# block 1

==> block_1/met4.png <==
Scale bar: 20 um.
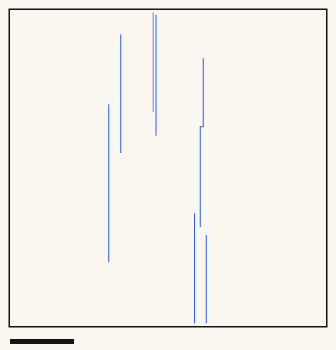

### src/rtl/csr_access_unit_if.sv
// rtl/csr_access_unit_if.sv - execute-stage / CSR register-file signal bundle for csr_access_unit.
interface csr_access_unit_if #(
  parameter int XLEN = 32
);
  logic            i_valid;
  logic            o_ready;
  logic [2:0]      i_funct3;
  logic [11:0]     i_csr_addr;
  logic [4:0]      i_rs1_idx;
  logic [XLEN-1:0] i_rs1_data;
  logic [4:0]      i_rd_idx;
  logic            i_fp_busy;
  logic [11:0]     o_csr_addr;
  logic [1:0]      o_csr_op;
  logic            o_csr_write;
  logic [XLEN-1:0] o_csr_wdata;
  logic [XLEN-1:0] i_csr_rdata;
  logic            o_wb_valid;
  logic [4:0]      o_wb_rd;
  logic [XLEN-1:0] o_wb_data;
  logic            o_illegal;

  modport master (
    output i_valid, i_funct3, i_csr_addr, i_rs1_idx, i_rs1_data, i_rd_idx, i_fp_busy, i_csr_rdata,
    input  o_ready, o_csr_addr, o_csr_op, o_csr_write, o_csr_wdata, o_wb_valid, o_wb_rd, o_wb_data,
           o_illegal
  );

  modport slave (
    input  i_valid, i_funct3, i_csr_addr, i_rs1_idx, i_rs1_data, i_rd_idx, i_fp_busy, i_csr_rdata,
    output o_ready, o_csr_addr, o_csr_op, o_csr_write, o_csr_wdata, o_wb_valid, o_wb_rd, o_wb_data,
           o_illegal
  );
endinterface

### src/rtl/csr_access_unit.sv
// rtl/csr_access_unit.sv - Zicsr sequencer: IDLE->(DRAIN)->ACCESS->WB, one instruction in flight.
// Optional illegal-instruction detection under CSR_ILLEGAL_CHECK_EN.
module csr_access_unit #(
  parameter int XLEN      = 32,
  parameter int DRAIN_MAX = 255
) (
  input  logic              i_clk,
  input  logic              i_rst,
  csr_access_unit_if.slave  bus
);

  typedef enum logic [1:0] {
    S_IDLE   = 2'd0,
    S_DRAIN  = 2'd1,
    S_ACCESS = 2'd2,
    S_WB     = 2'd3
  } state_e;

  localparam logic [7:0] DRAIN_LIM = 8'(DRAIN_MAX);

  state_e          state_q, state_d;
  logic [7:0]      cnt_q, cnt_d;
  logic [11:0]     addr_q, addr_d;
  logic [1:0]      op_q, op_d;
  logic [XLEN-1:0] wdata_q, wdata_d;
  logic [4:0]      rd_q, rd_d;
  logic            we_q, we_d;
  logic            illegal_q, illegal_d;
  logic [XLEN-1:0] wb_data_q, wb_data_d;

  logic [1:0]      dec_op;
  logic [XLEN-1:0] dec_wdata;
  logic            dec_we;
  logic            dec_illegal;

  always_comb begin
    dec_op = 2'b00;
    case (bus.i_funct3[1:0])
      2'b10:   dec_op = 2'b01;
      2'b11:   dec_op = 2'b10;
      default: dec_op = 2'b00;
    endcase
  end

  assign dec_wdata = bus.i_funct3[2] ? {{(XLEN-5){1'b0}}, bus.i_rs1_idx} : bus.i_rs1_data;
  // Set/clear with x0 or uimm 0 is a pure read; funct3 x00 never writes.
  assign dec_we    = (bus.i_funct3[1:0] == 2'b00) ? 1'b0 :
                     (bus.i_funct3[1] ? (bus.i_rs1_idx != 5'd0) : 1'b1);

`ifdef CSR_ILLEGAL_CHECK_EN
  assign dec_illegal = (bus.i_funct3[1:0] == 2'b00) ||
                       !((bus.i_csr_addr == 12'h001) || (bus.i_csr_addr == 12'h002) ||
                         (bus.i_csr_addr == 12'h003));
`else
  assign dec_illegal = 1'b0;
`endif

  always_comb begin
    state_d   = state_q;
    cnt_d     = cnt_q;
    addr_d    = addr_q;
    op_d      = op_q;
    wdata_d   = wdata_q;
    rd_d      = rd_q;
    we_d      = we_q;
    illegal_d = illegal_q;
    wb_data_d = wb_data_q;
    case (state_q)
      S_IDLE: begin
        if (bus.i_valid) begin
          addr_d    = bus.i_csr_addr;
          op_d      = dec_op;
          wdata_d   = dec_wdata;
          rd_d      = bus.i_rd_idx;
          we_d      = dec_we;
          illegal_d = dec_illegal;
          cnt_d     = 8'd0;
          if (dec_illegal)         state_d = S_WB;
          else if (bus.i_fp_busy)  state_d = S_DRAIN;
          else                     state_d = S_ACCESS;
        end
      end
      S_DRAIN: begin
        if (cnt_q != 8'hFF) cnt_d = cnt_q + 8'd1;
        // Give up waiting once this cycle completes DRAIN_MAX drain cycles.
        if (!bus.i_fp_busy || ((cnt_q + 8'd1) == DRAIN_LIM)) state_d = S_ACCESS;
      end
      S_ACCESS: begin
        wb_data_d = bus.i_csr_rdata;
        state_d   = S_WB;
      end
      S_WB: begin
        state_d = S_IDLE;
      end
      default: state_d = S_IDLE;
    endcase
  end

  always_ff @(posedge i_clk) begin
    if (i_rst) begin
      state_q   <= S_IDLE;
      cnt_q     <= 8'd0;
      addr_q    <= 12'd0;
      op_q      <= 2'b00;
      wdata_q   <= '0;
      rd_q      <= 5'd0;
      we_q      <= 1'b0;
      illegal_q <= 1'b0;
      wb_data_q <= '0;
    end else begin
      state_q   <= state_d;
      cnt_q     <= cnt_d;
      addr_q    <= addr_d;
      op_q      <= op_d;
      wdata_q   <= wdata_d;
      rd_q      <= rd_d;
      we_q      <= we_d;
      illegal_q <= illegal_d;
      wb_data_q <= wb_data_d;
    end
  end

  assign bus.o_ready     = (state_q == S_IDLE);
  assign bus.o_csr_addr  = addr_q;
  assign bus.o_csr_wdata = wdata_q;
  assign bus.o_csr_op    = (state_q == S_ACCESS) ? op_q : 2'b00;
  assign bus.o_csr_write = (state_q == S_ACCESS) && we_q && !i_rst;
  assign bus.o_wb_valid  = (state_q == S_WB) && (rd_q != 5'd0) && !illegal_q && !i_rst;
  assign bus.o_wb_rd     = rd_q;
  assign bus.o_wb_data   = wb_data_q;
  assign bus.o_illegal   = (state_q == S_WB) && illegal_q && !i_rst;

endmodule

### src/flat_wrapper.sv
// flat-port wrapper written by rule: the top's interface ports become plain ports
module csr_access_unit_flat 
#(
  parameter int XLEN      = 32,
  parameter int DRAIN_MAX = 255
)
  (i_clk, i_rst, bus_i_valid, bus_i_funct3, bus_i_csr_addr, bus_i_rs1_idx, bus_i_rs1_data, bus_i_rd_idx, bus_i_fp_busy, bus_i_csr_rdata, bus_o_ready, bus_o_csr_addr, bus_o_csr_op, bus_o_csr_write, bus_o_csr_wdata, bus_o_wb_valid, bus_o_wb_rd, bus_o_wb_data, bus_o_illegal);
  csr_access_unit_if #(.XLEN(XLEN)) bus_i ();
  input  logic i_clk;
  input  logic i_rst;
  input wire logic [$bits(bus_i.i_valid)-1:0] bus_i_valid;
  input wire logic [$bits(bus_i.i_funct3)-1:0] bus_i_funct3;
  input wire logic [$bits(bus_i.i_csr_addr)-1:0] bus_i_csr_addr;
  input wire logic [$bits(bus_i.i_rs1_idx)-1:0] bus_i_rs1_idx;
  input wire logic [$bits(bus_i.i_rs1_data)-1:0] bus_i_rs1_data;
  input wire logic [$bits(bus_i.i_rd_idx)-1:0] bus_i_rd_idx;
  input wire logic [$bits(bus_i.i_fp_busy)-1:0] bus_i_fp_busy;
  input wire logic [$bits(bus_i.i_csr_rdata)-1:0] bus_i_csr_rdata;
  output wire logic [$bits(bus_i.o_ready)-1:0] bus_o_ready;
  output wire logic [$bits(bus_i.o_csr_addr)-1:0] bus_o_csr_addr;
  output wire logic [$bits(bus_i.o_csr_op)-1:0] bus_o_csr_op;
  output wire logic [$bits(bus_i.o_csr_write)-1:0] bus_o_csr_write;
  output wire logic [$bits(bus_i.o_csr_wdata)-1:0] bus_o_csr_wdata;
  output wire logic [$bits(bus_i.o_wb_valid)-1:0] bus_o_wb_valid;
  output wire logic [$bits(bus_i.o_wb_rd)-1:0] bus_o_wb_rd;
  output wire logic [$bits(bus_i.o_wb_data)-1:0] bus_o_wb_data;
  output wire logic [$bits(bus_i.o_illegal)-1:0] bus_o_illegal;
  assign bus_i.i_valid = bus_i_valid;
  assign bus_i.i_funct3 = bus_i_funct3;
  assign bus_i.i_csr_addr = bus_i_csr_addr;
  assign bus_i.i_rs1_idx = bus_i_rs1_idx;
  assign bus_i.i_rs1_data = bus_i_rs1_data;
  assign bus_i.i_rd_idx = bus_i_rd_idx;
  assign bus_i.i_fp_busy = bus_i_fp_busy;
  assign bus_i.i_csr_rdata = bus_i_csr_rdata;
  assign bus_o_ready = bus_i.o_ready;
  assign bus_o_csr_addr = bus_i.o_csr_addr;
  assign bus_o_csr_op = bus_i.o_csr_op;
  assign bus_o_csr_write = bus_i.o_csr_write;
  assign bus_o_csr_wdata = bus_i.o_csr_wdata;
  assign bus_o_wb_valid = bus_i.o_wb_valid;
  assign bus_o_wb_rd = bus_i.o_wb_rd;
  assign bus_o_wb_data = bus_i.o_wb_data;
  assign bus_o_illegal = bus_i.o_illegal;
  csr_access_unit #(.XLEN(XLEN), .DRAIN_MAX(DRAIN_MAX)) u_core (.i_clk(i_clk), .i_rst(i_rst), .bus(bus_i));
endmodule
### config.mk
export PLATFORM = sky130hd
export DESIGN_NAME = csr_access_unit_flat
export DESIGN_NICKNAME = d
export VERILOG_FILES = /design/src/rtl/csr_access_unit_if.sv /design/src/rtl/csr_access_unit.sv /design/src/flat_wrapper.sv
export SDC_FILE = /design/constraint.sdc
export NUM_CORES = 1
export LEC_CHECK = 0
export CORE_UTILIZATION = 41
export DETAILED_ROUTE_END_ITERATION = 8
export HOLD_SLACK_MARGIN = 0.08
export PLACE_DENSITY_LB_ADDON = 0.2
export SYNTH_ARGS = -nofsm -noshare
export SYNTH_HDL_FRONTEND = slang
export SYNTH_SLANG_ARGS = --single-unit
### constraint.sdc
create_clock -name i_clk -period 2.5 [get_ports i_clk]
set_clock_uncertainty 0.15 [all_clocks]
set_input_delay 0.5 -clock i_clk [delete_from_list [all_inputs] [get_ports i_clk]]
set_output_delay 0.5 -clock i_clk [all_outputs]
set_load 0.01 [all_outputs]
# block 2

### src/rtl/mul_share_ctrl.sv
// Round-robin sequencer sharing one sequential multiplier between two requesters.
// Issues the operands, waits for ready (or a timeout that flushes the multiplier) and returns a tagged result.
module mul_share_ctrl #(
   parameter int N       = 32,
   parameter int TIMEOUT = 48,
   parameter int CW      = 6
) (
   input  logic         clk,
   input  logic         reset,
   input  logic         req0,
   input  logic [N-1:0] a0,
   input  logic [N-1:0] b0,
   output logic         ack0,
   input  logic         req1,
   input  logic [N-1:0] a1,
   input  logic [N-1:0] b1,
   output logic         ack1,
   output logic         res_valid,
   output logic         res_id,
   output logic [N-1:0] res_hi,
   output logic [N-1:0] res_lo,
   output logic         res_cout,
   output logic         res_err,
   output logic         busy,
   output logic         mul_reset,
   output logic         mul_enable,
   output logic [N-1:0] mul_multiplier,
   output logic [N-1:0] mul_multiplicand,
   input  logic         mul_ready,
   input  logic [N-1:0] mul_product_upper,
   input  logic [N-1:0] mul_product_lower,
   input  logic         mul_cout
);

   typedef enum logic [1:0] {S_IDLE, S_ISSUE, S_WAIT, S_FLUSH} state_t;

   localparam logic [CW-1:0] TMO = CW'(TIMEOUT);

   state_t         state_q, state_d;
   logic           last_grant_q, last_grant_d;
   logic           id_q, id_d;
   logic [CW-1:0]  cnt_q, cnt_d;
   logic [N-1:0]   mult_q, mult_d, mcand_q, mcand_d;
   logic           enable_q, enable_d;
   logic           ack0_q, ack0_d, ack1_q, ack1_d;
   logic           res_valid_q, res_valid_d, res_err_q, res_err_d;
   logic           res_id_q, res_id_d, res_cout_q, res_cout_d;
   logic [N-1:0]   res_hi_q, res_hi_d, res_lo_q, res_lo_d;
   logic           busy_q, busy_d;
   logic           grant;

   always_comb begin
      state_d      = state_q;
      last_grant_d = last_grant_q;
      id_d         = id_q;
      cnt_d        = cnt_q;
      mult_d       = mult_q;
      mcand_d      = mcand_q;
      enable_d     = 1'b0;
      ack0_d       = 1'b0;
      ack1_d       = 1'b0;
      res_valid_d  = 1'b0;
      res_err_d    = 1'b0;
      res_id_d     = res_id_q;
      res_hi_d     = res_hi_q;
      res_lo_d     = res_lo_q;
      res_cout_d   = res_cout_q;
      grant        = 1'b0;
      case (state_q)
         S_IDLE: begin
            if (req0 || req1) begin
               // On contention the requester that did not win last time goes first
               grant        = (req0 && req1) ? ~last_grant_q : req1;
               last_grant_d = grant;
               id_d         = grant;
               mult_d       = grant ? a1 : a0;
               mcand_d      = grant ? b1 : b0;
               ack0_d       = ~grant;
               ack1_d       = grant;
               state_d      = S_ISSUE;
            end
         end
         S_ISSUE: begin
            enable_d = 1'b1;
            cnt_d    = '0;
            state_d  = S_WAIT;
         end
         S_WAIT: begin
            cnt_d = cnt_q + CW'(1);
            // Ready seen in the first WAIT cycle may be left over from the previous operation
            if (mul_ready && (cnt_q != '0)) begin
               res_hi_d    = mul_product_upper;
               res_lo_d    = mul_product_lower;
               res_cout_d  = mul_cout;
               res_id_d    = id_q;
               res_valid_d = 1'b1;
               state_d     = S_IDLE;
            end else if (cnt_q == TMO) begin
               res_hi_d    = '0;
               res_lo_d    = '0;
               res_cout_d  = 1'b0;
               res_id_d    = id_q;
               res_valid_d = 1'b1;
               res_err_d   = 1'b1;
               state_d     = S_FLUSH;
            end
         end
         S_FLUSH: begin
            state_d = S_IDLE;
         end
         default: begin
            state_d = S_IDLE;
         end
      endcase
      busy_d = (state_d != S_IDLE);
   end

   always_ff @(posedge clk or posedge reset) begin
      if (reset) begin
         state_q      <= S_IDLE;
         last_grant_q <= 1'b1;
         id_q         <= 1'b0;
         cnt_q        <= '0;
         mult_q       <= '0;
         mcand_q      <= '0;
         enable_q     <= 1'b0;
         ack0_q       <= 1'b0;
         ack1_q       <= 1'b0;
         res_valid_q  <= 1'b0;
         res_err_q    <= 1'b0;
         res_id_q     <= 1'b0;
         res_hi_q     <= '0;
         res_lo_q     <= '0;
         res_cout_q   <= 1'b0;
         busy_q       <= 1'b0;
      end else begin
         state_q      <= state_d;
         last_grant_q <= last_grant_d;
         id_q         <= id_d;
         cnt_q        <= cnt_d;
         mult_q       <= mult_d;
         mcand_q      <= mcand_d;
         enable_q     <= enable_d;
         ack0_q       <= ack0_d;
         ack1_q       <= ack1_d;
         res_valid_q  <= res_valid_d;
         res_err_q    <= res_err_d;
         res_id_q     <= res_id_d;
         res_hi_q     <= res_hi_d;
         res_lo_q     <= res_lo_d;
         res_cout_q   <= res_cout_d;
         busy_q       <= busy_d;
      end
   end

   assign ack0             = ack0_q;
   assign ack1             = ack1_q;
   assign res_valid        = res_valid_q;
   assign res_err          = res_err_q;
   assign res_id           = res_id_q;
   assign res_hi           = res_hi_q;
   assign res_lo           = res_lo_q;
   assign res_cout         = res_cout_q;
   assign busy             = busy_q;
   assign mul_enable       = enable_q;
   assign mul_multiplier   = mult_q;
   assign mul_multiplicand = mcand_q;
   assign mul_reset        = reset | (state_q == S_FLUSH);

endmodule
### config.mk
export PLATFORM = sky130hd
export DESIGN_NAME = mul_share_ctrl
export DESIGN_NICKNAME = d
export VERILOG_FILES = /design/src/rtl/mul_share_ctrl.sv
export SDC_FILE = /design/constraint.sdc
export NUM_CORES = 1
export LEC_CHECK = 0
export ABC_AREA = 1
export ABC_CLOCK_PERIOD_IN_PS = 4500
export CORE_ASPECT_RATIO = 0.5
export CORE_UTILIZATION = 36
export CTS_CLUSTER_DIAMETER = 80
export DETAILED_ROUTE_END_ITERATION = 7
export HOLD_SLACK_MARGIN = 0.12
export PLACE_DENSITY = 0.81
export RECOVER_POWER = 25
export SLEW_MARGIN = 10
export SYNTH_ARGS = -nofsm -noshare
export SYNTH_HDL_FRONTEND = slang
export SYNTH_SLANG_ARGS = --single-unit
### constraint.sdc
create_clock -name clk -period 4.5 [get_ports clk]
set_clock_uncertainty 0.05 [all_clocks]
set_input_delay 0.9 -clock clk [delete_from_list [all_inputs] [get_ports clk]]
set_output_delay 0.9 -clock clk [all_outputs]
set_load 0.005 [all_outputs]

==> notes/layouts.md <==
Pictures saved along the way, in no particular order.

Signal wires on met1.
image #1
Scale bar: 50 um. Cells faint in the background.
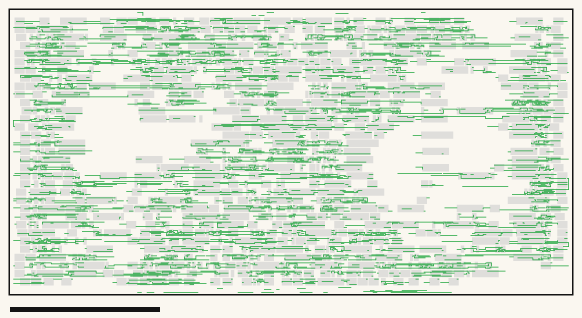
image #2
Scale bar: 20 um. Cells faint in the background.
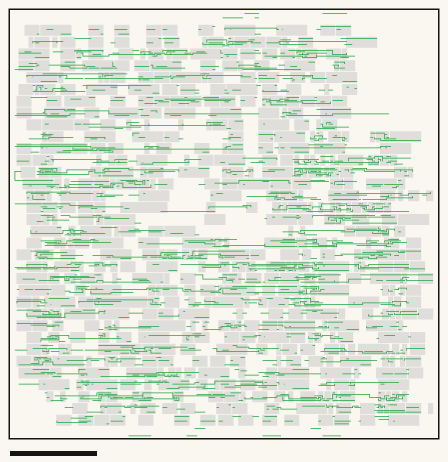
| from | picture |
|---|---|
| block 1 | image #2 |
| block 2 | image #1 |

==> block_1/final_congestion.png <==
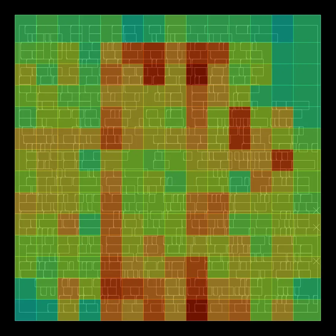
Overall Global Routing Usage: 21.8%
post-detailed-route wirelength per cell: 14.6 um

About block_1/met4.png:
share of all routed wire = 2.6%
longest straight run = 49.0 um
main direction = vertical
wire length on this layer = 268 um
nets with wire on the layer = 6
vias after detailed routing: 3525
detailed-route wire length: 10.3 mm

==> reports/results.tsv, block 1 <==
stage	metric	value	unit
power	total power density per cell area	815	mW/mm^2
final_timing	max-slew violation count	0	
synthesis	register share after synthesis	49.3	%
worst_hold_path	hold wc startpoint	u_core.bus.o_csr_wdata[29]	
status	failing checks	design-rule violations	
cells_and_area	multi-input gate share of total cell area	30.2	%
synthesis	Top FF cell, synth	dfxtp_1	
global_route	wire length of the first global-routing pass	16.8	mm
worst_hold_path	Hold Path Cell Cnt	2	
setup_path	cells along the critical path	inv_1 > ha_2 > and3_1 > clkdlybuf4s50_1	
job	count of tool warnings	30	
global_route	total congestion overflow after global routing	0	
final_timing	final setup violation count	0	
routing	met2 WL post-DR	5.26	mm
cells_and_area	count of buffers not belonging to the clock network in the layout	184	
global_route	met3 GRT Util	6.60	%
cells_and_area	number of logic gates	297	
routing	residual DRC count	3	
floorplanning	Die Footprint	0.00971	mm^2
cells_and_area	most common library cell in the layout ignoring fill and taps	clkdlybuf4s50_1	
synthesis	average instance area after synthesis	8.93	um^2
clock_network	cell chosen for the clock root	clkbuf_8	
cells_and_area	final std cells w/o fill	705	
setup_path	worst path arrival time	1750	ps
final_timing	total negative slack	0	ps
final_timing	setup slack of the critical path after layout	102	ps
status	run status	finished, violations left	
floorplanning	horizontal die dimension	98.5	um
==> block_2/met4.png <==
Scale bar: 50 um.
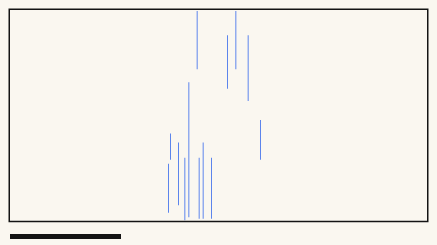
main direction = vertical
longest straight run = 60.5 um
nets with wire on the layer = 12
share of all routed wire = 1.9%
wire length on this layer = 360 um
detailed-route wire length: 19.1 mm
vias after detailed routing: 6103

==> reports/results.tsv, block 2 <==
stage	metric	value	unit
synthesis	post-synthesis simple-gate area fraction	29.0	%
final_timing	max-slew violation count	29	
synthesis	synthesized net count	926	
synthesis	yosys xor share	0.141	%
routing	max layer used	met4	
cells_and_area	layout cells sized above 1	4.18	%
floorplanning	core region area	0.0166	mm^2
setup_path	r2r startpoint	state_q[1]	
power	total power density per cell area	615	mW/mm^2
clock_network	post-cts gate resize count	0	
setup_path	worst-path cell with the longest stage delay	clkbuf_1	
status	failing checks	max-capacitance violations, max-slew violations	
job	number of maximum-capacitance violations	1	
power	total power draw	6290	uW
status	run status	finished, violations left	
global_route	maximum number of pins on one net before global-route repair	69	

# block 3

==> block_3/final_congestion.png <==
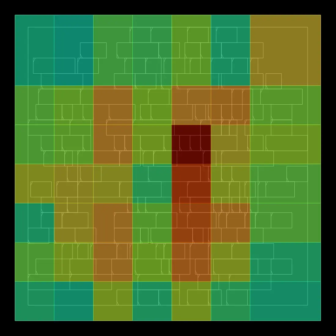

File: src/rtl/cmp_pkg.sv
// Shared definitions for the bit-serial comparator: controller state encoding
// and the default operand width.
package cmp_pkg;

    localparam int DEFAULT_WIDTH = 8;

    typedef enum logic [1:0] {
        IDLE  = 2'd0,
        SHIFT = 2'd1,
        DONE  = 2'd2
    } cmp_state_t;

endpackage

File: src/rtl/bit_compare_cell.sv
// Single-bit magnitude compare cell: relates one bit of A to one bit of B.
module bit_compare_cell (
    input  logic a,
    input  logic b,
    output logic eq,
    output logic neq,
    output logic gt,
    output logic lt
);

    assign neq = a ^ b;
    assign eq  = ~neq;
    assign gt  = a & ~b;
    assign lt  = ~a & b;

endmodule

File: src/rtl/serial_compare_ctrl.sv
// Bit-serial unsigned comparator, MSB first, one bit per cycle, stopping at the
// first differing bit. Handshake: start is taken only in IDLE; done pulses for
// one cycle with eq/gt/lt valid, and those flags hold until the next done.
module serial_compare_ctrl
    import cmp_pkg::*;
#(
    parameter int WIDTH = DEFAULT_WIDTH
) (
    input  logic             clk,
    input  logic             rst,
    input  logic             start,
    input  logic [WIDTH-1:0] a_in,
    input  logic [WIDTH-1:0] b_in,
    output logic             busy,
    output logic             done,
    output logic             eq,
    output logic             gt,
    output logic             lt,
    output logic [1:0]       state_dbg
);

    localparam int CW = $clog2(WIDTH);

    cmp_state_t       state, state_n;
    logic [WIDTH-1:0] a_sr, a_sr_n;
    logic [WIDTH-1:0] b_sr, b_sr_n;
    logic [CW-1:0]    cnt, cnt_n;
    logic             eq_r, eq_n;
    logic             gt_r, gt_n;
    logic             lt_r, lt_n;

    logic cell_eq, cell_neq, cell_gt, cell_lt;

    bit_compare_cell u_cell (
        .a   (a_sr[WIDTH-1]),
        .b   (b_sr[WIDTH-1]),
        .eq  (cell_eq),
        .neq (cell_neq),
        .gt  (cell_gt),
        .lt  (cell_lt)
    );

    always_ff @(posedge clk) begin
        if (rst) begin
            state <= IDLE;
            a_sr  <= '0;
            b_sr  <= '0;
            cnt   <= '0;
            eq_r  <= 1'b0;
            gt_r  <= 1'b0;
            lt_r  <= 1'b0;
        end else begin
            state <= state_n;
            a_sr  <= a_sr_n;
            b_sr  <= b_sr_n;
            cnt   <= cnt_n;
            eq_r  <= eq_n;
            gt_r  <= gt_n;
            lt_r  <= lt_n;
        end
    end

    always_comb begin
        state_n = state;
        a_sr_n  = a_sr;
        b_sr_n  = b_sr;
        cnt_n   = cnt;
        eq_n    = eq_r;
        gt_n    = gt_r;
        lt_n    = lt_r;
        case (state)
            IDLE: begin
                if (start) begin
                    a_sr_n  = a_in;
                    b_sr_n  = b_in;
                    cnt_n   = CW'(WIDTH - 1);
                    state_n = SHIFT;
                end
            end
            SHIFT: begin
                // Result flags are written only on the transition into DONE.
                if (cell_neq) begin
                    gt_n    = cell_gt;
                    lt_n    = cell_lt;
                    eq_n    = 1'b0;
                    state_n = DONE;
                end else if (cnt != '0) begin
                    a_sr_n = {a_sr[WIDTH-2:0], 1'b0};
                    b_sr_n = {b_sr[WIDTH-2:0], 1'b0};
                    cnt_n  = cnt - CW'(1);
                end else begin
                    eq_n    = cell_eq;
                    gt_n    = 1'b0;
                    lt_n    = 1'b0;
                    state_n = DONE;
                end
            end
            DONE: begin
                state_n = IDLE;
            end
            default: begin
                state_n = IDLE;
            end
        endcase
    end

    assign busy      = (state != IDLE);
    assign done      = (state == DONE);
    assign eq        = eq_r;
    assign gt        = gt_r;
    assign lt        = lt_r;
    assign state_dbg = state;

endmodule

File: config.mk
export PLATFORM = sky130hd
export DESIGN_NAME = serial_compare_ctrl
export DESIGN_NICKNAME = d
export VERILOG_FILES = /design/src/rtl/cmp_pkg.sv /design/src/rtl/bit_compare_cell.sv /design/src/rtl/serial_compare_ctrl.sv
export SDC_FILE = /design/constraint.sdc
export NUM_CORES = 1
export LEC_CHECK = 0
export ABC_CLOCK_PERIOD_IN_PS = 2100
export CORE_MARGIN = 2
export CORE_UTILIZATION = 50
export CTS_BUF_LIST = sky130_fd_sc_hd__clkbuf_16
export DETAILED_ROUTE_END_ITERATION = 10
export GPL_TIMING_DRIVEN = 0
export HOLD_SLACK_MARGIN = 0.03
export PLACE_DENSITY = 0.78
export SLEW_MARGIN = 15
export SYNTH_ARGS = -nofsm -noshare
export SYNTH_HDL_FRONTEND = slang
export SYNTH_SLANG_ARGS = --single-unit
File: constraint.sdc
create_clock -name clk -period 2.1 [get_ports clk]
set_input_delay 0.21 -clock clk [delete_from_list [all_inputs] [get_ports clk]]
set_output_delay 0.21 -clock clk [all_outputs]
set_load 0.01 [all_outputs]
# block 4

--- config.mk ---
export PLATFORM = sky130hd
export DESIGN_NAME = spatz_l1d_maint_ctrl
export DESIGN_NICKNAME = d
export VERILOG_FILES = /design/src/rtl/spatz_l1d_pkg.sv /design/src/rtl/spatz_l1d_line_walker.sv /design/src/rtl/spatz_l1d_maint_ctrl.sv
export SDC_FILE = /design/constraint.sdc
export NUM_CORES = 1
export LEC_CHECK = 0
export CAP_MARGIN = 20
export CORE_MARGIN = 3
export CORE_UTILIZATION = 40
export CTS_CLUSTER_SIZE = 28
export DETAILED_ROUTE_END_ITERATION = 8
export PLACE_DENSITY = 0.8
export SETUP_SLACK_MARGIN = 0.3
export SLEW_MARGIN = 20
export SYNTH_ARGS = -nofsm -noshare
export SYNTH_HDL_FRONTEND = slang
export SYNTH_SLANG_ARGS = --single-unit
--- constraint.sdc ---
create_clock -name clk_i -period 2.6 [get_ports clk_i]
set_clock_uncertainty 0.2 [all_clocks]
set_input_delay 0.78 -clock clk_i [delete_from_list [all_inputs] [get_ports clk_i]]
set_output_delay 0.78 -clock clk_i [all_outputs]
set_load 0.1 [all_outputs]
--- src/rtl/spatz_l1d_pkg.sv ---
// Shared types for the Spatz L1D maintenance controller: op encoding,
// walk FSM states and small decode helpers.
package spatz_l1d_pkg;

  // Cache maintenance op as delivered by the cluster peripheral.
  typedef enum logic [1:0] {
    INSN_NOP       = 2'b00,
    INSN_FLUSH     = 2'b01,
    INSN_INV       = 2'b10,
    INSN_FLUSH_INV = 2'b11
  } insn_e;

  // States of the line walk.
  typedef enum logic [2:0] {
    ST_IDLE     = 3'd0,
    ST_RD_TAG   = 3'd1,
    ST_WAIT_TAG = 3'd2,
    ST_WB_REQ   = 3'd3,
    ST_WB_WAIT  = 3'd4,
    ST_WR_TAG   = 3'd5,
    ST_NEXT     = 3'd6,
    ST_DONE     = 3'd7
  } state_e;

  // Width of the scratchpad-way count input.
  localparam int unsigned SpmWaysWidth = 6;

  // Bit 0 of the op requests write-back of dirty lines.
  function automatic logic insn_has_flush(input insn_e op);
    return op[0];
  endfunction

  // Bit 1 of the op requests clearing the valid bit.
  function automatic logic insn_has_inv(input insn_e op);
    return op[1];
  endfunction

endpackage

--- src/rtl/spatz_l1d_line_walker.sv ---
// Set/way walk counter. Ways run 0..eff_ways-1 inside each set, sets run
// 0..NumSets-1; last_o flags the final line of the walk.
module spatz_l1d_line_walker
  import spatz_l1d_pkg::*;
#(
  parameter int unsigned NumSets  = 64,
  parameter int unsigned NumWays  = 4,
  parameter int unsigned SetWidth = $clog2(NumSets),
  parameter int unsigned WayWidth = $clog2(NumWays)
) (
  input  logic                clk_i,
  input  logic                rst_i,
  input  logic                clear_i,
  input  logic                step_i,
  input  logic [WayWidth:0]   eff_ways_i,
  output logic [SetWidth-1:0] set_o,
  output logic [WayWidth-1:0] way_o,
  output logic                last_o
);

  localparam logic [WayWidth:0]   WayOne  = (WayWidth+1)'(1);
  localparam logic [SetWidth-1:0] SetOne  = SetWidth'(1);
  localparam logic [SetWidth-1:0] SetLast = SetWidth'(NumSets - 1);

  logic [SetWidth-1:0] r_set;
  logic [WayWidth-1:0] r_way;
  logic [WayWidth:0]   w_way_inc;
  logic                w_last_way;

  // The way count is one bit wider so a full set of ways (e.g. 32) compares cleanly.
  assign w_way_inc  = {1'b0, r_way} + WayOne;
  assign w_last_way = (w_way_inc == eff_ways_i);
  assign last_o     = w_last_way && (r_set == SetLast);
  assign set_o      = r_set;
  assign way_o      = r_way;

  // Advance way, wrapping into the next set after the last enabled way.
  always_ff @(posedge clk_i) begin
    if (rst_i || clear_i) begin
      r_set <= '0;
      r_way <= '0;
    end else if (step_i) begin
      if (w_last_way) begin
        r_way <= '0;
        r_set <= r_set + SetOne;
      end else begin
        r_way <= w_way_inc[WayWidth-1:0];
      end
    end
  end

endmodule

--- src/rtl/spatz_l1d_maint_ctrl.sv ---
// Spatz L1D maintenance controller: walks every non-scratchpad line and
// flushes and/or invalidates it through the tag and write-back ports.
// Optional feature macro: SPATZ_L1D_MAINT_PERF_EN (write-back line counter).
module spatz_l1d_maint_ctrl
  import spatz_l1d_pkg::*;
#(
  parameter int unsigned NumSets  = 64,
  parameter int unsigned NumWays  = 4,
  parameter int unsigned SetWidth = $clog2(NumSets),
  parameter int unsigned WayWidth = $clog2(NumWays)
) (
  input  logic                    clk_i,
  input  logic                    rst_i,
  input  logic [1:0]              insn_i,
  input  logic                    insn_valid_i,
  output logic                    insn_ready_o,
  input  logic [SpmWaysWidth-1:0] spm_ways_i,
  output logic                    busy_o,
  output logic                    tag_req_valid_o,
  input  logic                    tag_req_ready_i,
  output logic                    tag_req_we_o,
  output logic [SetWidth-1:0]     tag_req_set_o,
  output logic [WayWidth-1:0]     tag_req_way_o,
  input  logic                    tag_rsp_valid_i,
  input  logic                    tag_rsp_vld_i,
  input  logic                    tag_rsp_dirty_i,
  output logic                    wb_req_valid_o,
  input  logic                    wb_req_ready_i,
  input  logic                    wb_done_i,
  output logic [31:0]             lines_wb_o,
  output state_e                  dbg_state_o
);

  // Handshakes: a request transfers on the rising edge where valid and ready
  // are both high. Valid is a pure function of the FSM state, so it is never
  // dropped before that edge, and set/way/we come from registers that only
  // move in ST_NEXT, so the payload is stable while valid is high. Only one
  // state issues a request at a time, so at most one is outstanding.

  localparam logic [SpmWaysWidth-1:0] NumWaysW = SpmWaysWidth'(NumWays);

  state_e              r_state;
  state_e              w_state_next;
  insn_e               r_op;
  logic [WayWidth:0]   r_eff_ways;
  logic [WayWidth:0]   w_eff_ways_in;
  logic                r_ready;
  logic                w_accept;
  logic                w_step;
  logic                w_last;
  logic                w_run;
  logic [SetWidth-1:0] w_set;
  logic [WayWidth-1:0] w_way;
  logic [31:0]         w_lines_wb;

  // Ways left for the walk once the scratchpad ways are carved off the top.
  assign w_eff_ways_in = (spm_ways_i >= NumWaysW) ? '0
                       : (WayWidth+1)'(NumWaysW - spm_ways_i);

  assign w_accept = (r_state == ST_IDLE) && insn_valid_i;
  assign w_step   = (r_state == ST_NEXT);

  spatz_l1d_line_walker #(
    .NumSets (NumSets),
    .NumWays (NumWays)
  ) i_walker (
    .clk_i      (clk_i),
    .rst_i      (rst_i),
    .clear_i    (w_accept),
    .step_i     (w_step),
    .eff_ways_i (r_eff_ways),
    .set_o      (w_set),
    .way_o      (w_way),
    .last_o     (w_last)
  );

  // State register, latched op and the registered completion pulse.
  always_ff @(posedge clk_i) begin
    if (rst_i) begin
      r_state    <= ST_IDLE;
      r_op       <= INSN_NOP;
      r_eff_ways <= '0;
      r_ready    <= 1'b0;
    end else begin
      r_state <= w_state_next;
      r_ready <= (r_state == ST_DONE);
      if (w_accept) begin
        r_op       <= insn_e'(insn_i);
        r_eff_ways <= w_eff_ways_in;
      end
    end
  end

  // Next-state logic of the line walk.
  always_comb begin
    w_state_next = r_state;
    unique case (r_state)
      ST_IDLE: begin
        if (insn_valid_i) begin
          if ((insn_e'(insn_i) == INSN_NOP) || (w_eff_ways_in == '0)) begin
            w_state_next = ST_DONE;
          end else begin
            w_state_next = ST_RD_TAG;
          end
        end
      end
      ST_RD_TAG: begin
        if (tag_req_ready_i) w_state_next = ST_WAIT_TAG;
      end
      ST_WAIT_TAG: begin
        if (tag_rsp_valid_i) begin
          if (insn_has_flush(r_op) && tag_rsp_vld_i && tag_rsp_dirty_i) begin
            w_state_next = ST_WB_REQ;
          end else if (insn_has_inv(r_op)) begin
            w_state_next = ST_WR_TAG;
          end else begin
            w_state_next = ST_NEXT;
          end
        end
      end
      ST_WB_REQ: begin
        if (wb_req_ready_i) w_state_next = ST_WB_WAIT;
      end
      ST_WB_WAIT: begin
        // Only flush ops reach here; the written-back line is always cleaned.
        if (wb_done_i) w_state_next = ST_WR_TAG;
      end
      ST_WR_TAG: begin
        if (tag_req_ready_i) w_state_next = ST_NEXT;
      end
      ST_NEXT: begin
        w_state_next = w_last ? ST_DONE : ST_RD_TAG;
      end
      ST_DONE: begin
        w_state_next = ST_IDLE;
      end
      default: w_state_next = ST_IDLE;
    endcase
  end

`ifdef SPATZ_L1D_MAINT_PERF_EN
  logic [31:0] r_lines_wb;

  // Count completed write-backs; wraps naturally at 2^32.
  always_ff @(posedge clk_i) begin
    if (rst_i) begin
      r_lines_wb <= '0;
    end else if ((r_state == ST_WB_WAIT) && wb_done_i) begin
      r_lines_wb <= r_lines_wb + 32'd1;
    end
  end

  assign w_lines_wb = r_lines_wb;
`else
  assign w_lines_wb = '0;
`endif

  // Outputs are forced low while reset is asserted, even before the first edge.
  assign w_run           = !rst_i;
  assign busy_o          = w_run && (r_state != ST_IDLE);
  assign insn_ready_o    = w_run && r_ready;
  assign tag_req_valid_o = w_run && ((r_state == ST_RD_TAG) || (r_state == ST_WR_TAG));
  assign tag_req_we_o    = w_run && (r_state == ST_WR_TAG);
  assign tag_req_set_o   = w_run ? w_set : '0;
  assign tag_req_way_o   = w_run ? w_way : '0;
  assign wb_req_valid_o  = w_run && (r_state == ST_WB_REQ);
  assign lines_wb_o      = w_run ? w_lines_wb : '0;
  assign dbg_state_o     = w_run ? r_state : ST_IDLE;

endmodule

# block 5

File: src/rtl/two_decimal_counter_ctrl.sv
// rtl/two_decimal_counter_ctrl.sv - run/pause controller for a two-digit BCD up/down counter with multiplexed display
module decoder_hex_10 (
    input  logic [3:0] i_bcd,
    output logic [6:0] o_seg
);
    // Active-low segments, bit order gfedcba; non-decimal codes blank the digit
    always_comb begin
        o_seg = 7'b1111111;
        case (i_bcd)
            4'd0: o_seg = 7'b1000000;
            4'd1: o_seg = 7'b1111001;
            4'd2: o_seg = 7'b0100100;
            4'd3: o_seg = 7'b0110000;
            4'd4: o_seg = 7'b0011001;
            4'd5: o_seg = 7'b0010010;
            4'd6: o_seg = 7'b0000010;
            4'd7: o_seg = 7'b1111000;
            4'd8: o_seg = 7'b0000000;
            4'd9: o_seg = 7'b0010000;
            default: o_seg = 7'b1111111;
        endcase
    end
endmodule

module two_decimal_counter_ctrl #(
    parameter int TICK_DIV    = 50_000_000,
    parameter int SYNC_STAGES = 2
) (
    input  logic       CLOCK_50,
    input  logic       RESET_N,
    input  logic [9:0] SW,
    input  logic [2:0] KEY,
    output logic [9:0] LEDR,
    output logic [6:0] HEX1,
    output logic [6:0] HEX0
);
    localparam int PW = (TICK_DIV > 2) ? $clog2(TICK_DIV) : 1;

    typedef enum logic [1:0] {IDLE, RUN, HOLD} state_t;

    logic [SYNC_STAGES-1:0][2:0] r_sync;
    logic [2:0]                  r_key_d;
    logic [2:0]                  w_press;
    logic                        w_toggle, w_load, w_step;

    state_t      r_state, w_state_nxt;
    logic [7:0]  r_count, w_count_nxt;
    logic [PW-1:0] r_presc, w_presc_nxt;
    logic        w_tick;

    logic [3:0]  w_units, w_tens, w_tens_inc, w_tens_dec, w_units_inc, w_units_dec;
    logic [3:0]  w_ld_units, w_ld_tens;
    logic [7:0]  w_step_count;
    logic        w_step_hold;

    logic        r_sel;
    logic [3:0]  w_nib;
    logic [6:0]  w_seg;

    always_ff @(posedge CLOCK_50 or negedge RESET_N) begin
        if (!RESET_N) begin
            r_sync  <= '1;
            r_key_d <= '1;
        end else begin
            r_sync  <= {r_sync[SYNC_STAGES-2:0], KEY};
            r_key_d <= r_sync[SYNC_STAGES-1];
        end
    end

    assign w_press  = r_key_d & ~r_sync[SYNC_STAGES-1];
    assign w_toggle = w_press[0];
    assign w_load   = w_press[1];
    assign w_step   = w_press[2];

    assign w_units     = r_count[3:0];
    assign w_tens      = r_count[7:4];
    assign w_tens_inc  = w_tens + 4'd1;
    assign w_tens_dec  = w_tens - 4'd1;
    assign w_units_inc = w_units + 4'd1;
    assign w_units_dec = w_units - 4'd1;
    assign w_ld_tens   = (SW[7:4] > 4'd9) ? 4'd9 : SW[7:4];
    assign w_ld_units  = (SW[3:0] > 4'd9) ? 4'd9 : SW[3:0];

    // In stop mode the limit value is sticky and reaching it requests HOLD
    always_comb begin
        w_step_count = r_count;
        w_step_hold  = 1'b0;
        if (!SW[8]) begin
            if (r_count == 8'h99)
                w_step_count = SW[9] ? 8'h99 : 8'h00;
            else if (w_units == 4'd9)
                w_step_count = {w_tens_inc, 4'd0};
            else
                w_step_count = {w_tens, w_units_inc};
            w_step_hold = SW[9] && (w_step_count == 8'h99);
        end else begin
            if (r_count == 8'h00)
                w_step_count = SW[9] ? 8'h00 : 8'h99;
            else if (w_units == 4'd0)
                w_step_count = {w_tens_dec, 4'd9};
            else
                w_step_count = {w_tens, w_units_dec};
            w_step_hold = SW[9] && (w_step_count == 8'h00);
        end
    end

    assign w_tick = (r_state == RUN) && (r_presc == PW'(TICK_DIV - 1));

    always_comb begin
        w_state_nxt = r_state;
        w_count_nxt = r_count;
        w_presc_nxt = '0;
        if (w_load) begin
            w_count_nxt = {w_ld_tens, w_ld_units};
            w_state_nxt = IDLE;
        end else begin
            case (r_state)
                IDLE: begin
                    if (w_toggle) begin
                        w_state_nxt = RUN;
                    end else if (w_step) begin
                        w_count_nxt = w_step_count;
                        if (w_step_hold)
                            w_state_nxt = HOLD;
                    end
                end
                RUN: begin
                    if (w_toggle) begin
                        w_state_nxt = IDLE;
                    end else begin
                        w_presc_nxt = w_tick ? '0 : r_presc + PW'(1);
                        if (w_tick) begin
                            w_count_nxt = w_step_count;
                            if (w_step_hold)
                                w_state_nxt = HOLD;
                        end
                    end
                end
                HOLD: begin
                    if (w_toggle)
                        w_state_nxt = IDLE;
                end
                default: w_state_nxt = IDLE;
            endcase
        end
    end

    always_ff @(posedge CLOCK_50 or negedge RESET_N) begin
        if (!RESET_N) begin
            r_state <= IDLE;
            r_count <= 8'h00;
            r_presc <= '0;
        end else begin
            r_state <= w_state_nxt;
            r_count <= w_count_nxt;
            r_presc <= w_presc_nxt;
        end
    end

    assign w_nib = r_sel ? w_tens : w_units;

    decoder_hex_10 u_dec (
        .i_bcd (w_nib),
        .o_seg (w_seg)
    );

    // Each HEX register is written only in its own sel slot
    always_ff @(posedge CLOCK_50 or negedge RESET_N) begin
        if (!RESET_N) begin
            r_sel <= 1'b0;
            HEX0  <= 7'b1111111;
            HEX1  <= 7'b1111111;
            LEDR  <= 10'h000;
        end else begin
            r_sel <= ~r_sel;
            if (r_sel)
                HEX1 <= w_seg;
            else
                HEX0 <= w_seg;
            LEDR <= {r_state == HOLD, r_state == RUN, r_count};
        end
    end
endmodule

File: config.mk
export PLATFORM = sky130hd
export DESIGN_NAME = two_decimal_counter_ctrl
export DESIGN_NICKNAME = d
export VERILOG_FILES = /design/src/rtl/two_decimal_counter_ctrl.sv
export SDC_FILE = /design/constraint.sdc
export NUM_CORES = 1
export LEC_CHECK = 0
export CAP_MARGIN = 20
export CORE_AREA = 2 2 84 86
export DETAILED_ROUTE_END_ITERATION = 10
export DIE_AREA = 0 0 86 88
export GPL_TIMING_DRIVEN = 0
export PLACE_DENSITY = 0.83
export SLEW_MARGIN = 20
export SYNTH_ARGS = -nofsm -noshare
export SYNTH_HDL_FRONTEND = slang
export SYNTH_SLANG_ARGS = --single-unit
File: constraint.sdc
create_clock -name CLOCK_50 -period 4.85 [get_ports CLOCK_50]
set_input_delay 0.97 -clock CLOCK_50 [delete_from_list [all_inputs] [get_ports CLOCK_50]]
set_output_delay 0.97 -clock CLOCK_50 [all_outputs]
set_load 0.05 [all_outputs]
# block 6

### config.mk
export PLATFORM = sky130hd
export DESIGN_NAME = regfile_write_arbiter
export DESIGN_NICKNAME = d
export VERILOG_FILES = /design/src/rtl/regfile_write_arbiter.sv
export SDC_FILE = /design/constraint.sdc
export NUM_CORES = 1
export LEC_CHECK = 0
export ABC_AREA = 1
export CAP_MARGIN = 15
export CORE_MARGIN = 10
export CORE_UTILIZATION = 30
export DETAILED_ROUTE_END_ITERATION = 7
export PLACE_DENSITY = 0.56
export SYNTH_ARGS = -nofsm -noshare
export SYNTH_HDL_FRONTEND = slang
export SYNTH_SLANG_ARGS = --single-unit
### constraint.sdc
create_clock -name i_clk -period 7.3 [get_ports i_clk]
set_clock_uncertainty 0.2 [all_clocks]
set_input_delay 1.46 -clock i_clk [delete_from_list [all_inputs] [get_ports i_clk]]
set_output_delay 1.46 -clock i_clk [all_outputs]
set_load 0.01 [all_outputs]
### src/rtl/regfile_write_arbiter.sv
// Register-file write-port arbiter: ALU writeback has priority, long-latency
// results queue in a small FIFO, and a busy scoreboard tracks pending writes.
module regfile_write_arbiter #(
    parameter int DEPTH = 2
) (
    input  logic        i_clk,
    input  logic        i_rst,
    input  logic        i_alu_valid,
    input  logic [4:0]  i_alu_addr,
    input  logic [31:0] i_alu_data,
    input  logic        i_ld_valid,
    input  logic [4:0]  i_ld_addr,
    input  logic [31:0] i_ld_data,
    output logic        o_ld_ready,
    input  logic        i_issue_valid,
    input  logic [4:0]  i_issue_addr,
    output logic [4:0]  o_A3,
    output logic [31:0] o_WD3,
    output logic        o_WE3,
    output logic [31:0] o_busy
);

    localparam int PTR_W = (DEPTH > 1) ? $clog2(DEPTH) : 1;
    localparam int CNT_W = PTR_W + 1;

    logic [4:0]       r_fifoAddr  [DEPTH];
    logic [31:0]      r_fifoData  [DEPTH];
    logic [DEPTH-1:0] r_fifoValid;
    logic [PTR_W-1:0] r_wrPtr;
    logic [PTR_W-1:0] r_rdPtr;
    logic [CNT_W-1:0] r_count;
    logic [31:0]      r_busy;
    logic [4:0]       r_A3;
    logic [31:0]      r_WD3;
    logic             r_WE3;

    logic             w_aluUse;
    logic             w_enq;
    logic             w_deq;
    logic             w_headValid;
    logic [DEPTH-1:0] w_killMask;
    logic             w_anyKill;
    logic [31:0]      w_set;
    logic [31:0]      w_clr;
    logic [31:0]      w_busyNext;

    assign o_ld_ready  = (r_count != CNT_W'(DEPTH));
    assign w_aluUse    = i_alu_valid && (i_alu_addr != 5'd0);
    assign w_enq       = i_ld_valid && o_ld_ready && (i_ld_addr != 5'd0);
    assign w_deq       = !w_aluUse && (r_count != '0);
    assign w_headValid = r_fifoValid[r_rdPtr];

    // A younger ALU write to the same register turns queued entries into holes.
    always_comb begin
        w_killMask = '0;
        for (int i = 0; i < DEPTH; i++) begin
            if (w_aluUse && r_fifoValid[i] && (r_fifoAddr[i] == i_alu_addr)) begin
                w_killMask[i] = 1'b1;
            end
        end
        w_anyKill = |w_killMask;
    end

    always_comb begin
        w_set = '0;
        w_clr = '0;
        if (i_issue_valid && (i_issue_addr != 5'd0)) begin
            w_set[i_issue_addr] = 1'b1;
        end
        if (w_deq && w_headValid) begin
            w_clr[r_fifoAddr[r_rdPtr]] = 1'b1;
        end
        if (w_anyKill) begin
            w_clr[i_alu_addr] = 1'b1;
        end
        w_busyNext    = (r_busy & ~w_clr) | w_set;
        w_busyNext[0] = 1'b0;
    end

    // Later assignments win: a fresh enqueue is never killed in its arrival cycle.
    always_ff @(posedge i_clk) begin
        if (i_rst) begin
            r_fifoValid <= '0;
            r_wrPtr     <= '0;
            r_rdPtr     <= '0;
            r_count     <= '0;
            for (int i = 0; i < DEPTH; i++) begin
                r_fifoAddr[i] <= '0;
                r_fifoData[i] <= '0;
            end
        end else begin
            for (int i = 0; i < DEPTH; i++) begin
                if (w_killMask[i]) begin
                    r_fifoValid[i] <= 1'b0;
                end
            end
            if (w_deq) begin
                r_fifoValid[r_rdPtr] <= 1'b0;
                r_rdPtr              <= r_rdPtr + 1'b1;
            end
            if (w_enq) begin
                r_fifoValid[r_wrPtr] <= 1'b1;
                r_fifoAddr[r_wrPtr]  <= i_ld_addr;
                r_fifoData[r_wrPtr]  <= i_ld_data;
                r_wrPtr              <= r_wrPtr + 1'b1;
            end
            case ({w_enq, w_deq})
                2'b10:   r_count <= r_count + 1'b1;
                2'b01:   r_count <= r_count - 1'b1;
                default: r_count <= r_count;
            endcase
        end
    end

    // Address/data hold their last written values whenever no write is issued.
    always_ff @(posedge i_clk) begin
        if (i_rst) begin
            r_A3   <= '0;
            r_WD3  <= '0;
            r_WE3  <= 1'b0;
            r_busy <= '0;
        end else begin
            r_busy <= w_busyNext;
            r_WE3  <= 1'b0;
            if (w_aluUse) begin
                r_WE3 <= 1'b1;
                r_A3  <= i_alu_addr;
                r_WD3 <= i_alu_data;
            end else if (w_deq && w_headValid) begin
                r_WE3 <= 1'b1;
                r_A3  <= r_fifoAddr[r_rdPtr];
                r_WD3 <= r_fifoData[r_rdPtr];
            end
        end
    end

    assign o_A3   = r_A3;
    assign o_WD3  = r_WD3;
    assign o_WE3  = r_WE3;
    assign o_busy = r_busy;

endmodule

==> block_6/met1.png <==
Scale bar: 50 um. Cells faint in the background.
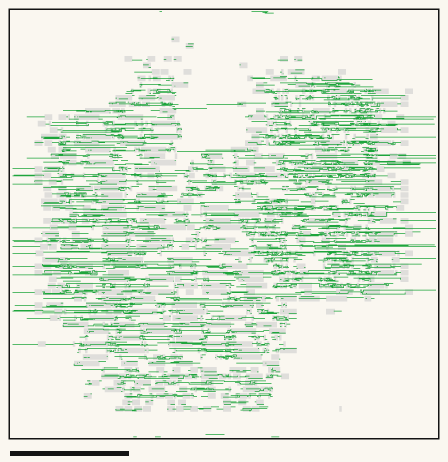
share of all routed wire = 46%
wire length on this layer = 10200 um
longest straight run = 57.0 um
main direction = horizontal
nets with wire on the layer = 1124
detailed-route wire length: 22.2 mm
fraction of met1 tracks used by global routing: 16.9%

==> reports/results.tsv, block 6 <==
stage	metric	value	unit
synthesis	number of distinct library cells after synthesis	34	
synthesis	post-synthesis compound-gate area fraction	9.02	%
placement	detailed placer's ending HPWL	15.6	mm
global_route	number of antenna violations at the first check in global routing	4	
final_timing	max-slew violation count	0	
cells_and_area	max FFs per register	64	
status	run status	finished, final reports clean	
synthesis	yosys xor share	0.229	%
global_route	Overall Global Routing Usage	13.6	%
synthesis	adder and majority cell fraction of the synthesized area	0.164	%
power	total power draw	2460	uW
synthesis	average instance area after synthesis	7.52	um^2
floorplanning	die height	180	um
setup_path	capture point of the critical path	o_WD3[19]	
synthesis	Top FF cell, synth	dfxtp_1	
power	relative contribution of sequential cells to total power	41.1	%
routing	detailed-routing iteration count for the pre-antenna-repair pass	5	
cells_and_area	flop count	150	
power	total net switching power	758	uW
cells_and_area	Syn-to-layout area delta	30.7	%
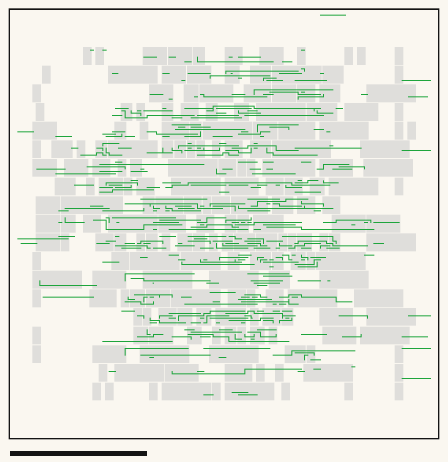
(block_4/met1.png)
Scale bar: 20 um. Cells faint in the background.
share of all routed wire = 43%
longest straight run = 15.2 um
nets with wire on the layer = 182
fraction of met1 tracks used by global routing: 18.9%
detailed-route wire length: 2.90 mm

==> block_4/pins.png <==
Scale bar: 20 um. Pins as bars across the die edge, other pins in gray.
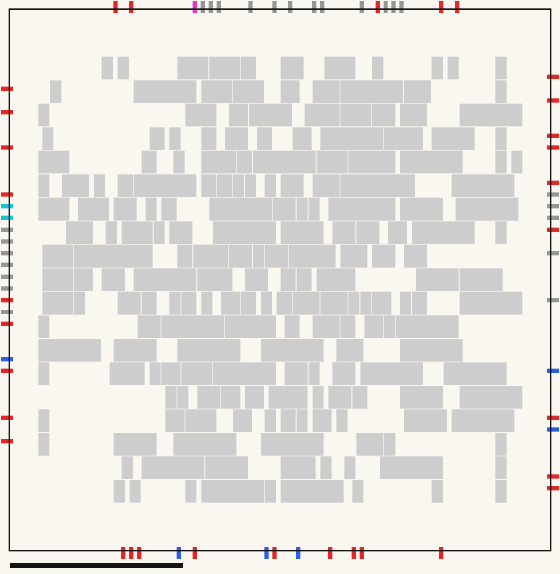
blue -> `tag_req_set_o`  # pins 6, direction output, edge 3 bottom, 2 right, 1 left
magenta -> `tag_rsp_dirty_i`  # pins 1, direction input, edge top
red -> `lines_wb_o`  # pins 32, direction output, edge 9 right, 9 left, 9 bottom, 5 top
cyan -> `insn_i`  # pins 2, direction input, edge left
quantity of I/O buffers inserted on ports: 32
die height: 62.5 um

==> reports/results.tsv, block 4 <==
stage	metric	value	unit
final_timing	FMAX	414	MHz
setup_path	critical path launch point type	primary input	
power	total power density per cell area	727	mW/mm^2
cells_and_area	Largest area class, layout	multi-input combinational cells	
setup_path	Critical Path Max Stage Delay	160	ps
job	count of tool warnings	29	
setup_path	worst-path cell with the longest stage delay	buf_12	
synthesis	Async SR Flop Fraction	0	%
power	total power draw	1380	uW
synthesis	number of enable-type register cells in the synthesized netlist	0	
synthesis	post-synthesis simple-gate area fraction	27.5	%
cells_and_area	clock distribution area overhead in the final layout	1.45	%
status	run status	finished, final reports clean	
routing	post-detailed-route count of antenna-violating nets	0	
routing	detailed-routing iteration count for the pre-antenna-repair pass	4	
cells_and_area	number of antenna repair diodes	0	
synthesis	cell types occupying the most area after synthesis	dfxtp_1, buf_4, nor2b_1	
setup_path	kind of capture point of the worst setup path	primary output	
cells_and_area	fraction of standard cell area that is sequential	18.2	%
final_timing	part of the cycle the worst path needs	93.0	%
synthesis	register share after synthesis	26.7	%
synthesis	yosys xor share	2.75	%
global_route	via count of the first global-routing pass	1041	
cells_and_area	share of final layout cell area taken by non-clock buffers	29.9	%
setup_path	number of buffers and inverters on the critical path	2	
synthesis	dominant combinational cell family by area after synthesis	simple AND/OR/NAND/NOR gates	
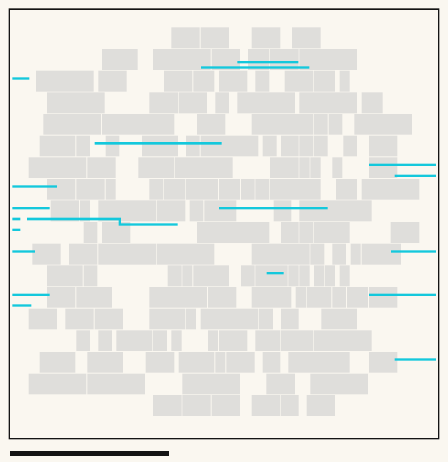
(block_3/met3.png)
Scale bar: 20 um. Cells faint in the background.
longest straight run = 15.6 um
share of all routed wire = 4.4%
met3 GRT Util: 6.11%
vias after detailed routing: 1009
detailed-route wire length: 2.81 mm

Notes on block_3/final_congestion.png above:
global route hottest layer: met2
met2 layer usage reported by global route: 40.9%
post-detailed-route wirelength per cell: 15.5 um
final core area utilization: 66.8%

==> reports/results.tsv, block 3 <==
stage	metric	value	unit
cells_and_area	multi-input gate share of total cell area	42.2	%
global_route	total congestion overflow after global routing	0	
synthesis	Async SR Flop Fraction	0	%
synthesis	Post-Syn Area	0.00124	mm^2
synthesis	# Cells Yosys	122	
floorplanning	number of ports placed on the die boundary	26	
cells_and_area	number of logic gates	83	
cells_and_area	layout cells sized above 1	19.9	%
routing	detail-routed via count per cell	5.57	
setup_path	category of the most critical setup path	register to primary output	
synthesis	cell types occupying the most area after synthesis	dfxtp_1, mux2i_1, a211oi_2	
cells_and_area	final std cells w/o fill	181	
status	run status	finished, final reports clean	
clock_network	cell chosen for the clock root	clkbuf_16	
placement	detailed placer's ending HPWL	2.00	mm
synthesis	yosys synthesis chip area	0.00124	mm^2
final_timing	max-slew violation count	0	
clock_network	post-cts gate resize count	0	
cells_and_area	fraction of standard cell area that is sequential	29.9	%
synthesis	synthesized net count	145	
global_route	fraction of met1 tracks used by global routing	24.7	%
power	Pleak	0.000597	uW
power	clock distribution power	421	uW
cells_and_area	clock distribution area overhead in the final layout	4.90	%
==> block_5/pins.png <==
Scale bar: 20 um. Pins as bars across the die edge, other pins in gray.
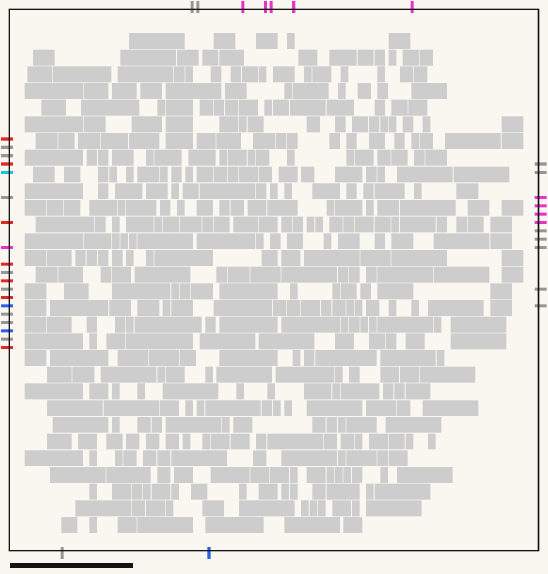
cyan -> `CLOCK_50`  # pins 1, direction input, edge left
blue -> `KEY`  # pins 3, direction input, edge 2 left, 1 bottom
magenta -> `SW`  # pins 10, direction input, edge 5 top, 4 right, 1 left
red -> `HEX0`  # pins 7, direction output, edge left
all pins by edge = 19 left, 11 right, 7 top, 2 bottom
die height: 88 um
quantity of I/O buffers inserted on ports: 37
horizontal die dimension: 86 um

==> reports/results.tsv, block 5 <==
stage	metric	value	unit
setup_path	Crit path max-delay family	AND-OR/OR-AND gates	
clock_network	count of hold-fix buffers inserted at cts	0	
routing	post-detailed-route count of antenna-violating nets	0	
final_timing	setup slack of the critical path after layout	2040	ps
clock_network	post-cts gate resize count	0	
power	power in combinational cells	755	uW
final_timing	setup repair after global routing missed its margin	no	
cells_and_area	clock distribution area overhead in the final layout	5.24	%
synthesis	average instance area after synthesis	9.98	um^2
power	Pleak	0.00196	uW
clock_network	total number of H-tree levels	3	
cells_and_area	share of final layout cell area taken by non-clock buffers	10.4	%
clock_network	total clock buffers created by CTS	9	
final_timing	max-slew violation count	0	
routing	post-detailed-route wirelength per cell	16.4	um
routing	vias after detailed routing	3094	
cells_and_area	multi-input gate share of total cell area	42.3	%
routing	WL met3	592	um
setup_path	Worst Reg-to-Reg Cells	9	
cells_and_area	Non-clock inverters	16	
synthesis	yosys synthesis chip area	0.00388	mm^2
setup_path	peak fanout along the critical path	9	
placement	detailed placer's ending HPWL	5.99	mm
floorplanning	number of tap cells inserted	80	
cells_and_area	layout cells sized above 1	17.8	%
synthesis	area fraction in mux cells	4.74	%
status	run status	finished, final reports clean	
synthesis	Async SR Flop Fraction	100	%
final_timing	total negative slack	0	ps
setup_path	first element of the critical path	r_count[4]	
cells_and_area	register with the most flip-flops	r_presc	
synthesis	adder and majority cell fraction of the synthesized area	4.51	%
power	relative contribution of sequential cells to total power	36.4	%
setup_path	cell depth of the worst setup path	9	
cells_and_area	final std cell area, no fill	0.00461	mm^2
placement	Worst Setup Slack post-DPL	2000	ps
global_route	via count of the first global-routing pass	2952	
cells_and_area	Largest area class, layout	multi-input combinational cells	
global_route	met2 layer usage reported by global route	37.3	%
power	total power density per cell area	449	mW/mm^2
worst_hold_path	end point of the worst hold path	r_key_d[0]	
setup_path	register-to-register setup slack	2040	ps
job	number of maximum-capacitance violations	0	

# block 7

==> block_7/met1.png <==
Scale bar: 20 um. Cells faint in the background.
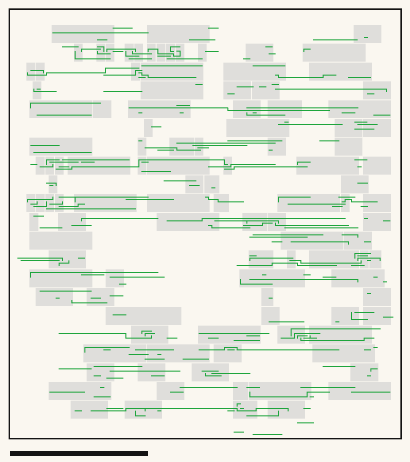

<file path="src/rtl/sp_ram_rr_arbiter.sv">
// Two-requester round-robin arbiter that sequences read/write commands onto a
// single-port RAM (synchronous write, asynchronous read) with registered outputs.
module sp_ram_rr_arbiter #(
  parameter int ADDR_WIDTH = 8,
  parameter int DATA_WIDTH = 8
) (
  input  logic                  clk_in,
  input  logic                  rst_n_in,
  input  logic                  req0_in,
  input  logic                  we0_in,
  input  logic [ADDR_WIDTH-1:0] addr0_in,
  input  logic [DATA_WIDTH-1:0] wdata0_in,
  output logic                  ack0_out,
  input  logic                  req1_in,
  input  logic                  we1_in,
  input  logic [ADDR_WIDTH-1:0] addr1_in,
  input  logic [DATA_WIDTH-1:0] wdata1_in,
  output logic                  ack1_out,
  output logic [DATA_WIDTH-1:0] rdata_out,
  output logic                  busy_out,
  output logic                  ram_write_en_out,
  output logic [ADDR_WIDTH-1:0] ram_address_out,
  output logic [DATA_WIDTH-1:0] ram_wdata_out,
  input  logic [DATA_WIDTH-1:0] ram_rdata_in
);

  typedef enum logic [1:0] {IDLE, GRANT, ACK} state_t;

  state_t                r_state,    w_state_nxt;
  logic                  r_gnt_id,   w_gnt_id_nxt;
  logic                  r_last_gnt, w_last_gnt_nxt;
  logic                  r_ack0,     w_ack0_nxt;
  logic                  r_ack1,     w_ack1_nxt;
  logic                  r_we,       w_we_nxt;
  logic [ADDR_WIDTH-1:0] r_addr,     w_addr_nxt;
  logic [DATA_WIDTH-1:0] r_wdata,    w_wdata_nxt;
  logic [DATA_WIDTH-1:0] r_rdata,    w_rdata_nxt;

  logic w_cand0, w_cand1, w_win;

  // The requester currently being acked is masked so the other one gets its turn.
  assign w_cand0 = req0_in && !((r_state == ACK) && (r_gnt_id == 1'b0));
  assign w_cand1 = req1_in && !((r_state == ACK) && (r_gnt_id == 1'b1));
  assign w_win   = (w_cand0 && w_cand1) ? ~r_last_gnt : w_cand1;

  always_comb begin
    // NOTE: every next-state value gets a default first, so no path can infer a latch.
    w_state_nxt    = r_state;
    w_gnt_id_nxt   = r_gnt_id;
    w_last_gnt_nxt = r_last_gnt;
    w_ack0_nxt     = 1'b0;
    w_ack1_nxt     = 1'b0;
    w_we_nxt       = r_we;
    w_addr_nxt     = r_addr;
    w_wdata_nxt    = r_wdata;
    w_rdata_nxt    = r_rdata;

    case (r_state)
      GRANT: begin
        w_rdata_nxt = ram_rdata_in;
        w_ack0_nxt  = ~r_gnt_id;
        w_ack1_nxt  = r_gnt_id;
        w_we_nxt    = 1'b0;
        w_state_nxt = ACK;
      end
      default: begin
        if (w_cand0 || w_cand1) begin
          w_state_nxt    = GRANT;
          w_gnt_id_nxt   = w_win;
          w_last_gnt_nxt = w_win;
          w_addr_nxt     = w_win ? addr1_in  : addr0_in;
          w_wdata_nxt    = w_win ? wdata1_in : wdata0_in;
          w_we_nxt       = w_win ? we1_in    : we0_in;
        end else begin
          w_state_nxt = IDLE;
          w_we_nxt    = 1'b0;
        end
      end
    endcase
  end

  // NOTE: sequential state uses non-blocking assignments so all registers update together.
  always_ff @(posedge clk_in or negedge rst_n_in) begin
    if (!rst_n_in) begin
      r_state    <= IDLE;
      r_gnt_id   <= 1'b0;
      r_last_gnt <= 1'b1;
      r_ack0     <= 1'b0;
      r_ack1     <= 1'b0;
      r_we       <= 1'b0;
      r_addr     <= '0;
      r_wdata    <= '0;
      r_rdata    <= '0;
    end else begin
      r_state    <= w_state_nxt;
      r_gnt_id   <= w_gnt_id_nxt;
      r_last_gnt <= w_last_gnt_nxt;
      r_ack0     <= w_ack0_nxt;
      r_ack1     <= w_ack1_nxt;
      r_we       <= w_we_nxt;
      r_addr     <= w_addr_nxt;
      r_wdata    <= w_wdata_nxt;
      r_rdata    <= w_rdata_nxt;
    end
  end

  assign ack0_out         = r_ack0;
  assign ack1_out         = r_ack1;
  assign rdata_out        = r_rdata;
  assign busy_out         = (r_state != IDLE);
  assign ram_write_en_out = r_we;
  assign ram_address_out  = r_addr;
  assign ram_wdata_out    = r_wdata;

endmodule

</file>
<file path="config.mk">
export PLATFORM = sky130hd
export DESIGN_NAME = sp_ram_rr_arbiter
export DESIGN_NICKNAME = d
export VERILOG_FILES = /design/src/rtl/sp_ram_rr_arbiter.sv
export SDC_FILE = /design/constraint.sdc
export NUM_CORES = 1
export LEC_CHECK = 0
export CORE_ASPECT_RATIO = 1.1
export CORE_UTILIZATION = 43
export CTS_CLUSTER_SIZE = 12
export DETAILED_ROUTE_END_ITERATION = 10
export DONT_BUFFER_PORTS = 1
export GPL_ROUTABILITY_DRIVEN = 0
export SYNTH_ARGS = -nofsm -noshare
export SYNTH_HDL_FRONTEND = slang
export SYNTH_SLANG_ARGS = --single-unit
</file>
<file path="constraint.sdc">
create_clock -name clk_in -period 5 [get_ports clk_in]
set_clock_uncertainty 0.1 [all_clocks]
set_input_delay 1.5 -clock clk_in [delete_from_list [all_inputs] [get_ports clk_in]]
set_output_delay 1.5 -clock clk_in [all_outputs]
set_load 0.01 [all_outputs]
</file>
# block 8

===== config.mk =====
export PLATFORM = sky130hd
export DESIGN_NAME = button_step_gen
export DESIGN_NICKNAME = d
export VERILOG_FILES = /design/src/rtl/btn_step_pkg.sv /design/src/rtl/debounce_sync.sv /design/src/rtl/button_step_gen.sv
export SDC_FILE = /design/constraint.sdc
export NUM_CORES = 1
export LEC_CHECK = 0
export CORE_MARGIN = 10
export CORE_UTILIZATION = 35
export CTS_BUF_LIST = sky130_fd_sc_hd__clkbuf_4 sky130_fd_sc_hd__clkbuf_8 sky130_fd_sc_hd__clkbuf_16
export DETAILED_ROUTE_END_ITERATION = 10
export SYNTH_ARGS = -nofsm -noshare
export SYNTH_HDL_FRONTEND = slang
export SYNTH_HIERARCHICAL = 1
export SYNTH_SLANG_ARGS = --single-unit

===== constraint.sdc =====
create_clock -name clk -period 2.4 [get_ports clk]
set_clock_uncertainty 0.15 [all_clocks]
set_input_delay 0.6 -clock clk [delete_from_list [all_inputs] [get_ports clk]]
set_output_delay 0.6 -clock clk [all_outputs]
set_load 0.03 [all_outputs]

===== src/rtl/btn_step_pkg.sv =====
// Shared FSM encoding and parameter floors for the button step generator.
// Out-of-range cycle parameters are clamped up to the smallest legal value.
package btn_step_pkg;

  localparam logic [1:0] ST_IDLE    = 2'd0;
  localparam logic [1:0] ST_PRESSED = 2'd1;
  localparam logic [1:0] ST_REPEAT  = 2'd2;

  localparam int MIN_DEBOUNCE_CYCLES = 2;
  localparam int MIN_HOLD_CYCLES     = 2;
  localparam int MIN_REPEAT_CYCLES   = 2;

  function automatic int clamp_min(input int value, input int floor_val);
    return (value < floor_val) ? floor_val : value;
  endfunction

endpackage


===== src/rtl/debounce_sync.sv =====
// Two-flop synchronizer plus stable-run counter; btn_level follows the
// synchronized button only after DEBOUNCE_CYCLES consecutive differing samples.
module debounce_sync
  import btn_step_pkg::*;
#(
  parameter int DEBOUNCE_CYCLES = 16
) (
  input  logic i_clk,
  input  logic i_rst_n,
  input  logic i_btn_async,
  output logic o_btn_level
);

  localparam int DB_C = clamp_min(DEBOUNCE_CYCLES, MIN_DEBOUNCE_CYCLES);
  localparam int CW   = $clog2(DB_C) + 1;
  localparam logic [CW-1:0] CNT_LAST = CW'(DB_C - 1);

  logic          r_s1;
  logic          r_s2;
  logic          r_level;
  logic [CW-1:0] r_cnt;

  always_ff @(posedge i_clk or negedge i_rst_n) begin
    if (!i_rst_n) begin
      r_s1 <= 1'b0;
      r_s2 <= 1'b0;
    end else begin
      r_s1 <= i_btn_async;
      r_s2 <= r_s1;
    end
  end

  // Toggle on the edge that would take the count to DB_C, so the level
  // moves exactly DB_C edges after the first differing s2 sample.
  always_ff @(posedge i_clk or negedge i_rst_n) begin
    if (!i_rst_n) begin
      r_level <= 1'b0;
      r_cnt   <= '0;
    end else if (r_s2 == r_level) begin
      r_cnt <= '0;
    end else if (r_cnt == CNT_LAST) begin
      r_level <= ~r_level;
      r_cnt   <= '0;
    end else begin
      r_cnt <= r_cnt + CW'(1);
    end
  end

  assign o_btn_level = r_level;

endmodule


===== src/rtl/button_step_gen.sv =====
// Turns a bouncing push-button into clean one-cycle step pulses, with an
// optional hold-to-repeat mode; all outputs are registered.
module button_step_gen
  import btn_step_pkg::*;
#(
  parameter int DEBOUNCE_CYCLES = 16,
  parameter int HOLD_CYCLES     = 64,
  parameter int REPEAT_CYCLES   = 16
) (
  input  logic clk,
  input  logic reset,
  input  logic btn_in,
  input  logic repeat_en,
  output logic step,
  output logic btn_level,
  output logic repeating
);

  localparam int HOLD_C = clamp_min(HOLD_CYCLES, MIN_HOLD_CYCLES);
  localparam int REP_C  = clamp_min(REPEAT_CYCLES, MIN_REPEAT_CYCLES);
  localparam int HOLD_W = $clog2(HOLD_C) + 1;
  localparam int REP_W  = $clog2(REP_C) + 1;
  localparam int TW     = (HOLD_W > REP_W) ? HOLD_W : REP_W;
  localparam logic [TW-1:0] HOLD_LAST = TW'(HOLD_C - 1);
  localparam logic [TW-1:0] REP_LAST  = TW'(REP_C - 1);

  logic          w_level;
  logic [1:0]    r_state;
  logic [1:0]    w_state_nxt;
  logic [TW-1:0] r_timer;
  logic [TW-1:0] w_timer_nxt;
  logic          r_step;
  logic          r_repeating;
  logic          w_step_nxt;
  logic          w_repeating_nxt;

  debounce_sync #(
    .DEBOUNCE_CYCLES(DEBOUNCE_CYCLES)
  ) u_debounce (
    .i_clk       (clk),
    .i_rst_n     (reset),
    .i_btn_async (btn_in),
    .o_btn_level (w_level)
  );

  always_ff @(posedge clk or negedge reset) begin
    if (!reset) begin
      r_state     <= ST_IDLE;
      r_timer     <= '0;
      r_step      <= 1'b0;
      r_repeating <= 1'b0;
    end else begin
      r_state     <= w_state_nxt;
      r_timer     <= w_timer_nxt;
      r_step      <= w_step_nxt;
      r_repeating <= w_repeating_nxt;
    end
  end

  // Release is tested first in every state so it always beats a due pulse.
  always_comb begin
    w_state_nxt = r_state;
    w_timer_nxt = r_timer;
    case (r_state)
      ST_IDLE: begin
        if (w_level) begin
          w_state_nxt = ST_PRESSED;
          w_timer_nxt = '0;
        end
      end
      ST_PRESSED: begin
        if (!w_level) begin
          w_state_nxt = ST_IDLE;
        end else if (r_timer == HOLD_LAST) begin
          if (repeat_en) begin
            w_state_nxt = ST_REPEAT;
            w_timer_nxt = '0;
          end
        end else begin
          w_timer_nxt = r_timer + TW'(1);
        end
      end
      ST_REPEAT: begin
        if (!w_level) begin
          w_state_nxt = ST_IDLE;
        end else if (!repeat_en) begin
          w_state_nxt = ST_PRESSED;
          w_timer_nxt = '0;
        end else if (r_timer == REP_LAST) begin
          w_timer_nxt = '0;
        end else begin
          w_timer_nxt = r_timer + TW'(1);
        end
      end
      default: begin
        w_state_nxt = ST_IDLE;
        w_timer_nxt = '0;
      end
    endcase
  end

  always_comb begin
    w_step_nxt = 1'b0;
    if (w_level) begin
      case (r_state)
        ST_IDLE:    w_step_nxt = 1'b1;
        ST_PRESSED: w_step_nxt = repeat_en && (r_timer == HOLD_LAST);
        ST_REPEAT:  w_step_nxt = repeat_en && (r_timer == REP_LAST);
        default:    w_step_nxt = 1'b0;
      endcase
    end
    w_repeating_nxt = (w_state_nxt == ST_REPEAT);
  end

  assign step      = r_step;
  assign btn_level = w_level;
  assign repeating = r_repeating;

endmodule


==> block_8/met3.png <==
Scale bar: 20 um. Cells faint in the background.
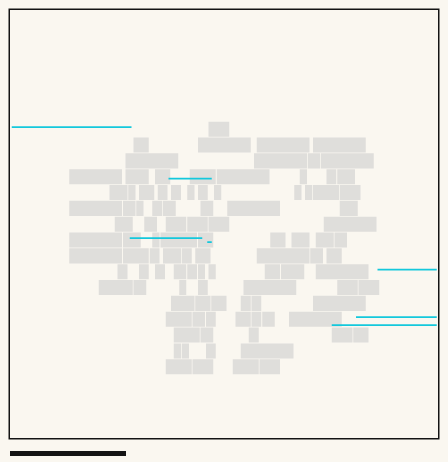
main direction = horizontal
nets with wire on the layer = 5
longest straight run = 20.2 um
detailed-route wire length: 1.73 mm
met3 GRT Util: 3.10%
vias after detailed routing: 718

==> reports/results.tsv, block 8 <==
stage	metric	value	unit
synthesis	synthesized net count	102	
synthesis	area fraction in mux cells	3.37	%
power	proportion of total power due to net switching	23.6	%
cells_and_area	number of antenna repair diodes	0	
power	VDD IR-drop max	0.000370	V
routing	post-detailed-route wirelength per cell	12.8	um
clock_network	post-cts gate resize count	0	
clock_network	cell chosen for the clock root	clkbuf_4	
global_route	number of antenna violations at the first check in global routing	0	
setup_path	peak fanout along the critical path	2	
power	Power Internal	406	uW
setup_path	register-to-register setup slack	410	ps
cells_and_area	Multi-input gate area	512	um^2
worst_hold_path	end point of the worst hold path	u_debounce/r_s2	
setup_path	worst path arrival time	1360	ps
power	total power draw	531	uW
clock_network	clock sinks	19	
global_route	total congestion overflow after global routing	0	
final_timing	setup slack of the critical path after layout	287	ps
setup_path	Worst Reg-to-Reg Cells	7	
routing	detail-routed via count per cell	5.32	
setup_path	data required time at the worst endpoint	1650	ps
setup_path	worst-path cell with the longest stage delay	clkdlybuf4s50_1	
final_timing	Final Hold Violation Tally	0	
final_timing	FMAX	473	MHz
power	Clk network pwr share	30.1	%
synthesis	synthesized instance count	92	
synthesis	top-count cell post-synth	dfrtp_1	
global_route	met2 layer usage reported by global route	11.4	%
placement	instance area at placement	0.00112	mm^2
cells_and_area	area taken by flip-flops and latches	475	um^2
cells_and_area	leading cell types in the layout, fill and taps excluded	dfrtp_1, o21ai_0, ha_1, clkdlybuf4s50_1, nor2_1	
final_timing	part of the cycle the worst path needs	88.1	%
power	total net switching power	125	uW
cells_and_area	number of nets in the layout	115	
cells_and_area	final std cell area, no fill	0.00114	mm^2
final_timing	final setup violation count	0	
cells_and_area	fraction of standard cell area that is sequential	41.6	%
power	combinational group share of total power	7.4	%
routing	met2 WL post-DR	815	um
status	run status	finished, final reports clean	
cells_and_area	Non-clock inverters	4	
global_route	global route hottest layer	met2	
placement	quantity of I/O buffers inserted on ports	6	
==> block_7/met2.png <==
Scale bar: 20 um. Cells faint in the background.
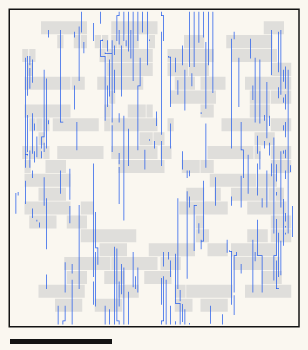
main direction = vertical
wire length on this layer = 1190 um
longest straight run = 32.0 um
met2 layer usage reported by global route: 23.5%
detailed-route wire length: 2.47 mm
vias after detailed routing: 802

Notes on block_7/met1.png above:
share of all routed wire = 42%
wire length on this layer = 1030 um
fraction of met1 tracks used by global routing: 19.0%

==> reports/results.tsv, block 7 <==
stage	metric	value	unit
status	run status	finished, final reports clean	
cells_and_area	area taken by flip-flops and latches	777	um^2
final_timing	total negative slack	0	ps
clock_network	post-cts gate resize count	0	
floorplanning	Site Rows	21	
setup_path	endpoint of the worst-slack reg-to-reg timing path	ram_address_out[1]	
global_route	number of antenna violations at the first check in global routing	0	
setup_path	worst-path cell with the longest stage delay	a211oi_4	
final_timing	Final Hold Violation Tally	0	
final_timing	final setup violation count	0	
synthesis	leading post-synthesis cells by instance count	dfrtp_1, mux2_2, nand2_1, mux2_4	
power	clock distribution power	206	uW
synthesis	yosys xor share	0	%
cells_and_area	leading cell types in the layout, fill and taps excluded	dfrtp_1, nand2_1, mux2_2	
global_route	maximum number of pins on one net before global-route repair	32	
placement	quantity of I/O buffers inserted on ports	0	
synthesis	Flops after synth	31	
setup_path	Critical Path Max Stage Delay	850	ps
synthesis	Async SR Flop Fraction	100	%
floorplanning	initial cell density of the core	45.7	%
setup_path	cells along the critical path	a21oi_1 > a211oi_4 > mux2_2	
cells_and_area	count of buffers not belonging to the clock network in the layout	0	
power	flip-flop and latch power	512	uW
clock_network	cell chosen for the clock root	clkbuf_4	
power	Biggest consumer	sequential cells	

# block 9

[config.mk]
export PLATFORM = sky130hd
export DESIGN_NAME = case_sel_sequencer_flat
export DESIGN_NICKNAME = d
export VERILOG_FILES = /design/src/rtl/case_seq_pkg.sv /design/src/rtl/case_sel_sequencer_if.sv /design/src/rtl/rr_arb2.sv /design/src/rtl/case_sel_sequencer.sv /design/src/flat_wrapper.sv
export SDC_FILE = /design/constraint.sdc
export NUM_CORES = 1
export LEC_CHECK = 0
export ABC_AREA = 0
export CORE_ASPECT_RATIO = 1.5
export CORE_MARGIN = 10
export CORE_UTILIZATION = 30
export DETAILED_ROUTE_END_ITERATION = 10
export SYNTH_ARGS = -nofsm -noshare
export SYNTH_HDL_FRONTEND = slang
export SYNTH_SLANG_ARGS = --single-unit
[constraint.sdc]
create_clock -name clock -period 3.32 [get_ports clock]
set_clock_uncertainty 0.2 [all_clocks]
set_input_delay 0.498 -clock clock [delete_from_list [all_inputs] [get_ports clock]]
set_output_delay 0.498 -clock clock [all_outputs]
set_load 0.02 [all_outputs]
[src/rtl/case_seq_pkg.sv]
// rtl/case_seq_pkg.sv - shared types and constants for the case_mod select sequencer
//
// Purpose: FSM state encoding, hold-counter width and a helper that turns
//          the HOLD parameter into the counter reload value.
// Ports:   none (package).
package case_seq_pkg;

   typedef enum logic [1:0] {
      IDLE  = 2'd0,
      DRIVE = 2'd1,
      DONE  = 2'd2
   } state_t;

   localparam int HOLD_MAX = 255;
   localparam int CNTW     = 8;

   // Counter reload for a given hold time; the counter counts down to zero,
   // so HOLD cycles of DRIVE need HOLD-1 loaded. Out-of-range holds are clamped.
   function automatic logic [CNTW-1:0] hold_load(input int hold);
      int h;
      h = hold;
      if (h < 1) h = 1;
      if (h > HOLD_MAX) h = HOLD_MAX;
      return CNTW'(h - 1);
   endfunction

endpackage

[src/rtl/case_sel_sequencer_if.sv]
// rtl/case_sel_sequencer_if.sv - requester/datapath bundle for the case_mod select sequencer
//
// Purpose: groups the two request channels, the case_mod feedback and the
//          sequencer outputs.
// Ports:   req0/code0, req1/code1  requests and 2-bit select codes
//          b_in                    case_mod output b (SIZE bits)
//          sel                     select to case_mod input a
//          gnt0/gnt1, done, busy   access status
//          result                  captured b_in of the last completed access
// Modports: master = requester/datapath side, slave = sequencer side.
interface case_sel_sequencer_if #(
   parameter int SIZE = 3
);

   logic            req0;
   logic [1:0]      code0;
   logic            req1;
   logic [1:0]      code1;
   logic [SIZE-1:0] b_in;
   logic [1:0]      sel;
   logic            gnt0;
   logic            gnt1;
   logic            done;
   logic [SIZE-1:0] result;
   logic            busy;

   modport master (
      output req0, code0, req1, code1, b_in,
      input  sel, gnt0, gnt1, done, result, busy
   );

   modport slave (
      input  req0, code0, req1, code1, b_in,
      output sel, gnt0, gnt1, done, result, busy
   );

endinterface

[src/rtl/rr_arb2.sv]
// rtl/rr_arb2.sv - combinational two-way round-robin picker
//
// Purpose: chooses one of two requesters; ptr only matters when both request.
// Ports:   req0, req1  requests
//          ptr         0 favours requester 0, 1 favours requester 1
//          win_valid   at least one request present
//          win_id      index of the winner (0 or 1)
module rr_arb2 (
   input  logic req0,
   input  logic req1,
   input  logic ptr,
   output logic win_valid,
   output logic win_id
);

   assign win_valid = req0 | req1;
   // A lone requester wins outright; ptr only breaks ties.
   assign win_id    = (req0 & req1) ? ptr : req1;

endmodule

[src/rtl/case_sel_sequencer.sv]
// rtl/case_sel_sequencer.sv - arbitrates two requesters for one case_mod selector and sequences each access
//
// Purpose: latches the winner's code onto sel, holds it HOLD cycles, then
//          captures b_in into result and pulses done.
// Ports:   clock  single clock, posedge
//          reset  synchronous active-high reset
//          bus    case_sel_sequencer_if.slave (requests, b_in, sel, gnt0/1,
//                 done, result, busy)
// Params:  SIZE   width of b_in / result
//          HOLD   cycles sel is held before b_in is sampled (1..255)
module case_sel_sequencer
   import case_seq_pkg::*;
#(
   parameter int SIZE = 3,
   parameter int HOLD = 4
) (
   input  logic                  clock,
   input  logic                  reset,
   case_sel_sequencer_if.slave   bus
);

   state_t          state_q, state_d;
   logic [CNTW-1:0] cnt_q, cnt_d;
   logic            ptr_q, ptr_d;
   logic            win_q, win_d;
   logic [1:0]      sel_q, sel_d;
   logic            gnt0_q, gnt0_d;
   logic            gnt1_q, gnt1_d;
   logic            done_q, done_d;
   logic            busy_q, busy_d;
   logic [SIZE-1:0] result_q, result_d;

   logic            win_valid;
   logic            win_id;
   logic            req_owned;

   rr_arb2 u_arb (
      .req0      (bus.req0),
      .req1      (bus.req1),
      .ptr       (ptr_q),
      .win_valid (win_valid),
      .win_id    (win_id)
   );

   // Request line of whoever currently owns the datapath.
   assign req_owned = win_q ? bus.req1 : bus.req0;

   always_ff @(posedge clock) begin
      if (reset) begin
         state_q  <= IDLE;
         cnt_q    <= '0;
         ptr_q    <= 1'b0;
         win_q    <= 1'b0;
         sel_q    <= 2'b00;
         gnt0_q   <= 1'b0;
         gnt1_q   <= 1'b0;
         done_q   <= 1'b0;
         busy_q   <= 1'b0;
         result_q <= '0;
      end else begin
         state_q  <= state_d;
         cnt_q    <= cnt_d;
         ptr_q    <= ptr_d;
         win_q    <= win_d;
         sel_q    <= sel_d;
         gnt0_q   <= gnt0_d;
         gnt1_q   <= gnt1_d;
         done_q   <= done_d;
         busy_q   <= busy_d;
         result_q <= result_d;
      end
   end

   always_comb begin
      state_d  = state_q;
      cnt_d    = cnt_q;
      ptr_d    = ptr_q;
      win_d    = win_q;
      sel_d    = sel_q;
      gnt0_d   = gnt0_q;
      gnt1_d   = gnt1_q;
      done_d   = 1'b0;
      busy_d   = busy_q;
      result_d = result_q;

      case (state_q)
         IDLE: begin
            gnt0_d = 1'b0;
            gnt1_d = 1'b0;
            busy_d = 1'b0;
            if (win_valid) begin
               win_d   = win_id;
               sel_d   = win_id ? bus.code1 : bus.code0;
               gnt0_d  = ~win_id;
               gnt1_d  = win_id;
               busy_d  = 1'b1;
               cnt_d   = hold_load(HOLD);
               state_d = DRIVE;
            end
         end

         DRIVE: begin
            // A withdrawn request ends the access before any capture.
            if (!req_owned) begin
               gnt0_d  = 1'b0;
               gnt1_d  = 1'b0;
               busy_d  = 1'b0;
               ptr_d   = ~win_q;
               state_d = IDLE;
            end else if (cnt_q != '0) begin
               cnt_d = cnt_q - {{(CNTW-1){1'b0}}, 1'b1};
            end else begin
               result_d = bus.b_in;
               done_d   = 1'b1;
               state_d  = DONE;
            end
         end

         DONE: begin
            gnt0_d  = 1'b0;
            gnt1_d  = 1'b0;
            busy_d  = 1'b0;
            ptr_d   = ~win_q;
            state_d = IDLE;
         end

         default: begin
            gnt0_d  = 1'b0;
            gnt1_d  = 1'b0;
            busy_d  = 1'b0;
            state_d = IDLE;
         end
      endcase
   end

   assign bus.sel    = sel_q;
   assign bus.gnt0   = gnt0_q;
   assign bus.gnt1   = gnt1_q;
   assign bus.done   = done_q;
   assign bus.busy   = busy_q;
   assign bus.result = result_q;

endmodule

[src/flat_wrapper.sv]
// flat-port wrapper written by rule: the top's interface ports become plain ports
module case_sel_sequencer_flat import case_seq_pkg::*;
#(
   parameter int SIZE = 3,
   parameter int HOLD = 4
)
  (clock, reset, bus_req0, bus_code0, bus_req1, bus_code1, bus_b_in, bus_sel, bus_gnt0, bus_gnt1, bus_done, bus_result, bus_busy);
  case_sel_sequencer_if #(.SIZE(SIZE)) bus_i ();
  input  logic clock;
  input  logic reset;
  input wire logic [$bits(bus_i.req0)-1:0] bus_req0;
  input wire logic [$bits(bus_i.code0)-1:0] bus_code0;
  input wire logic [$bits(bus_i.req1)-1:0] bus_req1;
  input wire logic [$bits(bus_i.code1)-1:0] bus_code1;
  input wire logic [$bits(bus_i.b_in)-1:0] bus_b_in;
  output wire logic [$bits(bus_i.sel)-1:0] bus_sel;
  output wire logic [$bits(bus_i.gnt0)-1:0] bus_gnt0;
  output wire logic [$bits(bus_i.gnt1)-1:0] bus_gnt1;
  output wire logic [$bits(bus_i.done)-1:0] bus_done;
  output wire logic [$bits(bus_i.result)-1:0] bus_result;
  output wire logic [$bits(bus_i.busy)-1:0] bus_busy;
  assign bus_i.req0 = bus_req0;
  assign bus_i.code0 = bus_code0;
  assign bus_i.req1 = bus_req1;
  assign bus_i.code1 = bus_code1;
  assign bus_i.b_in = bus_b_in;
  assign bus_sel = bus_i.sel;
  assign bus_gnt0 = bus_i.gnt0;
  assign bus_gnt1 = bus_i.gnt1;
  assign bus_done = bus_i.done;
  assign bus_result = bus_i.result;
  assign bus_busy = bus_i.busy;
  case_sel_sequencer #(.SIZE(SIZE), .HOLD(HOLD)) u_core (.clock(clock), .reset(reset), .bus(bus_i));
endmodule
# block 10

<file path="config.mk">
export PLATFORM = sky130hd
export DESIGN_NAME = ddr4_rx_lane_aligner_flat
export DESIGN_NICKNAME = d
export VERILOG_FILES = /design/src/rtl/ddr4_rx_lane_aligner_pkg.sv /design/src/rtl/ddr4_rx_lane_aligner_if.sv /design/src/rtl/ddr4_rx_lane_aligner_pattern_checker.sv /design/src/rtl/ddr4_rx_lane_aligner.sv /design/src/flat_wrapper.sv
export SDC_FILE = /design/constraint.sdc
export NUM_CORES = 1
export LEC_CHECK = 0
export ABC_AREA = 1
export CAP_MARGIN = 10
export CORE_UTILIZATION = 25
export CTS_CLUSTER_DIAMETER = 200
export DETAILED_ROUTE_END_ITERATION = 10
export PLACE_DENSITY_LB_ADDON = 0.2
export SLEW_MARGIN = 20
export SYNTH_ARGS = -nofsm -noshare
export SYNTH_HDL_FRONTEND = slang
export SYNTH_HIERARCHICAL = 1
export SYNTH_SLANG_ARGS = --single-unit
</file>
<file path="constraint.sdc">
create_clock -name FAB_CLK -period 1.6 [get_ports FAB_CLK]
set_input_delay 0.32 -clock FAB_CLK [delete_from_list [all_inputs] [get_ports FAB_CLK]]
set_output_delay 0.32 -clock FAB_CLK [all_outputs]
set_load 0.1 [all_outputs]
</file>
<file path="src/rtl/ddr4_rx_lane_aligner_pkg.sv">
// Shared types for the DDR4 receive lane aligner.
// Provides the FSM state enum, default training word and counter sizing.
package ddr4_phy_pkg;

  typedef enum logic [2:0] {
    ST_IDLE,
    ST_LOAD,
    ST_WAIT,
    ST_CHECK,
    ST_LOCKED,
    ST_FAIL
  } aligner_state_t;

  localparam logic [7:0] DEF_TRAIN_PATTERN = 8'h1E;

  function automatic int wait_width(input int cycles);
    return (cycles < 2) ? 1 : $clog2(cycles + 1);
  endfunction

endpackage

</file>
<file path="src/rtl/ddr4_rx_lane_aligner_if.sv">
// Lane bundle between the aligner and one input IOD.
// master: aligner (drives slip/move/load), slave: IOD side.
interface ddr4_rx_lane_aligner_if #(
  parameter int RX_WIDTH = 8
);

  logic [RX_WIDTH-1:0] RX_DATA_0;
  logic                DELAY_LINE_OUT_OF_RANGE_0;
  logic                RX_BIT_SLIP_0;
  logic                DELAY_LINE_MOVE_0;
  logic                DELAY_LINE_DIRECTION_0;
  logic                DELAY_LINE_LOAD_0;

  modport master (
    input  RX_DATA_0,
    input  DELAY_LINE_OUT_OF_RANGE_0,
    output RX_BIT_SLIP_0,
    output DELAY_LINE_MOVE_0,
    output DELAY_LINE_DIRECTION_0,
    output DELAY_LINE_LOAD_0
  );

  modport slave (
    output RX_DATA_0,
    output DELAY_LINE_OUT_OF_RANGE_0,
    input  RX_BIT_SLIP_0,
    input  DELAY_LINE_MOVE_0,
    input  DELAY_LINE_DIRECTION_0,
    input  DELAY_LINE_LOAD_0
  );

endinterface

</file>
<file path="src/rtl/ddr4_rx_lane_aligner_pattern_checker.sv">
// Registered compare of the lane word against the training pattern.
// Ports: clk, rst_n, en (sample), clr (drop run), rx_data; strobes match_ok, mismatch.
module ddr4_rx_pattern_checker
  import ddr4_phy_pkg::*;
#(
  parameter int                  RX_WIDTH    = 8,
  parameter logic [RX_WIDTH-1:0] PATTERN     = RX_WIDTH'(DEF_TRAIN_PATTERN),
  parameter int                  MATCH_COUNT = 4
) (
  input  logic                clk,
  input  logic                rst_n,
  input  logic                en,
  input  logic                clr,
  input  logic [RX_WIDTH-1:0] rx_data,
  output logic                match_ok,
  output logic                mismatch
);

  logic [3:0] run;

  // Strobes are one-cycle results of the previous sample.
  always_ff @(posedge clk or negedge rst_n) begin
    if (!rst_n) begin
      run      <= '0;
      match_ok <= 1'b0;
      mismatch <= 1'b0;
    end else begin
      match_ok <= 1'b0;
      mismatch <= 1'b0;
      if (clr) begin
        run <= '0;
      end else if (en) begin
        if (rx_data == PATTERN) begin
          run      <= run + 4'd1;
          match_ok <= (run == 4'(MATCH_COUNT - 1));
        end else begin
          run      <= '0;
          mismatch <= 1'b1;
        end
      end
    end
  end

endmodule

</file>
<file path="src/rtl/ddr4_rx_lane_aligner.sv">
// DDR4 RX lane aligner: bitslip then delay-step until the training word locks.
// Ports: FAB_CLK, ARST_N, TRAIN_START, iod lane bundle, aligned data and status.
module ddr4_rx_lane_aligner
  import ddr4_phy_pkg::*;
#(
  parameter int                  RX_WIDTH      = 8,
  parameter logic [RX_WIDTH-1:0] TRAIN_PATTERN = RX_WIDTH'(DEF_TRAIN_PATTERN),
  parameter int                  MATCH_COUNT   = 4,
  parameter int                  SETTLE_CYCLES = 8,
  parameter int                  MAX_TAPS      = 127
) (
  input  logic                   FAB_CLK,
  input  logic                   ARST_N,
  input  logic                   TRAIN_START,
  ddr4_rx_lane_aligner_if.master iod,
  output logic [RX_WIDTH-1:0]    RX_DATA_OUT,
  output logic                   RX_DATA_VALID,
  output logic                   TRAIN_DONE,
  output logic                   TRAIN_FAIL,
  output logic [2:0]             SLIP_COUNT,
  output logic [7:0]             TAP_COUNT
);

  localparam int WW = wait_width(SETTLE_CYCLES);

  aligner_state_t state;
  logic [WW-1:0]  wait_cnt;
  logic           slip_q;
  logic           move_q;
  logic           dir_q;
  logic           load_q;
  logic           match_ok;
  logic           mismatch;
  logic           start_ok;
  logic           in_check;

  assign in_check = (state == ST_CHECK);
  assign start_ok = TRAIN_START &&
                    (state == ST_IDLE ||
                     state == ST_LOCKED ||
                     state == ST_FAIL);

  assign iod.RX_BIT_SLIP_0          = slip_q;
  assign iod.DELAY_LINE_MOVE_0      = move_q;
  assign iod.DELAY_LINE_DIRECTION_0 = dir_q;
  assign iod.DELAY_LINE_LOAD_0      = load_q;

  ddr4_rx_pattern_checker #(
    .RX_WIDTH    (RX_WIDTH),
    .PATTERN     (TRAIN_PATTERN),
    .MATCH_COUNT (MATCH_COUNT)
  ) u_checker (
    .clk      (FAB_CLK),
    .rst_n    (ARST_N),
    .en       (in_check),
    .clr      (!in_check),
    .rx_data  (iod.RX_DATA_0),
    .match_ok (match_ok),
    .mismatch (mismatch)
  );

  // Pulses default low so each is a single cycle; decisions are
  // registered, so a pulse lands in the first cycle of the next state.
  always_ff @(posedge FAB_CLK or negedge ARST_N) begin
    if (!ARST_N) begin
      state         <= ST_IDLE;
      wait_cnt      <= '0;
      slip_q        <= 1'b0;
      move_q        <= 1'b0;
      dir_q         <= 1'b0;
      load_q        <= 1'b0;
      RX_DATA_OUT   <= '0;
      RX_DATA_VALID <= 1'b0;
      TRAIN_DONE    <= 1'b0;
      TRAIN_FAIL    <= 1'b0;
      SLIP_COUNT    <= '0;
      TAP_COUNT     <= '0;
    end else begin
      slip_q <= 1'b0;
      move_q <= 1'b0;
      dir_q  <= 1'b0;
      load_q <= 1'b0;
      if (state == ST_LOCKED) begin
        RX_DATA_OUT <= iod.RX_DATA_0;
      end
      if (start_ok) begin
        state         <= ST_LOAD;
        load_q        <= 1'b1;
        TRAIN_DONE    <= 1'b0;
        TRAIN_FAIL    <= 1'b0;
        RX_DATA_VALID <= 1'b0;
        SLIP_COUNT    <= '0;
        TAP_COUNT     <= '0;
      end else begin
        unique case (state)
          ST_IDLE: begin
          end
          ST_LOAD: begin
            wait_cnt <= WW'(SETTLE_CYCLES);
            state    <= ST_WAIT;
          end
          ST_WAIT: begin
            // End stop only matters once we have stepped off the default.
            if (iod.DELAY_LINE_OUT_OF_RANGE_0 && TAP_COUNT != 8'd0) begin
              state      <= ST_FAIL;
              TRAIN_FAIL <= 1'b1;
            end else begin
              wait_cnt <= wait_cnt - WW'(1);
              if (wait_cnt <= WW'(1)) begin
                state <= ST_CHECK;
              end
            end
          end
          ST_CHECK: begin
            if (match_ok) begin
              state         <= ST_LOCKED;
              TRAIN_DONE    <= 1'b1;
              RX_DATA_VALID <= 1'b1;
              RX_DATA_OUT   <= iod.RX_DATA_0;
            end else if (mismatch) begin
              wait_cnt <= WW'(SETTLE_CYCLES);
              if (SLIP_COUNT < 3'(RX_WIDTH - 1)) begin
                SLIP_COUNT <= SLIP_COUNT + 3'd1;
                slip_q     <= 1'b1;
                state      <= ST_WAIT;
              end else begin
                SLIP_COUNT <= '0;
                if (TAP_COUNT == 8'(MAX_TAPS) ||
                    iod.DELAY_LINE_OUT_OF_RANGE_0) begin
                  state      <= ST_FAIL;
                  TRAIN_FAIL <= 1'b1;
                end else begin
                  TAP_COUNT <= TAP_COUNT + 8'd1;
                  move_q    <= 1'b1;
                  dir_q     <= 1'b1;
                  state     <= ST_WAIT;
                end
              end
            end
          end
          ST_LOCKED: begin
          end
          ST_FAIL: begin
          end
          default: state <= ST_IDLE;
        endcase
      end
    end
  end

endmodule

</file>
<file path="src/flat_wrapper.sv">
// flat-port wrapper written by rule: the top's interface ports become plain ports
module ddr4_rx_lane_aligner_flat import ddr4_phy_pkg::*;
#(
  parameter int                  RX_WIDTH      = 8,
  parameter logic [RX_WIDTH-1:0] TRAIN_PATTERN = RX_WIDTH'(DEF_TRAIN_PATTERN),
  parameter int                  MATCH_COUNT   = 4,
  parameter int                  SETTLE_CYCLES = 8,
  parameter int                  MAX_TAPS      = 127
)
  (FAB_CLK, ARST_N, TRAIN_START, RX_DATA_OUT, RX_DATA_VALID, TRAIN_DONE, TRAIN_FAIL, SLIP_COUNT, TAP_COUNT, iod_RX_DATA_0, iod_DELAY_LINE_OUT_OF_RANGE_0, iod_RX_BIT_SLIP_0, iod_DELAY_LINE_MOVE_0, iod_DELAY_LINE_DIRECTION_0, iod_DELAY_LINE_LOAD_0);
  ddr4_rx_lane_aligner_if #(.RX_WIDTH(RX_WIDTH)) iod_i ();
  input  logic FAB_CLK;
  input  logic ARST_N;
  input  logic TRAIN_START;
  output logic [RX_WIDTH-1:0] RX_DATA_OUT;
  output logic RX_DATA_VALID;
  output logic TRAIN_DONE;
  output logic TRAIN_FAIL;
  output logic [2:0] SLIP_COUNT;
  output logic [7:0] TAP_COUNT;
  input wire logic [$bits(iod_i.RX_DATA_0)-1:0] iod_RX_DATA_0;
  input wire logic [$bits(iod_i.DELAY_LINE_OUT_OF_RANGE_0)-1:0] iod_DELAY_LINE_OUT_OF_RANGE_0;
  output wire logic [$bits(iod_i.RX_BIT_SLIP_0)-1:0] iod_RX_BIT_SLIP_0;
  output wire logic [$bits(iod_i.DELAY_LINE_MOVE_0)-1:0] iod_DELAY_LINE_MOVE_0;
  output wire logic [$bits(iod_i.DELAY_LINE_DIRECTION_0)-1:0] iod_DELAY_LINE_DIRECTION_0;
  output wire logic [$bits(iod_i.DELAY_LINE_LOAD_0)-1:0] iod_DELAY_LINE_LOAD_0;
  assign iod_i.RX_DATA_0 = iod_RX_DATA_0;
  assign iod_i.DELAY_LINE_OUT_OF_RANGE_0 = iod_DELAY_LINE_OUT_OF_RANGE_0;
  assign iod_RX_BIT_SLIP_0 = iod_i.RX_BIT_SLIP_0;
  assign iod_DELAY_LINE_MOVE_0 = iod_i.DELAY_LINE_MOVE_0;
  assign iod_DELAY_LINE_DIRECTION_0 = iod_i.DELAY_LINE_DIRECTION_0;
  assign iod_DELAY_LINE_LOAD_0 = iod_i.DELAY_LINE_LOAD_0;
  ddr4_rx_lane_aligner #(.RX_WIDTH(RX_WIDTH), .TRAIN_PATTERN(TRAIN_PATTERN), .MATCH_COUNT(MATCH_COUNT), .SETTLE_CYCLES(SETTLE_CYCLES), .MAX_TAPS(MAX_TAPS)) u_core (.FAB_CLK(FAB_CLK), .ARST_N(ARST_N), .TRAIN_START(TRAIN_START), .iod(iod_i), .RX_DATA_OUT(RX_DATA_OUT), .RX_DATA_VALID(RX_DATA_VALID), .TRAIN_DONE(TRAIN_DONE), .TRAIN_FAIL(TRAIN_FAIL), .SLIP_COUNT(SLIP_COUNT), .TAP_COUNT(TAP_COUNT));
endmodule
</file>
# block 11

`config.mk`:
```
export PLATFORM = sky130hd
export DESIGN_NAME = pll_loop_controller
export DESIGN_NICKNAME = d
export VERILOG_FILES = /design/src/rtl/pll_loop_controller.sv
export SDC_FILE = /design/constraint.sdc
export NUM_CORES = 1
export LEC_CHECK = 0
export ABC_AREA = 0
export CORE_MARGIN = 1.5
export CORE_UTILIZATION = 60
export DETAILED_ROUTE_END_ITERATION = 8
export GPL_TIMING_DRIVEN = 0
export HOLD_SLACK_MARGIN = 0.03
export PLACE_DENSITY = 0.8
export SYNTH_ARGS = -nofsm -noshare
export SYNTH_HDL_FRONTEND = slang
export SYNTH_SLANG_ARGS = --single-unit
export TNS_END_PERCENT = 1
```
`constraint.sdc`:
```
create_clock -name clk -period 3.6 [get_ports clk]
set_input_delay 1.08 -clock clk [delete_from_list [all_inputs] [get_ports clk]]
set_output_delay 1.08 -clock clk [all_outputs]
set_load 0.05 [all_outputs]
```
`src/rtl/pll_loop_controller.sv`:
```
// pll_loop_controller: acquisition and lock sequencer for a bang-bang PLL.
// Samples the phase detector direction on each synchronized reference edge.
// The DCO word is moved by a binary-search coarse step, then by +/-1 fine steps.
// Lock and loss of lock are judged from the alternation pattern of dir.
module pll_loop_controller #(
  parameter int CW              = 8,
  parameter int INIT_STEP_LOG2  = 6,
  parameter int REACQ_STEP_LOG2 = 2,
  parameter int SETTLE          = 1,
  parameter int LOCK_TOGGLES    = 4,
  parameter int UNLOCK_RUN      = 3
) (
  input  logic          clk,
  input  logic          rst,
  input  logic          en,
  input  logic          ref_edge,
  input  logic          dir,
  output logic [CW-1:0] ctrl_word,
  output logic          fb_en,
  output logic          locked,
  output logic [1:0]    state
);

  localparam logic [1:0] S_IDLE   = 2'd0;
  localparam logic [1:0] S_COARSE = 2'd1;
  localparam logic [1:0] S_FINE   = 2'd2;
  localparam logic [1:0] S_LOCKED = 2'd3;

  localparam logic [CW-1:0] MID_WORD   = CW'(1) << (CW - 1);
  localparam logic [CW-1:0] INIT_STEP  = CW'(1) << INIT_STEP_LOG2;
  localparam logic [CW-1:0] REACQ_STEP = CW'(1) << REACQ_STEP_LOG2;
  localparam logic [CW-1:0] ONE_STEP   = CW'(1);
  localparam logic [CW-1:0] MAX_WORD   = {CW{1'b1}};
  localparam logic [7:0]    SETTLE_C   = 8'(SETTLE);
  localparam logic [7:0]    LOCK_C     = 8'(LOCK_TOGGLES);
  localparam logic [7:0]    UNLOCK_C   = 8'(UNLOCK_RUN);

  logic [1:0]    state_q, state_d;
  logic [CW-1:0] ctrl_word_q, ctrl_word_d;
  logic [CW-1:0] step_q, step_d;
  logic [7:0]    settle_cnt_q, settle_cnt_d;
  logic [7:0]    toggle_cnt_q, toggle_cnt_d;
  logic [7:0]    run_cnt_q, run_cnt_d;
  logic          first_q, first_d;
  logic          prev_dir_q, prev_dir_d;
  logic          locked_q, locked_d;
  logic          fb_en_q, fb_en_d;

  // Decoded update terms shared by next-state and datapath logic
  logic          upd_s;
  logic          flip_s;
  logic [CW-1:0] new_step_s;
  logic [CW-1:0] upd_word_s;
  logic [CW:0]   sum_s;
  logic [CW:0]   diff_s;
  logic          lock_hit_s;
  logic          unlock_hit_s;

  assign ctrl_word = ctrl_word_q;
  assign fb_en     = fb_en_q;
  assign locked    = locked_q;
  assign state     = state_q;

  // Register bank; rst forces the reset image without waiting for a clock edge
  always_ff @(posedge clk or posedge rst) begin
    if (rst) begin
      state_q      <= S_IDLE;
      ctrl_word_q  <= MID_WORD;
      step_q       <= INIT_STEP;
      settle_cnt_q <= 8'd0;
      toggle_cnt_q <= 8'd0;
      run_cnt_q    <= 8'd0;
      first_q      <= 1'b1;
      prev_dir_q   <= 1'b0;
      locked_q     <= 1'b0;
      fb_en_q      <= 1'b0;
    end else begin
      state_q      <= state_d;
      ctrl_word_q  <= ctrl_word_d;
      step_q       <= step_d;
      settle_cnt_q <= settle_cnt_d;
      toggle_cnt_q <= toggle_cnt_d;
      run_cnt_q    <= run_cnt_d;
      first_q      <= first_d;
      prev_dir_q   <= prev_dir_d;
      locked_q     <= locked_d;
      fb_en_q      <= fb_en_d;
    end
  end

  // Decode an accepted update, its step size and saturating target word
  always_comb begin
    upd_s  = (state_q != S_IDLE) && en && ref_edge && (settle_cnt_q == 8'd0);
    flip_s = ~first_q & (dir ^ prev_dir_q);
    if (state_q == S_COARSE) begin
      new_step_s = flip_s ? (step_q >> 1) : step_q;
    end else begin
      new_step_s = ONE_STEP;
    end
    sum_s  = {1'b0, ctrl_word_q} + {1'b0, new_step_s};
    diff_s = {1'b0, ctrl_word_q} - {1'b0, new_step_s};
    if (dir) begin
      upd_word_s = sum_s[CW] ? MAX_WORD : sum_s[CW-1:0];
    end else begin
      upd_word_s = diff_s[CW] ? '0 : diff_s[CW-1:0];
    end
    lock_hit_s   = flip_s & ((toggle_cnt_q + 8'd1) >= LOCK_C);
    unlock_hit_s = ~flip_s & ((run_cnt_q + 8'd1) >= UNLOCK_C);
  end

  // Next-state: enable drop always wins, otherwise advance on accepted updates
  always_comb begin
    state_d = state_q;
    case (state_q)
      S_IDLE: begin
        state_d = en ? S_COARSE : S_IDLE;
      end
      S_COARSE: begin
        if (!en) state_d = S_IDLE;
        else if (upd_s && (new_step_s == ONE_STEP)) state_d = S_FINE;
        else state_d = S_COARSE;
      end
      S_FINE: begin
        if (!en) state_d = S_IDLE;
        else if (upd_s && lock_hit_s) state_d = S_LOCKED;
        else state_d = S_FINE;
      end
      S_LOCKED: begin
        if (!en) state_d = S_IDLE;
        else if (upd_s && unlock_hit_s) state_d = S_COARSE;
        else state_d = S_LOCKED;
      end
      default: begin
        state_d = S_IDLE;
      end
    endcase
  end

  // Datapath and flag outputs; flags follow the state being entered
  always_comb begin
    ctrl_word_d  = ctrl_word_q;
    step_d       = step_q;
    settle_cnt_d = settle_cnt_q;
    toggle_cnt_d = toggle_cnt_q;
    run_cnt_d    = run_cnt_q;
    first_d      = first_q;
    prev_dir_d   = prev_dir_q;
    locked_d     = (state_d == S_LOCKED);
    fb_en_d      = (state_d != S_IDLE);
    if (state_q == S_IDLE) begin
      if (en) begin
        step_d       = INIT_STEP;
        first_d      = 1'b1;
        settle_cnt_d = 8'd0;
        toggle_cnt_d = 8'd0;
        run_cnt_d    = 8'd0;
      end else begin
        step_d = step_q;
      end
    end else if (en && ref_edge && (settle_cnt_q != 8'd0)) begin
      settle_cnt_d = settle_cnt_q - 8'd1;
    end else if (upd_s) begin
      ctrl_word_d  = upd_word_s;
      prev_dir_d   = dir;
      first_d      = 1'b0;
      settle_cnt_d = SETTLE_C;
      case (state_q)
        S_COARSE: begin
          step_d = new_step_s;
          if (new_step_s == ONE_STEP) toggle_cnt_d = 8'd0;
          else toggle_cnt_d = toggle_cnt_q;
        end
        S_FINE: begin
          if (!flip_s) begin
            toggle_cnt_d = 8'd0;
          end else if (lock_hit_s) begin
            toggle_cnt_d = LOCK_C;
            run_cnt_d    = 8'd0;
          end else begin
            toggle_cnt_d = toggle_cnt_q + 8'd1;
          end
        end
        S_LOCKED: begin
          if (unlock_hit_s) begin
            step_d    = REACQ_STEP;
            run_cnt_d = 8'd0;
            first_d   = 1'b1;
          end else begin
            run_cnt_d = flip_s ? 8'd0 : (run_cnt_q + 8'd1);
          end
        end
        default: begin
          step_d = step_q;
        end
      endcase
    end else begin
      ctrl_word_d = ctrl_word_q;
    end
  end

endmodule
```
==> block_10/met3.png <==
Scale bar: 20 um. Cells faint in the background.
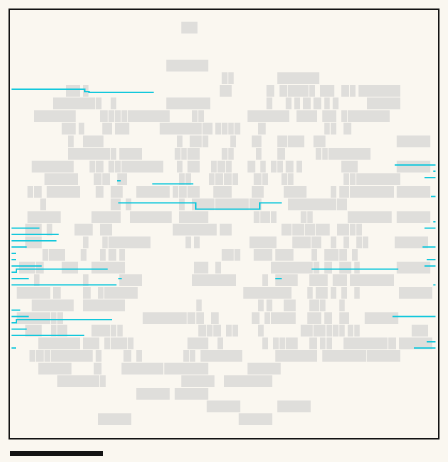
wire length on this layer = 261 um
main direction = horizontal
longest straight run = 22.3 um
met3 GRT Util: 3.65%
vias after detailed routing: 1764
detailed-route wire length: 4.51 mm

==> block_10/met1.png <==
Scale bar: 20 um. Cells faint in the background.
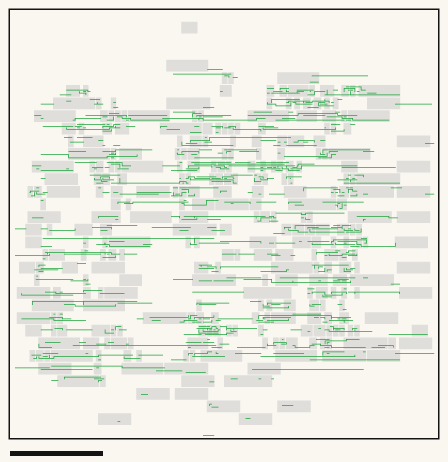
main direction = horizontal
nets with wire on the layer = 279
wire length on this layer = 2100 um
share of all routed wire = 46%
longest straight run = 36.8 um
fraction of met1 tracks used by global routing: 14.8%

==> reports/results.tsv, block 10 <==
stage	metric	value	unit
power	power in combinational cells	1720	uW
final_timing	FMAX	671	MHz
status	run status	finished, final reports clean	
floorplanning	horizontal die dimension	92.2	um
synthesis	register share after synthesis	45.5	%
floorplanning	core region area	0.00781	mm^2
setup_path	critical path launch point type	register	
synthesis	yosys xor share	3.01	%
final_timing	total negative slack	0	ps
global_route	global route hottest layer	met2	
synthesis	leading post-synthesis cells by instance count	nand2_1, dfrtp_1, inv_1, nor2_1, nand3_1	
synthesis	top-count cell post-synth	nand2_1	
global_route	wire length of the first global-routing pass	7.92	mm
cells_and_area	final std cell area, no fill	0.00308	mm^2
synthesis	number of enable-type register cells in the synthesized netlist	0	
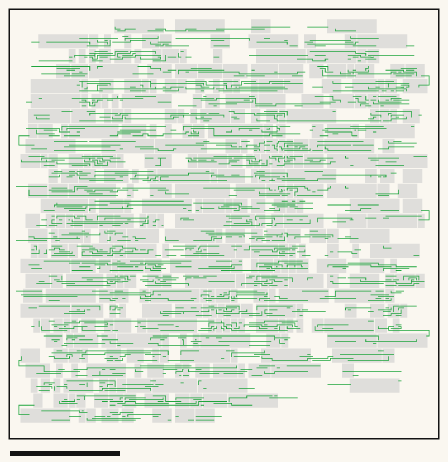
(block_11/met1.png)
Scale bar: 20 um. Cells faint in the background.
longest straight run = 27.1 um
main direction = horizontal
wire length on this layer = 3510 um
fraction of met1 tracks used by global routing: 34.1%
detailed-route wire length: 8.19 mm
vias after detailed routing: 2984

==> reports/results.tsv, block 11 <==
stage	metric	value	unit
final_timing	final period demand of the worst path	3530	ps
synthesis	register share after synthesis	34.4	%
synthesis	yosys synthesis chip area	0.00335	mm^2
setup_path	first element of the critical path	dir	
cells_and_area	share of final layout cell area taken by non-clock buffers	9.18	%
synthesis	number of enable-type register cells in the synthesized netlist	0	
clock_network	Post-CTS Setup Bufs	4	
setup_path	cell depth of the worst setup path	15	
synthesis	synthesized net count	405	
cells_and_area	number of logic gates	285	
floorplanning	die height	77.8	um
placement	quantity of I/O buffers inserted on ports	15	
global_route	maximum number of pins on one net before global-route repair	27	
synthesis	average instance area after synthesis	8.99	um^2
setup_path	category of the most critical setup path	primary input to register	
clock_network	Clock Pin Slew Worst Setup and Hold Paths	80	ps
routing	post-detailed-route count of antenna-violating nets	0	
clock_network	count of hold-fix buffers inserted at cts	0	
global_route	global route hottest layer	met2	
setup_path	Crit path max-delay family	AND-OR/OR-AND gates	
floorplanning	Site Rows	27	
setup_path	r2r startpoint	prev_dir_q	
global_route	met3 GRT Util	4.00	%
cells_and_area	Largest area class, layout	multi-input combinational cells	
status	run status	finished, final reports clean	
worst_hold_path	hold wc startpoint	step_q[0]	
placement	Routability Congestion	0.918	
cells_and_area	leading cell types in the layout, fill and taps excluded	dfrtp_1, nand2_1, nor2_1	
cells_and_area	clock buffers	7	
global_route	met2 layer usage reported by global route	46.8	%
routing	first-iteration detailed-routing DRC count	355	
synthesis	dominant combinational cell family by area after synthesis	simple AND/OR/NAND/NOR gates	
routing	met1 WL	3.51	mm
final_timing	total negative slack	0	ps
cells_and_area	most common library cell in the layout ignoring fill and taps	dfrtp_1	
synthesis	area share, top type	32.1	%
synthesis	post-synthesis compound-gate area fraction	19.6	%
synthesis	top-count cell post-synth	dfrtp_1	
setup_path	critical path launch point type	primary input	
power	total power density per cell area	617	mW/mm^2
setup_path	kind of capture point of the worst setup path	register	
synthesis	leading post-synthesis cells by instance count	dfrtp_1, nand2_1, nor2_1, inv_1, ha_1	
==> block_9/met2.png <==
Scale bar: 20 um. Cells faint in the background.
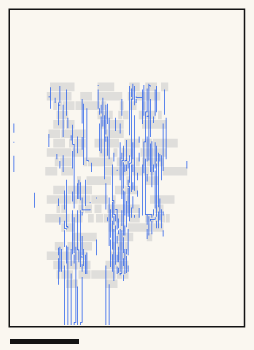
longest straight run = 22.6 um
wire length on this layer = 1250 um
share of all routed wire = 50%
nets with wire on the layer = 127
main direction = vertical
met2 layer usage reported by global route: 14.2%
detailed-route wire length: 2.50 mm
vias after detailed routing: 905

==> block_9/met3.png <==
Scale bar: 20 um. Cells faint in the background.
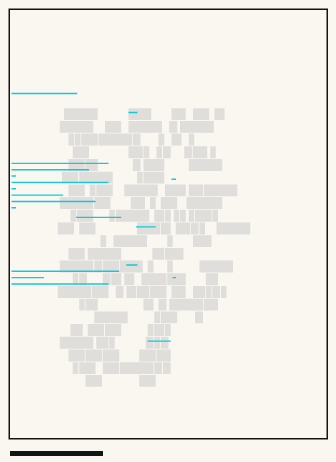
longest straight run = 22.8 um
nets with wire on the layer = 15
main direction = horizontal
wire length on this layer = 174 um
share of all routed wire = 7.0%
met3 GRT Util: 3.65%

==> reports/results.tsv, block 9 <==
stage	metric	value	unit
routing	post-detailed-route wirelength per cell	14.0	um
setup_path	kind of capture point of the worst setup path	register	
synthesis	adder and majority cell fraction of the synthesized area	2.44	%
floorplanning	core region area	0.00335	mm^2
routing	max layer used	met4	
power	combinational group share of total power	28.2	%
global_route	total congestion overflow after global routing	0	
synthesis	post-synthesis simple-gate area fraction	22.9	%
final_timing	transition at the pin with the smallest max-transition slack	545	ps
setup_path	category of the most critical setup path	primary input to register	
final_timing	max-slew violation count	0	
status	run status	finished, final reports clean	
synthesis	Post-Syn Area	0.00103	mm^2
job	count of tool warnings	27	
setup_path	data required time at the worst endpoint	3270	ps
placement	Worst Setup Slack post-DPL	940	ps
clock_network	post-cts gate resize count	0	
cells_and_area	Largest area class, layout	multi-input combinational cells	
global_route	fraction of met1 tracks used by global routing	9.05	%
setup_path	Critical Path Max Stage Delay	570	ps
final_timing	final period demand of the worst path	2130	ps
routing	WL met3	174	um
synthesis	leading post-synthesis cells by instance count	dfxtp_1, nor2_1, a21oi_1, inv_1, nand2_1	
clock_network	source-to-sink clock delay at the later pin of the worst-skew pair	270	ps
cells_and_area	final std cell area, no fill	0.00131	mm^2
setup_path	endpoint of the worst-slack reg-to-reg timing path	u_core.cnt_q[6]	
floorplanning	Die Footprint	0.00621	mm^2
floorplanning	horizontal die dimension	67.8	um
setup_path	worst-path cell with the longest stage delay	clkdlybuf4s50_1	
clock_network	clock tree from TritonCTS	done	
global_route	global route hottest layer	met2	
setup_path	worst path arrival time	2080	ps
routing	first-iteration detailed-routing DRC count	31	
global_route	wire length of the first global-routing pass	4.30	mm

# block 12

==> block_12/met1.png <==
Scale bar: 20 um. Cells faint in the background.
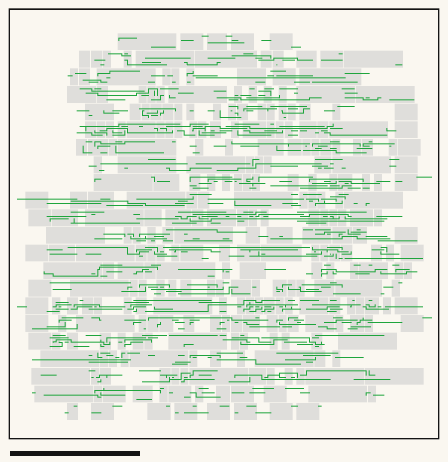
==> block_12/met2.png <==
Scale bar: 20 um. Cells faint in the background.
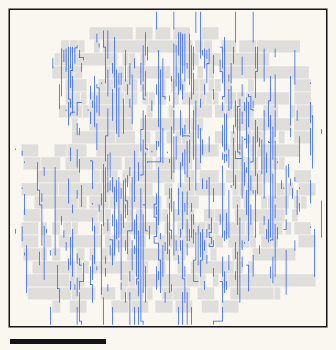
[config.mk]
export PLATFORM = sky130hd
export DESIGN_NAME = cypher_detector_seq
export DESIGN_NICKNAME = d
export VERILOG_FILES = /design/src/rtl/cypher_pkg.sv /design/src/rtl/cypher_lockout_timer.sv /design/src/rtl/cypher_detector_seq.sv
export SDC_FILE = /design/constraint.sdc
export NUM_CORES = 1
export LEC_CHECK = 0
export ABC_AREA = 1
export CAP_MARGIN = 20
export CORE_MARGIN = 2
export CORE_UTILIZATION = 54
export CTS_BUF_LIST = sky130_fd_sc_hd__clkbuf_2
export CTS_CLUSTER_DIAMETER = 80
export CTS_CLUSTER_SIZE = 28
export DETAILED_ROUTE_END_ITERATION = 12
export GPL_TIMING_DRIVEN = 1
export MAX_ROUTING_LAYER = met4
export PLACE_DENSITY = 0.83
export SYNTH_ARGS = -nofsm -noshare
export SYNTH_HDL_FRONTEND = slang
export SYNTH_HIERARCHICAL = 1
export SYNTH_SLANG_ARGS = --single-unit
[constraint.sdc]
create_clock -name clock -period 2.2 [get_ports clock]
set_input_delay 0.44 -clock clock [delete_from_list [all_inputs] [get_ports clock]]
set_output_delay 0.44 -clock clock [all_outputs]
set_load 0.05 [all_outputs]
[src/rtl/cypher_pkg.sv]
// rtl/cypher_pkg.sv - shared state encoding and code-digit helper for the code-lock detector
package cypher_pkg;

    typedef enum logic [1:0] {
        ST_IDLE    = 2'd0,
        ST_ENTER   = 2'd1,
        ST_LOCKOUT = 2'd2
    } state_t;

    localparam int CODE_MAX_W  = 256;
    localparam int DIGIT_MAX_W = 32;

    // Digit idx of a code holding `digits` digits of `dw` bits; idx 0 is the most-significant digit.
    function automatic logic [DIGIT_MAX_W-1:0] code_digit(
        input logic [CODE_MAX_W-1:0] code,
        input int                    idx,
        input int                    digits,
        input int                    dw
    );
        logic [CODE_MAX_W-1:0] shifted;
        shifted = code >> ((digits - 1 - idx) * dw);
        shifted = shifted & ((CODE_MAX_W'(1) << dw) - CODE_MAX_W'(1));
        return shifted[DIGIT_MAX_W-1:0];
    endfunction

endpackage

[src/rtl/cypher_lockout_timer.sv]
// rtl/cypher_lockout_timer.sv - down-counter that flags the last cycle of a lockout window
module cypher_lockout_timer #(
    parameter int LOCK_CYCLES = 16
) (
    input  logic clock,
    input  logic reset_n,
    input  logic load,
    output logic done
);
    localparam int W = $clog2(LOCK_CYCLES + 1);

    logic [W-1:0] count;

    // done is high in the final lockout cycle so the FSM leaves on exactly LOCK_CYCLES cycles.
    always_ff @(posedge clock or negedge reset_n) begin
        if (!reset_n) begin
            count <= '0;
        end else if (load) begin
            count <= W'(LOCK_CYCLES);
        end else if (count != '0) begin
            count <= count - W'(1);
        end
    end

    assign done = (count == W'(1));

endmodule

[src/rtl/cypher_detector_seq.sv]
// rtl/cypher_detector_seq.sv - code-lock detector with retry budget, timed lockout and abort
module cypher_detector_seq
    import cypher_pkg::*;
#(
    parameter int DIGITS      = 4,
    parameter int DIGIT_W     = 4,
    parameter int MAX_TRIES   = 3,
    parameter int LOCK_CYCLES = 16,
    localparam int SUM_W      = $clog2(DIGITS * (2**DIGIT_W - 1) + 1),
    localparam int CNT_W      = $clog2(DIGITS + 1),
    localparam int TRY_W      = $clog2(MAX_TRIES + 1)
) (
    input  logic                      clock,
    input  logic                      reset_n,
    input  logic                      code_load,
    input  logic [DIGITS*DIGIT_W-1:0] code_in,
    input  logic                      digit_valid,
    input  logic [DIGIT_W-1:0]        digit,
    input  logic                      clear,
    output logic                      right,
    output logic                      wrong,
    output logic                      locked,
    output logic [SUM_W-1:0]          sum,
    output logic [CNT_W-1:0]          digit_cnt,
    output logic [TRY_W-1:0]          tries_left
);
    localparam int CODE_W = DIGITS * DIGIT_W;

    state_t              state;
    logic [CODE_W-1:0]   code;
    logic                mismatch;
    logic                accept;
    logic                first;
    logic                last;
    logic                miss_now;
    logic [DIGIT_W-1:0]  expected;
    logic [SUM_W-1:0]    sum_next;
    logic                timer_load;
    logic                timer_done;

    // In IDLE digit_cnt is always 0, so it doubles as the code index for the incoming digit.
    always_comb begin
        accept     = digit_valid && !clear && (state != ST_LOCKOUT);
        first      = (state == ST_IDLE);
        last       = (digit_cnt == CNT_W'(DIGITS - 1));
        expected   = DIGIT_W'(code_digit(CODE_MAX_W'(code), int'(digit_cnt), DIGITS, DIGIT_W));
        miss_now   = (digit != expected) || (!first && mismatch);
        sum_next   = (first ? '0 : sum) + SUM_W'(digit);
        timer_load = accept && last && miss_now && (tries_left == TRY_W'(1));
    end

    cypher_lockout_timer #(
        .LOCK_CYCLES (LOCK_CYCLES)
    ) u_timer (
        .clock   (clock),
        .reset_n (reset_n),
        .load    (timer_load),
        .done    (timer_done)
    );

    always_ff @(posedge clock or negedge reset_n) begin
        if (!reset_n) begin
            state      <= ST_IDLE;
            code       <= '0;
            mismatch   <= 1'b0;
            right      <= 1'b0;
            wrong      <= 1'b0;
            locked     <= 1'b0;
            sum        <= '0;
            digit_cnt  <= '0;
            tries_left <= TRY_W'(MAX_TRIES);
        end else begin
            right <= 1'b0;
            wrong <= 1'b0;
            case (state)
                ST_LOCKOUT: begin
                    if (timer_done) begin
                        state      <= ST_IDLE;
                        locked     <= 1'b0;
                        tries_left <= TRY_W'(MAX_TRIES);
                    end
                end
                default: begin
                    if (first && code_load) begin
                        code <= code_in;
                    end
                    if (clear) begin
                        sum       <= '0;
                        digit_cnt <= '0;
                        mismatch  <= 1'b0;
                        state     <= ST_IDLE;
                    end else if (accept) begin
                        sum      <= sum_next;
                        mismatch <= miss_now;
                        if (last) begin
                            digit_cnt <= '0;
                            right     <= !miss_now;
                            wrong     <= miss_now;
                            state     <= ST_IDLE;
                            if (!miss_now) begin
                                tries_left <= TRY_W'(MAX_TRIES);
                            end else if (tries_left == TRY_W'(1)) begin
                                tries_left <= '0;
                                locked     <= 1'b1;
                                state      <= ST_LOCKOUT;
                            end else begin
                                tries_left <= tries_left - TRY_W'(1);
                            end
                        end else begin
                            digit_cnt <= digit_cnt + CNT_W'(1);
                            state     <= ST_ENTER;
                        end
                    end
                end
            endcase
        end
    end

endmodule

==> reports/results.tsv <==
stage	metric	value	unit
status	run status	finished, final reports clean	
setup_path	cells along the critical path	clkdlybuf4s50_1	
routing	post-detailed-route count of antenna-violating nets	0	
cells_and_area	clock buffers	5	
final_timing	FMAX	481	MHz
global_route	met3 GRT Util	5.11	%
cells_and_area	Non-clock inverters	47	
cells_and_area	multi-input gate share of total cell area	36.5	%
synthesis	number of distinct library cells after synthesis	28	
cells_and_area	most common library cell in the layout ignoring fill and taps	nand2_1	
floorplanning	die height	66.1	um
placement	instance area at placement	0.00252	mm^2
cells_and_area	final std cells w/o fill	349	
cells_and_area	final std cell area, no fill	0.00255	mm^2
setup_path	register-to-register setup slack	240	ps
cells_and_area	Syn-to-layout area delta	22.5	%
global_route	Overall Global Routing Usage	22.6	%
cells_and_area	clock distribution area overhead in the final layout	1.42	%
final_timing	total negative slack	0	ps
setup_path	endpoint of the worst-slack reg-to-reg timing path	u_timer/count[0]	
clock_network	Clock Pin Slew Worst Setup and Hold Paths	180	ps
synthesis	Top FF cell, synth	dfrtp_1	
global_route	via count of the first global-routing pass	1677	
placement	Worst Setup Slack post-DPL	58.5	ps
setup_path	kind of capture point of the worst setup path	primary output	
setup_path	worst path arrival time	1640	ps
cells_and_area	number of logic gates	167	
power	total power draw	1830	uW
clock_network	number of buffers between clock root and the deepest sink	2	
floorplanning	number of tap cells inserted	48	
cells_and_area	final core area utilization	69.1	%
power	Clk network pwr share	15.7	%
cells_and_area	count of buffers not belonging to the clock network in the layout	41	
setup_path	number of buffers and inverters on the critical path	1	
cells_and_area	leading cell types in the layout, fill and taps excluded	nand2_1, inv_1, dfrtp_1	
synthesis	post-synthesis compound-gate area fraction	8.96	%
routing	met2 WL post-DR	2.02	mm
global_route	global route hottest layer	met2	
synthesis	count of warnings emitted by yosys	6	
setup_path	Critical Path Max Stage Delay	820	ps
routing	met1 WL	1.87	mm
cells_and_area	flop count	38	
## Picture notes: block_12/met1.png
nets with wire on the layer = 294
wire length on this layer = 1870 um
detailed-route wire length: 4.10 mm
fraction of met1 tracks used by global routing: 29.0%
vias after detailed routing: 1761

## Picture notes: block_12/met2.png
longest straight run = 27.7 um
main direction = vertical
share of all routed wire = 49%
nets with wire on the layer = 280
met2 layer usage reported by global route: 36.5%



## Gallery

Track usage over the die.
(a)
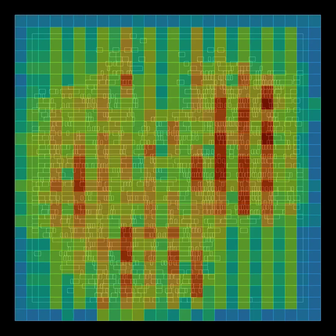
(b)
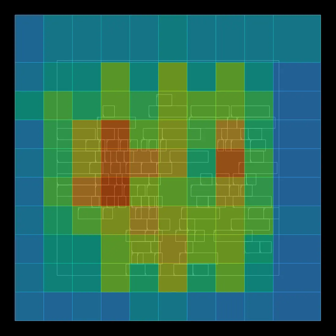
(c)
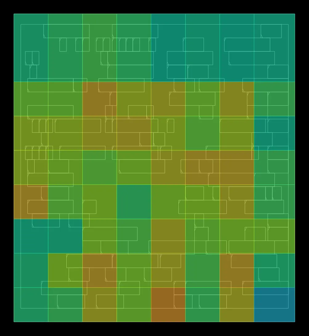
(d)
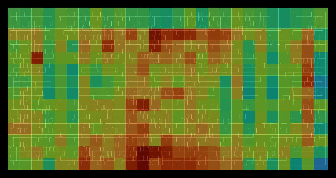
(e)
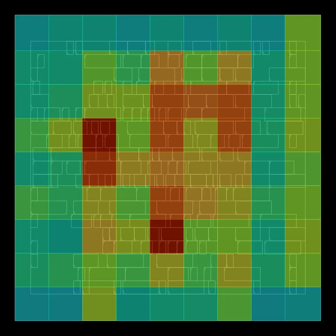
(f)
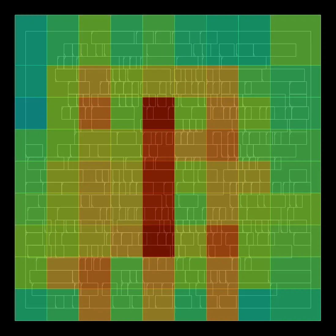
The one with the lowest track usage is (b).
- block 4 = (e)
- block 8 = (b)
- block 6 = (a)
- block 2 = (d)
- block 7 = (c)
- block 12 = (f)


==> layout pictures side by side <==
M3 wires.
picture 1
Scale bar: 20 um. Cells faint in the background.
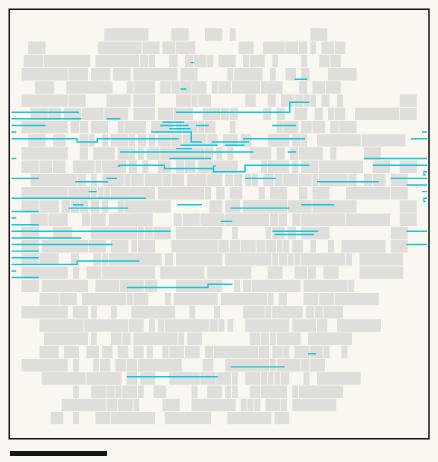
picture 2
Scale bar: 50 um. Cells faint in the background.
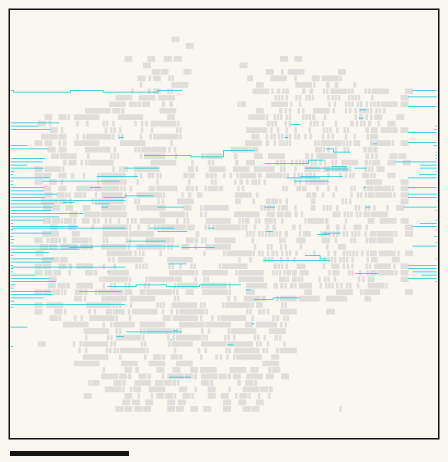
picture 3
Scale bar: 20 um. Cells faint in the background.
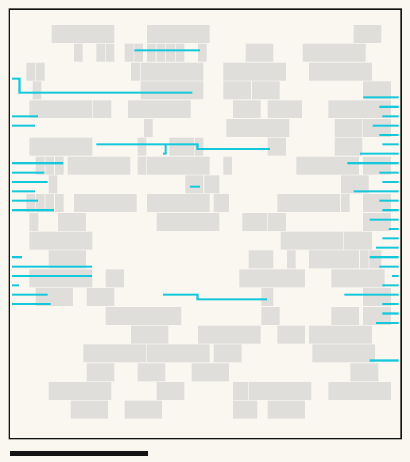
picture 4
Scale bar: 20 um. Cells faint in the background.
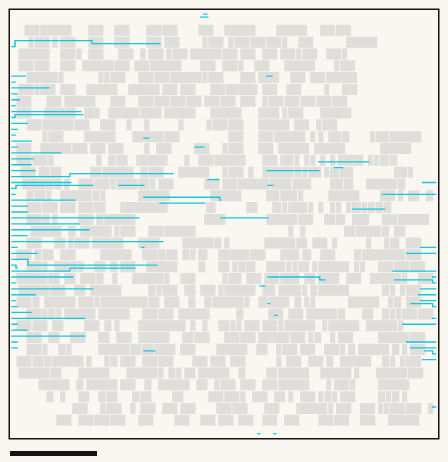
picture 5
Scale bar: 20 um. Cells faint in the background.
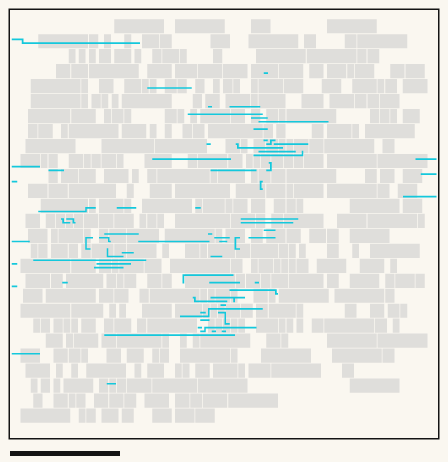
picture 6
Scale bar: 20 um. Cells faint in the background.
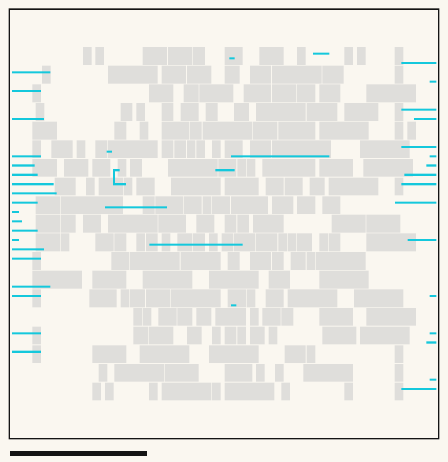
picture 5: block 11
picture 1: block 5
picture 4: block 1
picture 2: block 6
picture 6: block 4
picture 3: block 7
- largest die: picture 2

Power figures rest on the tool's default switching activity, not on a simulated workload.
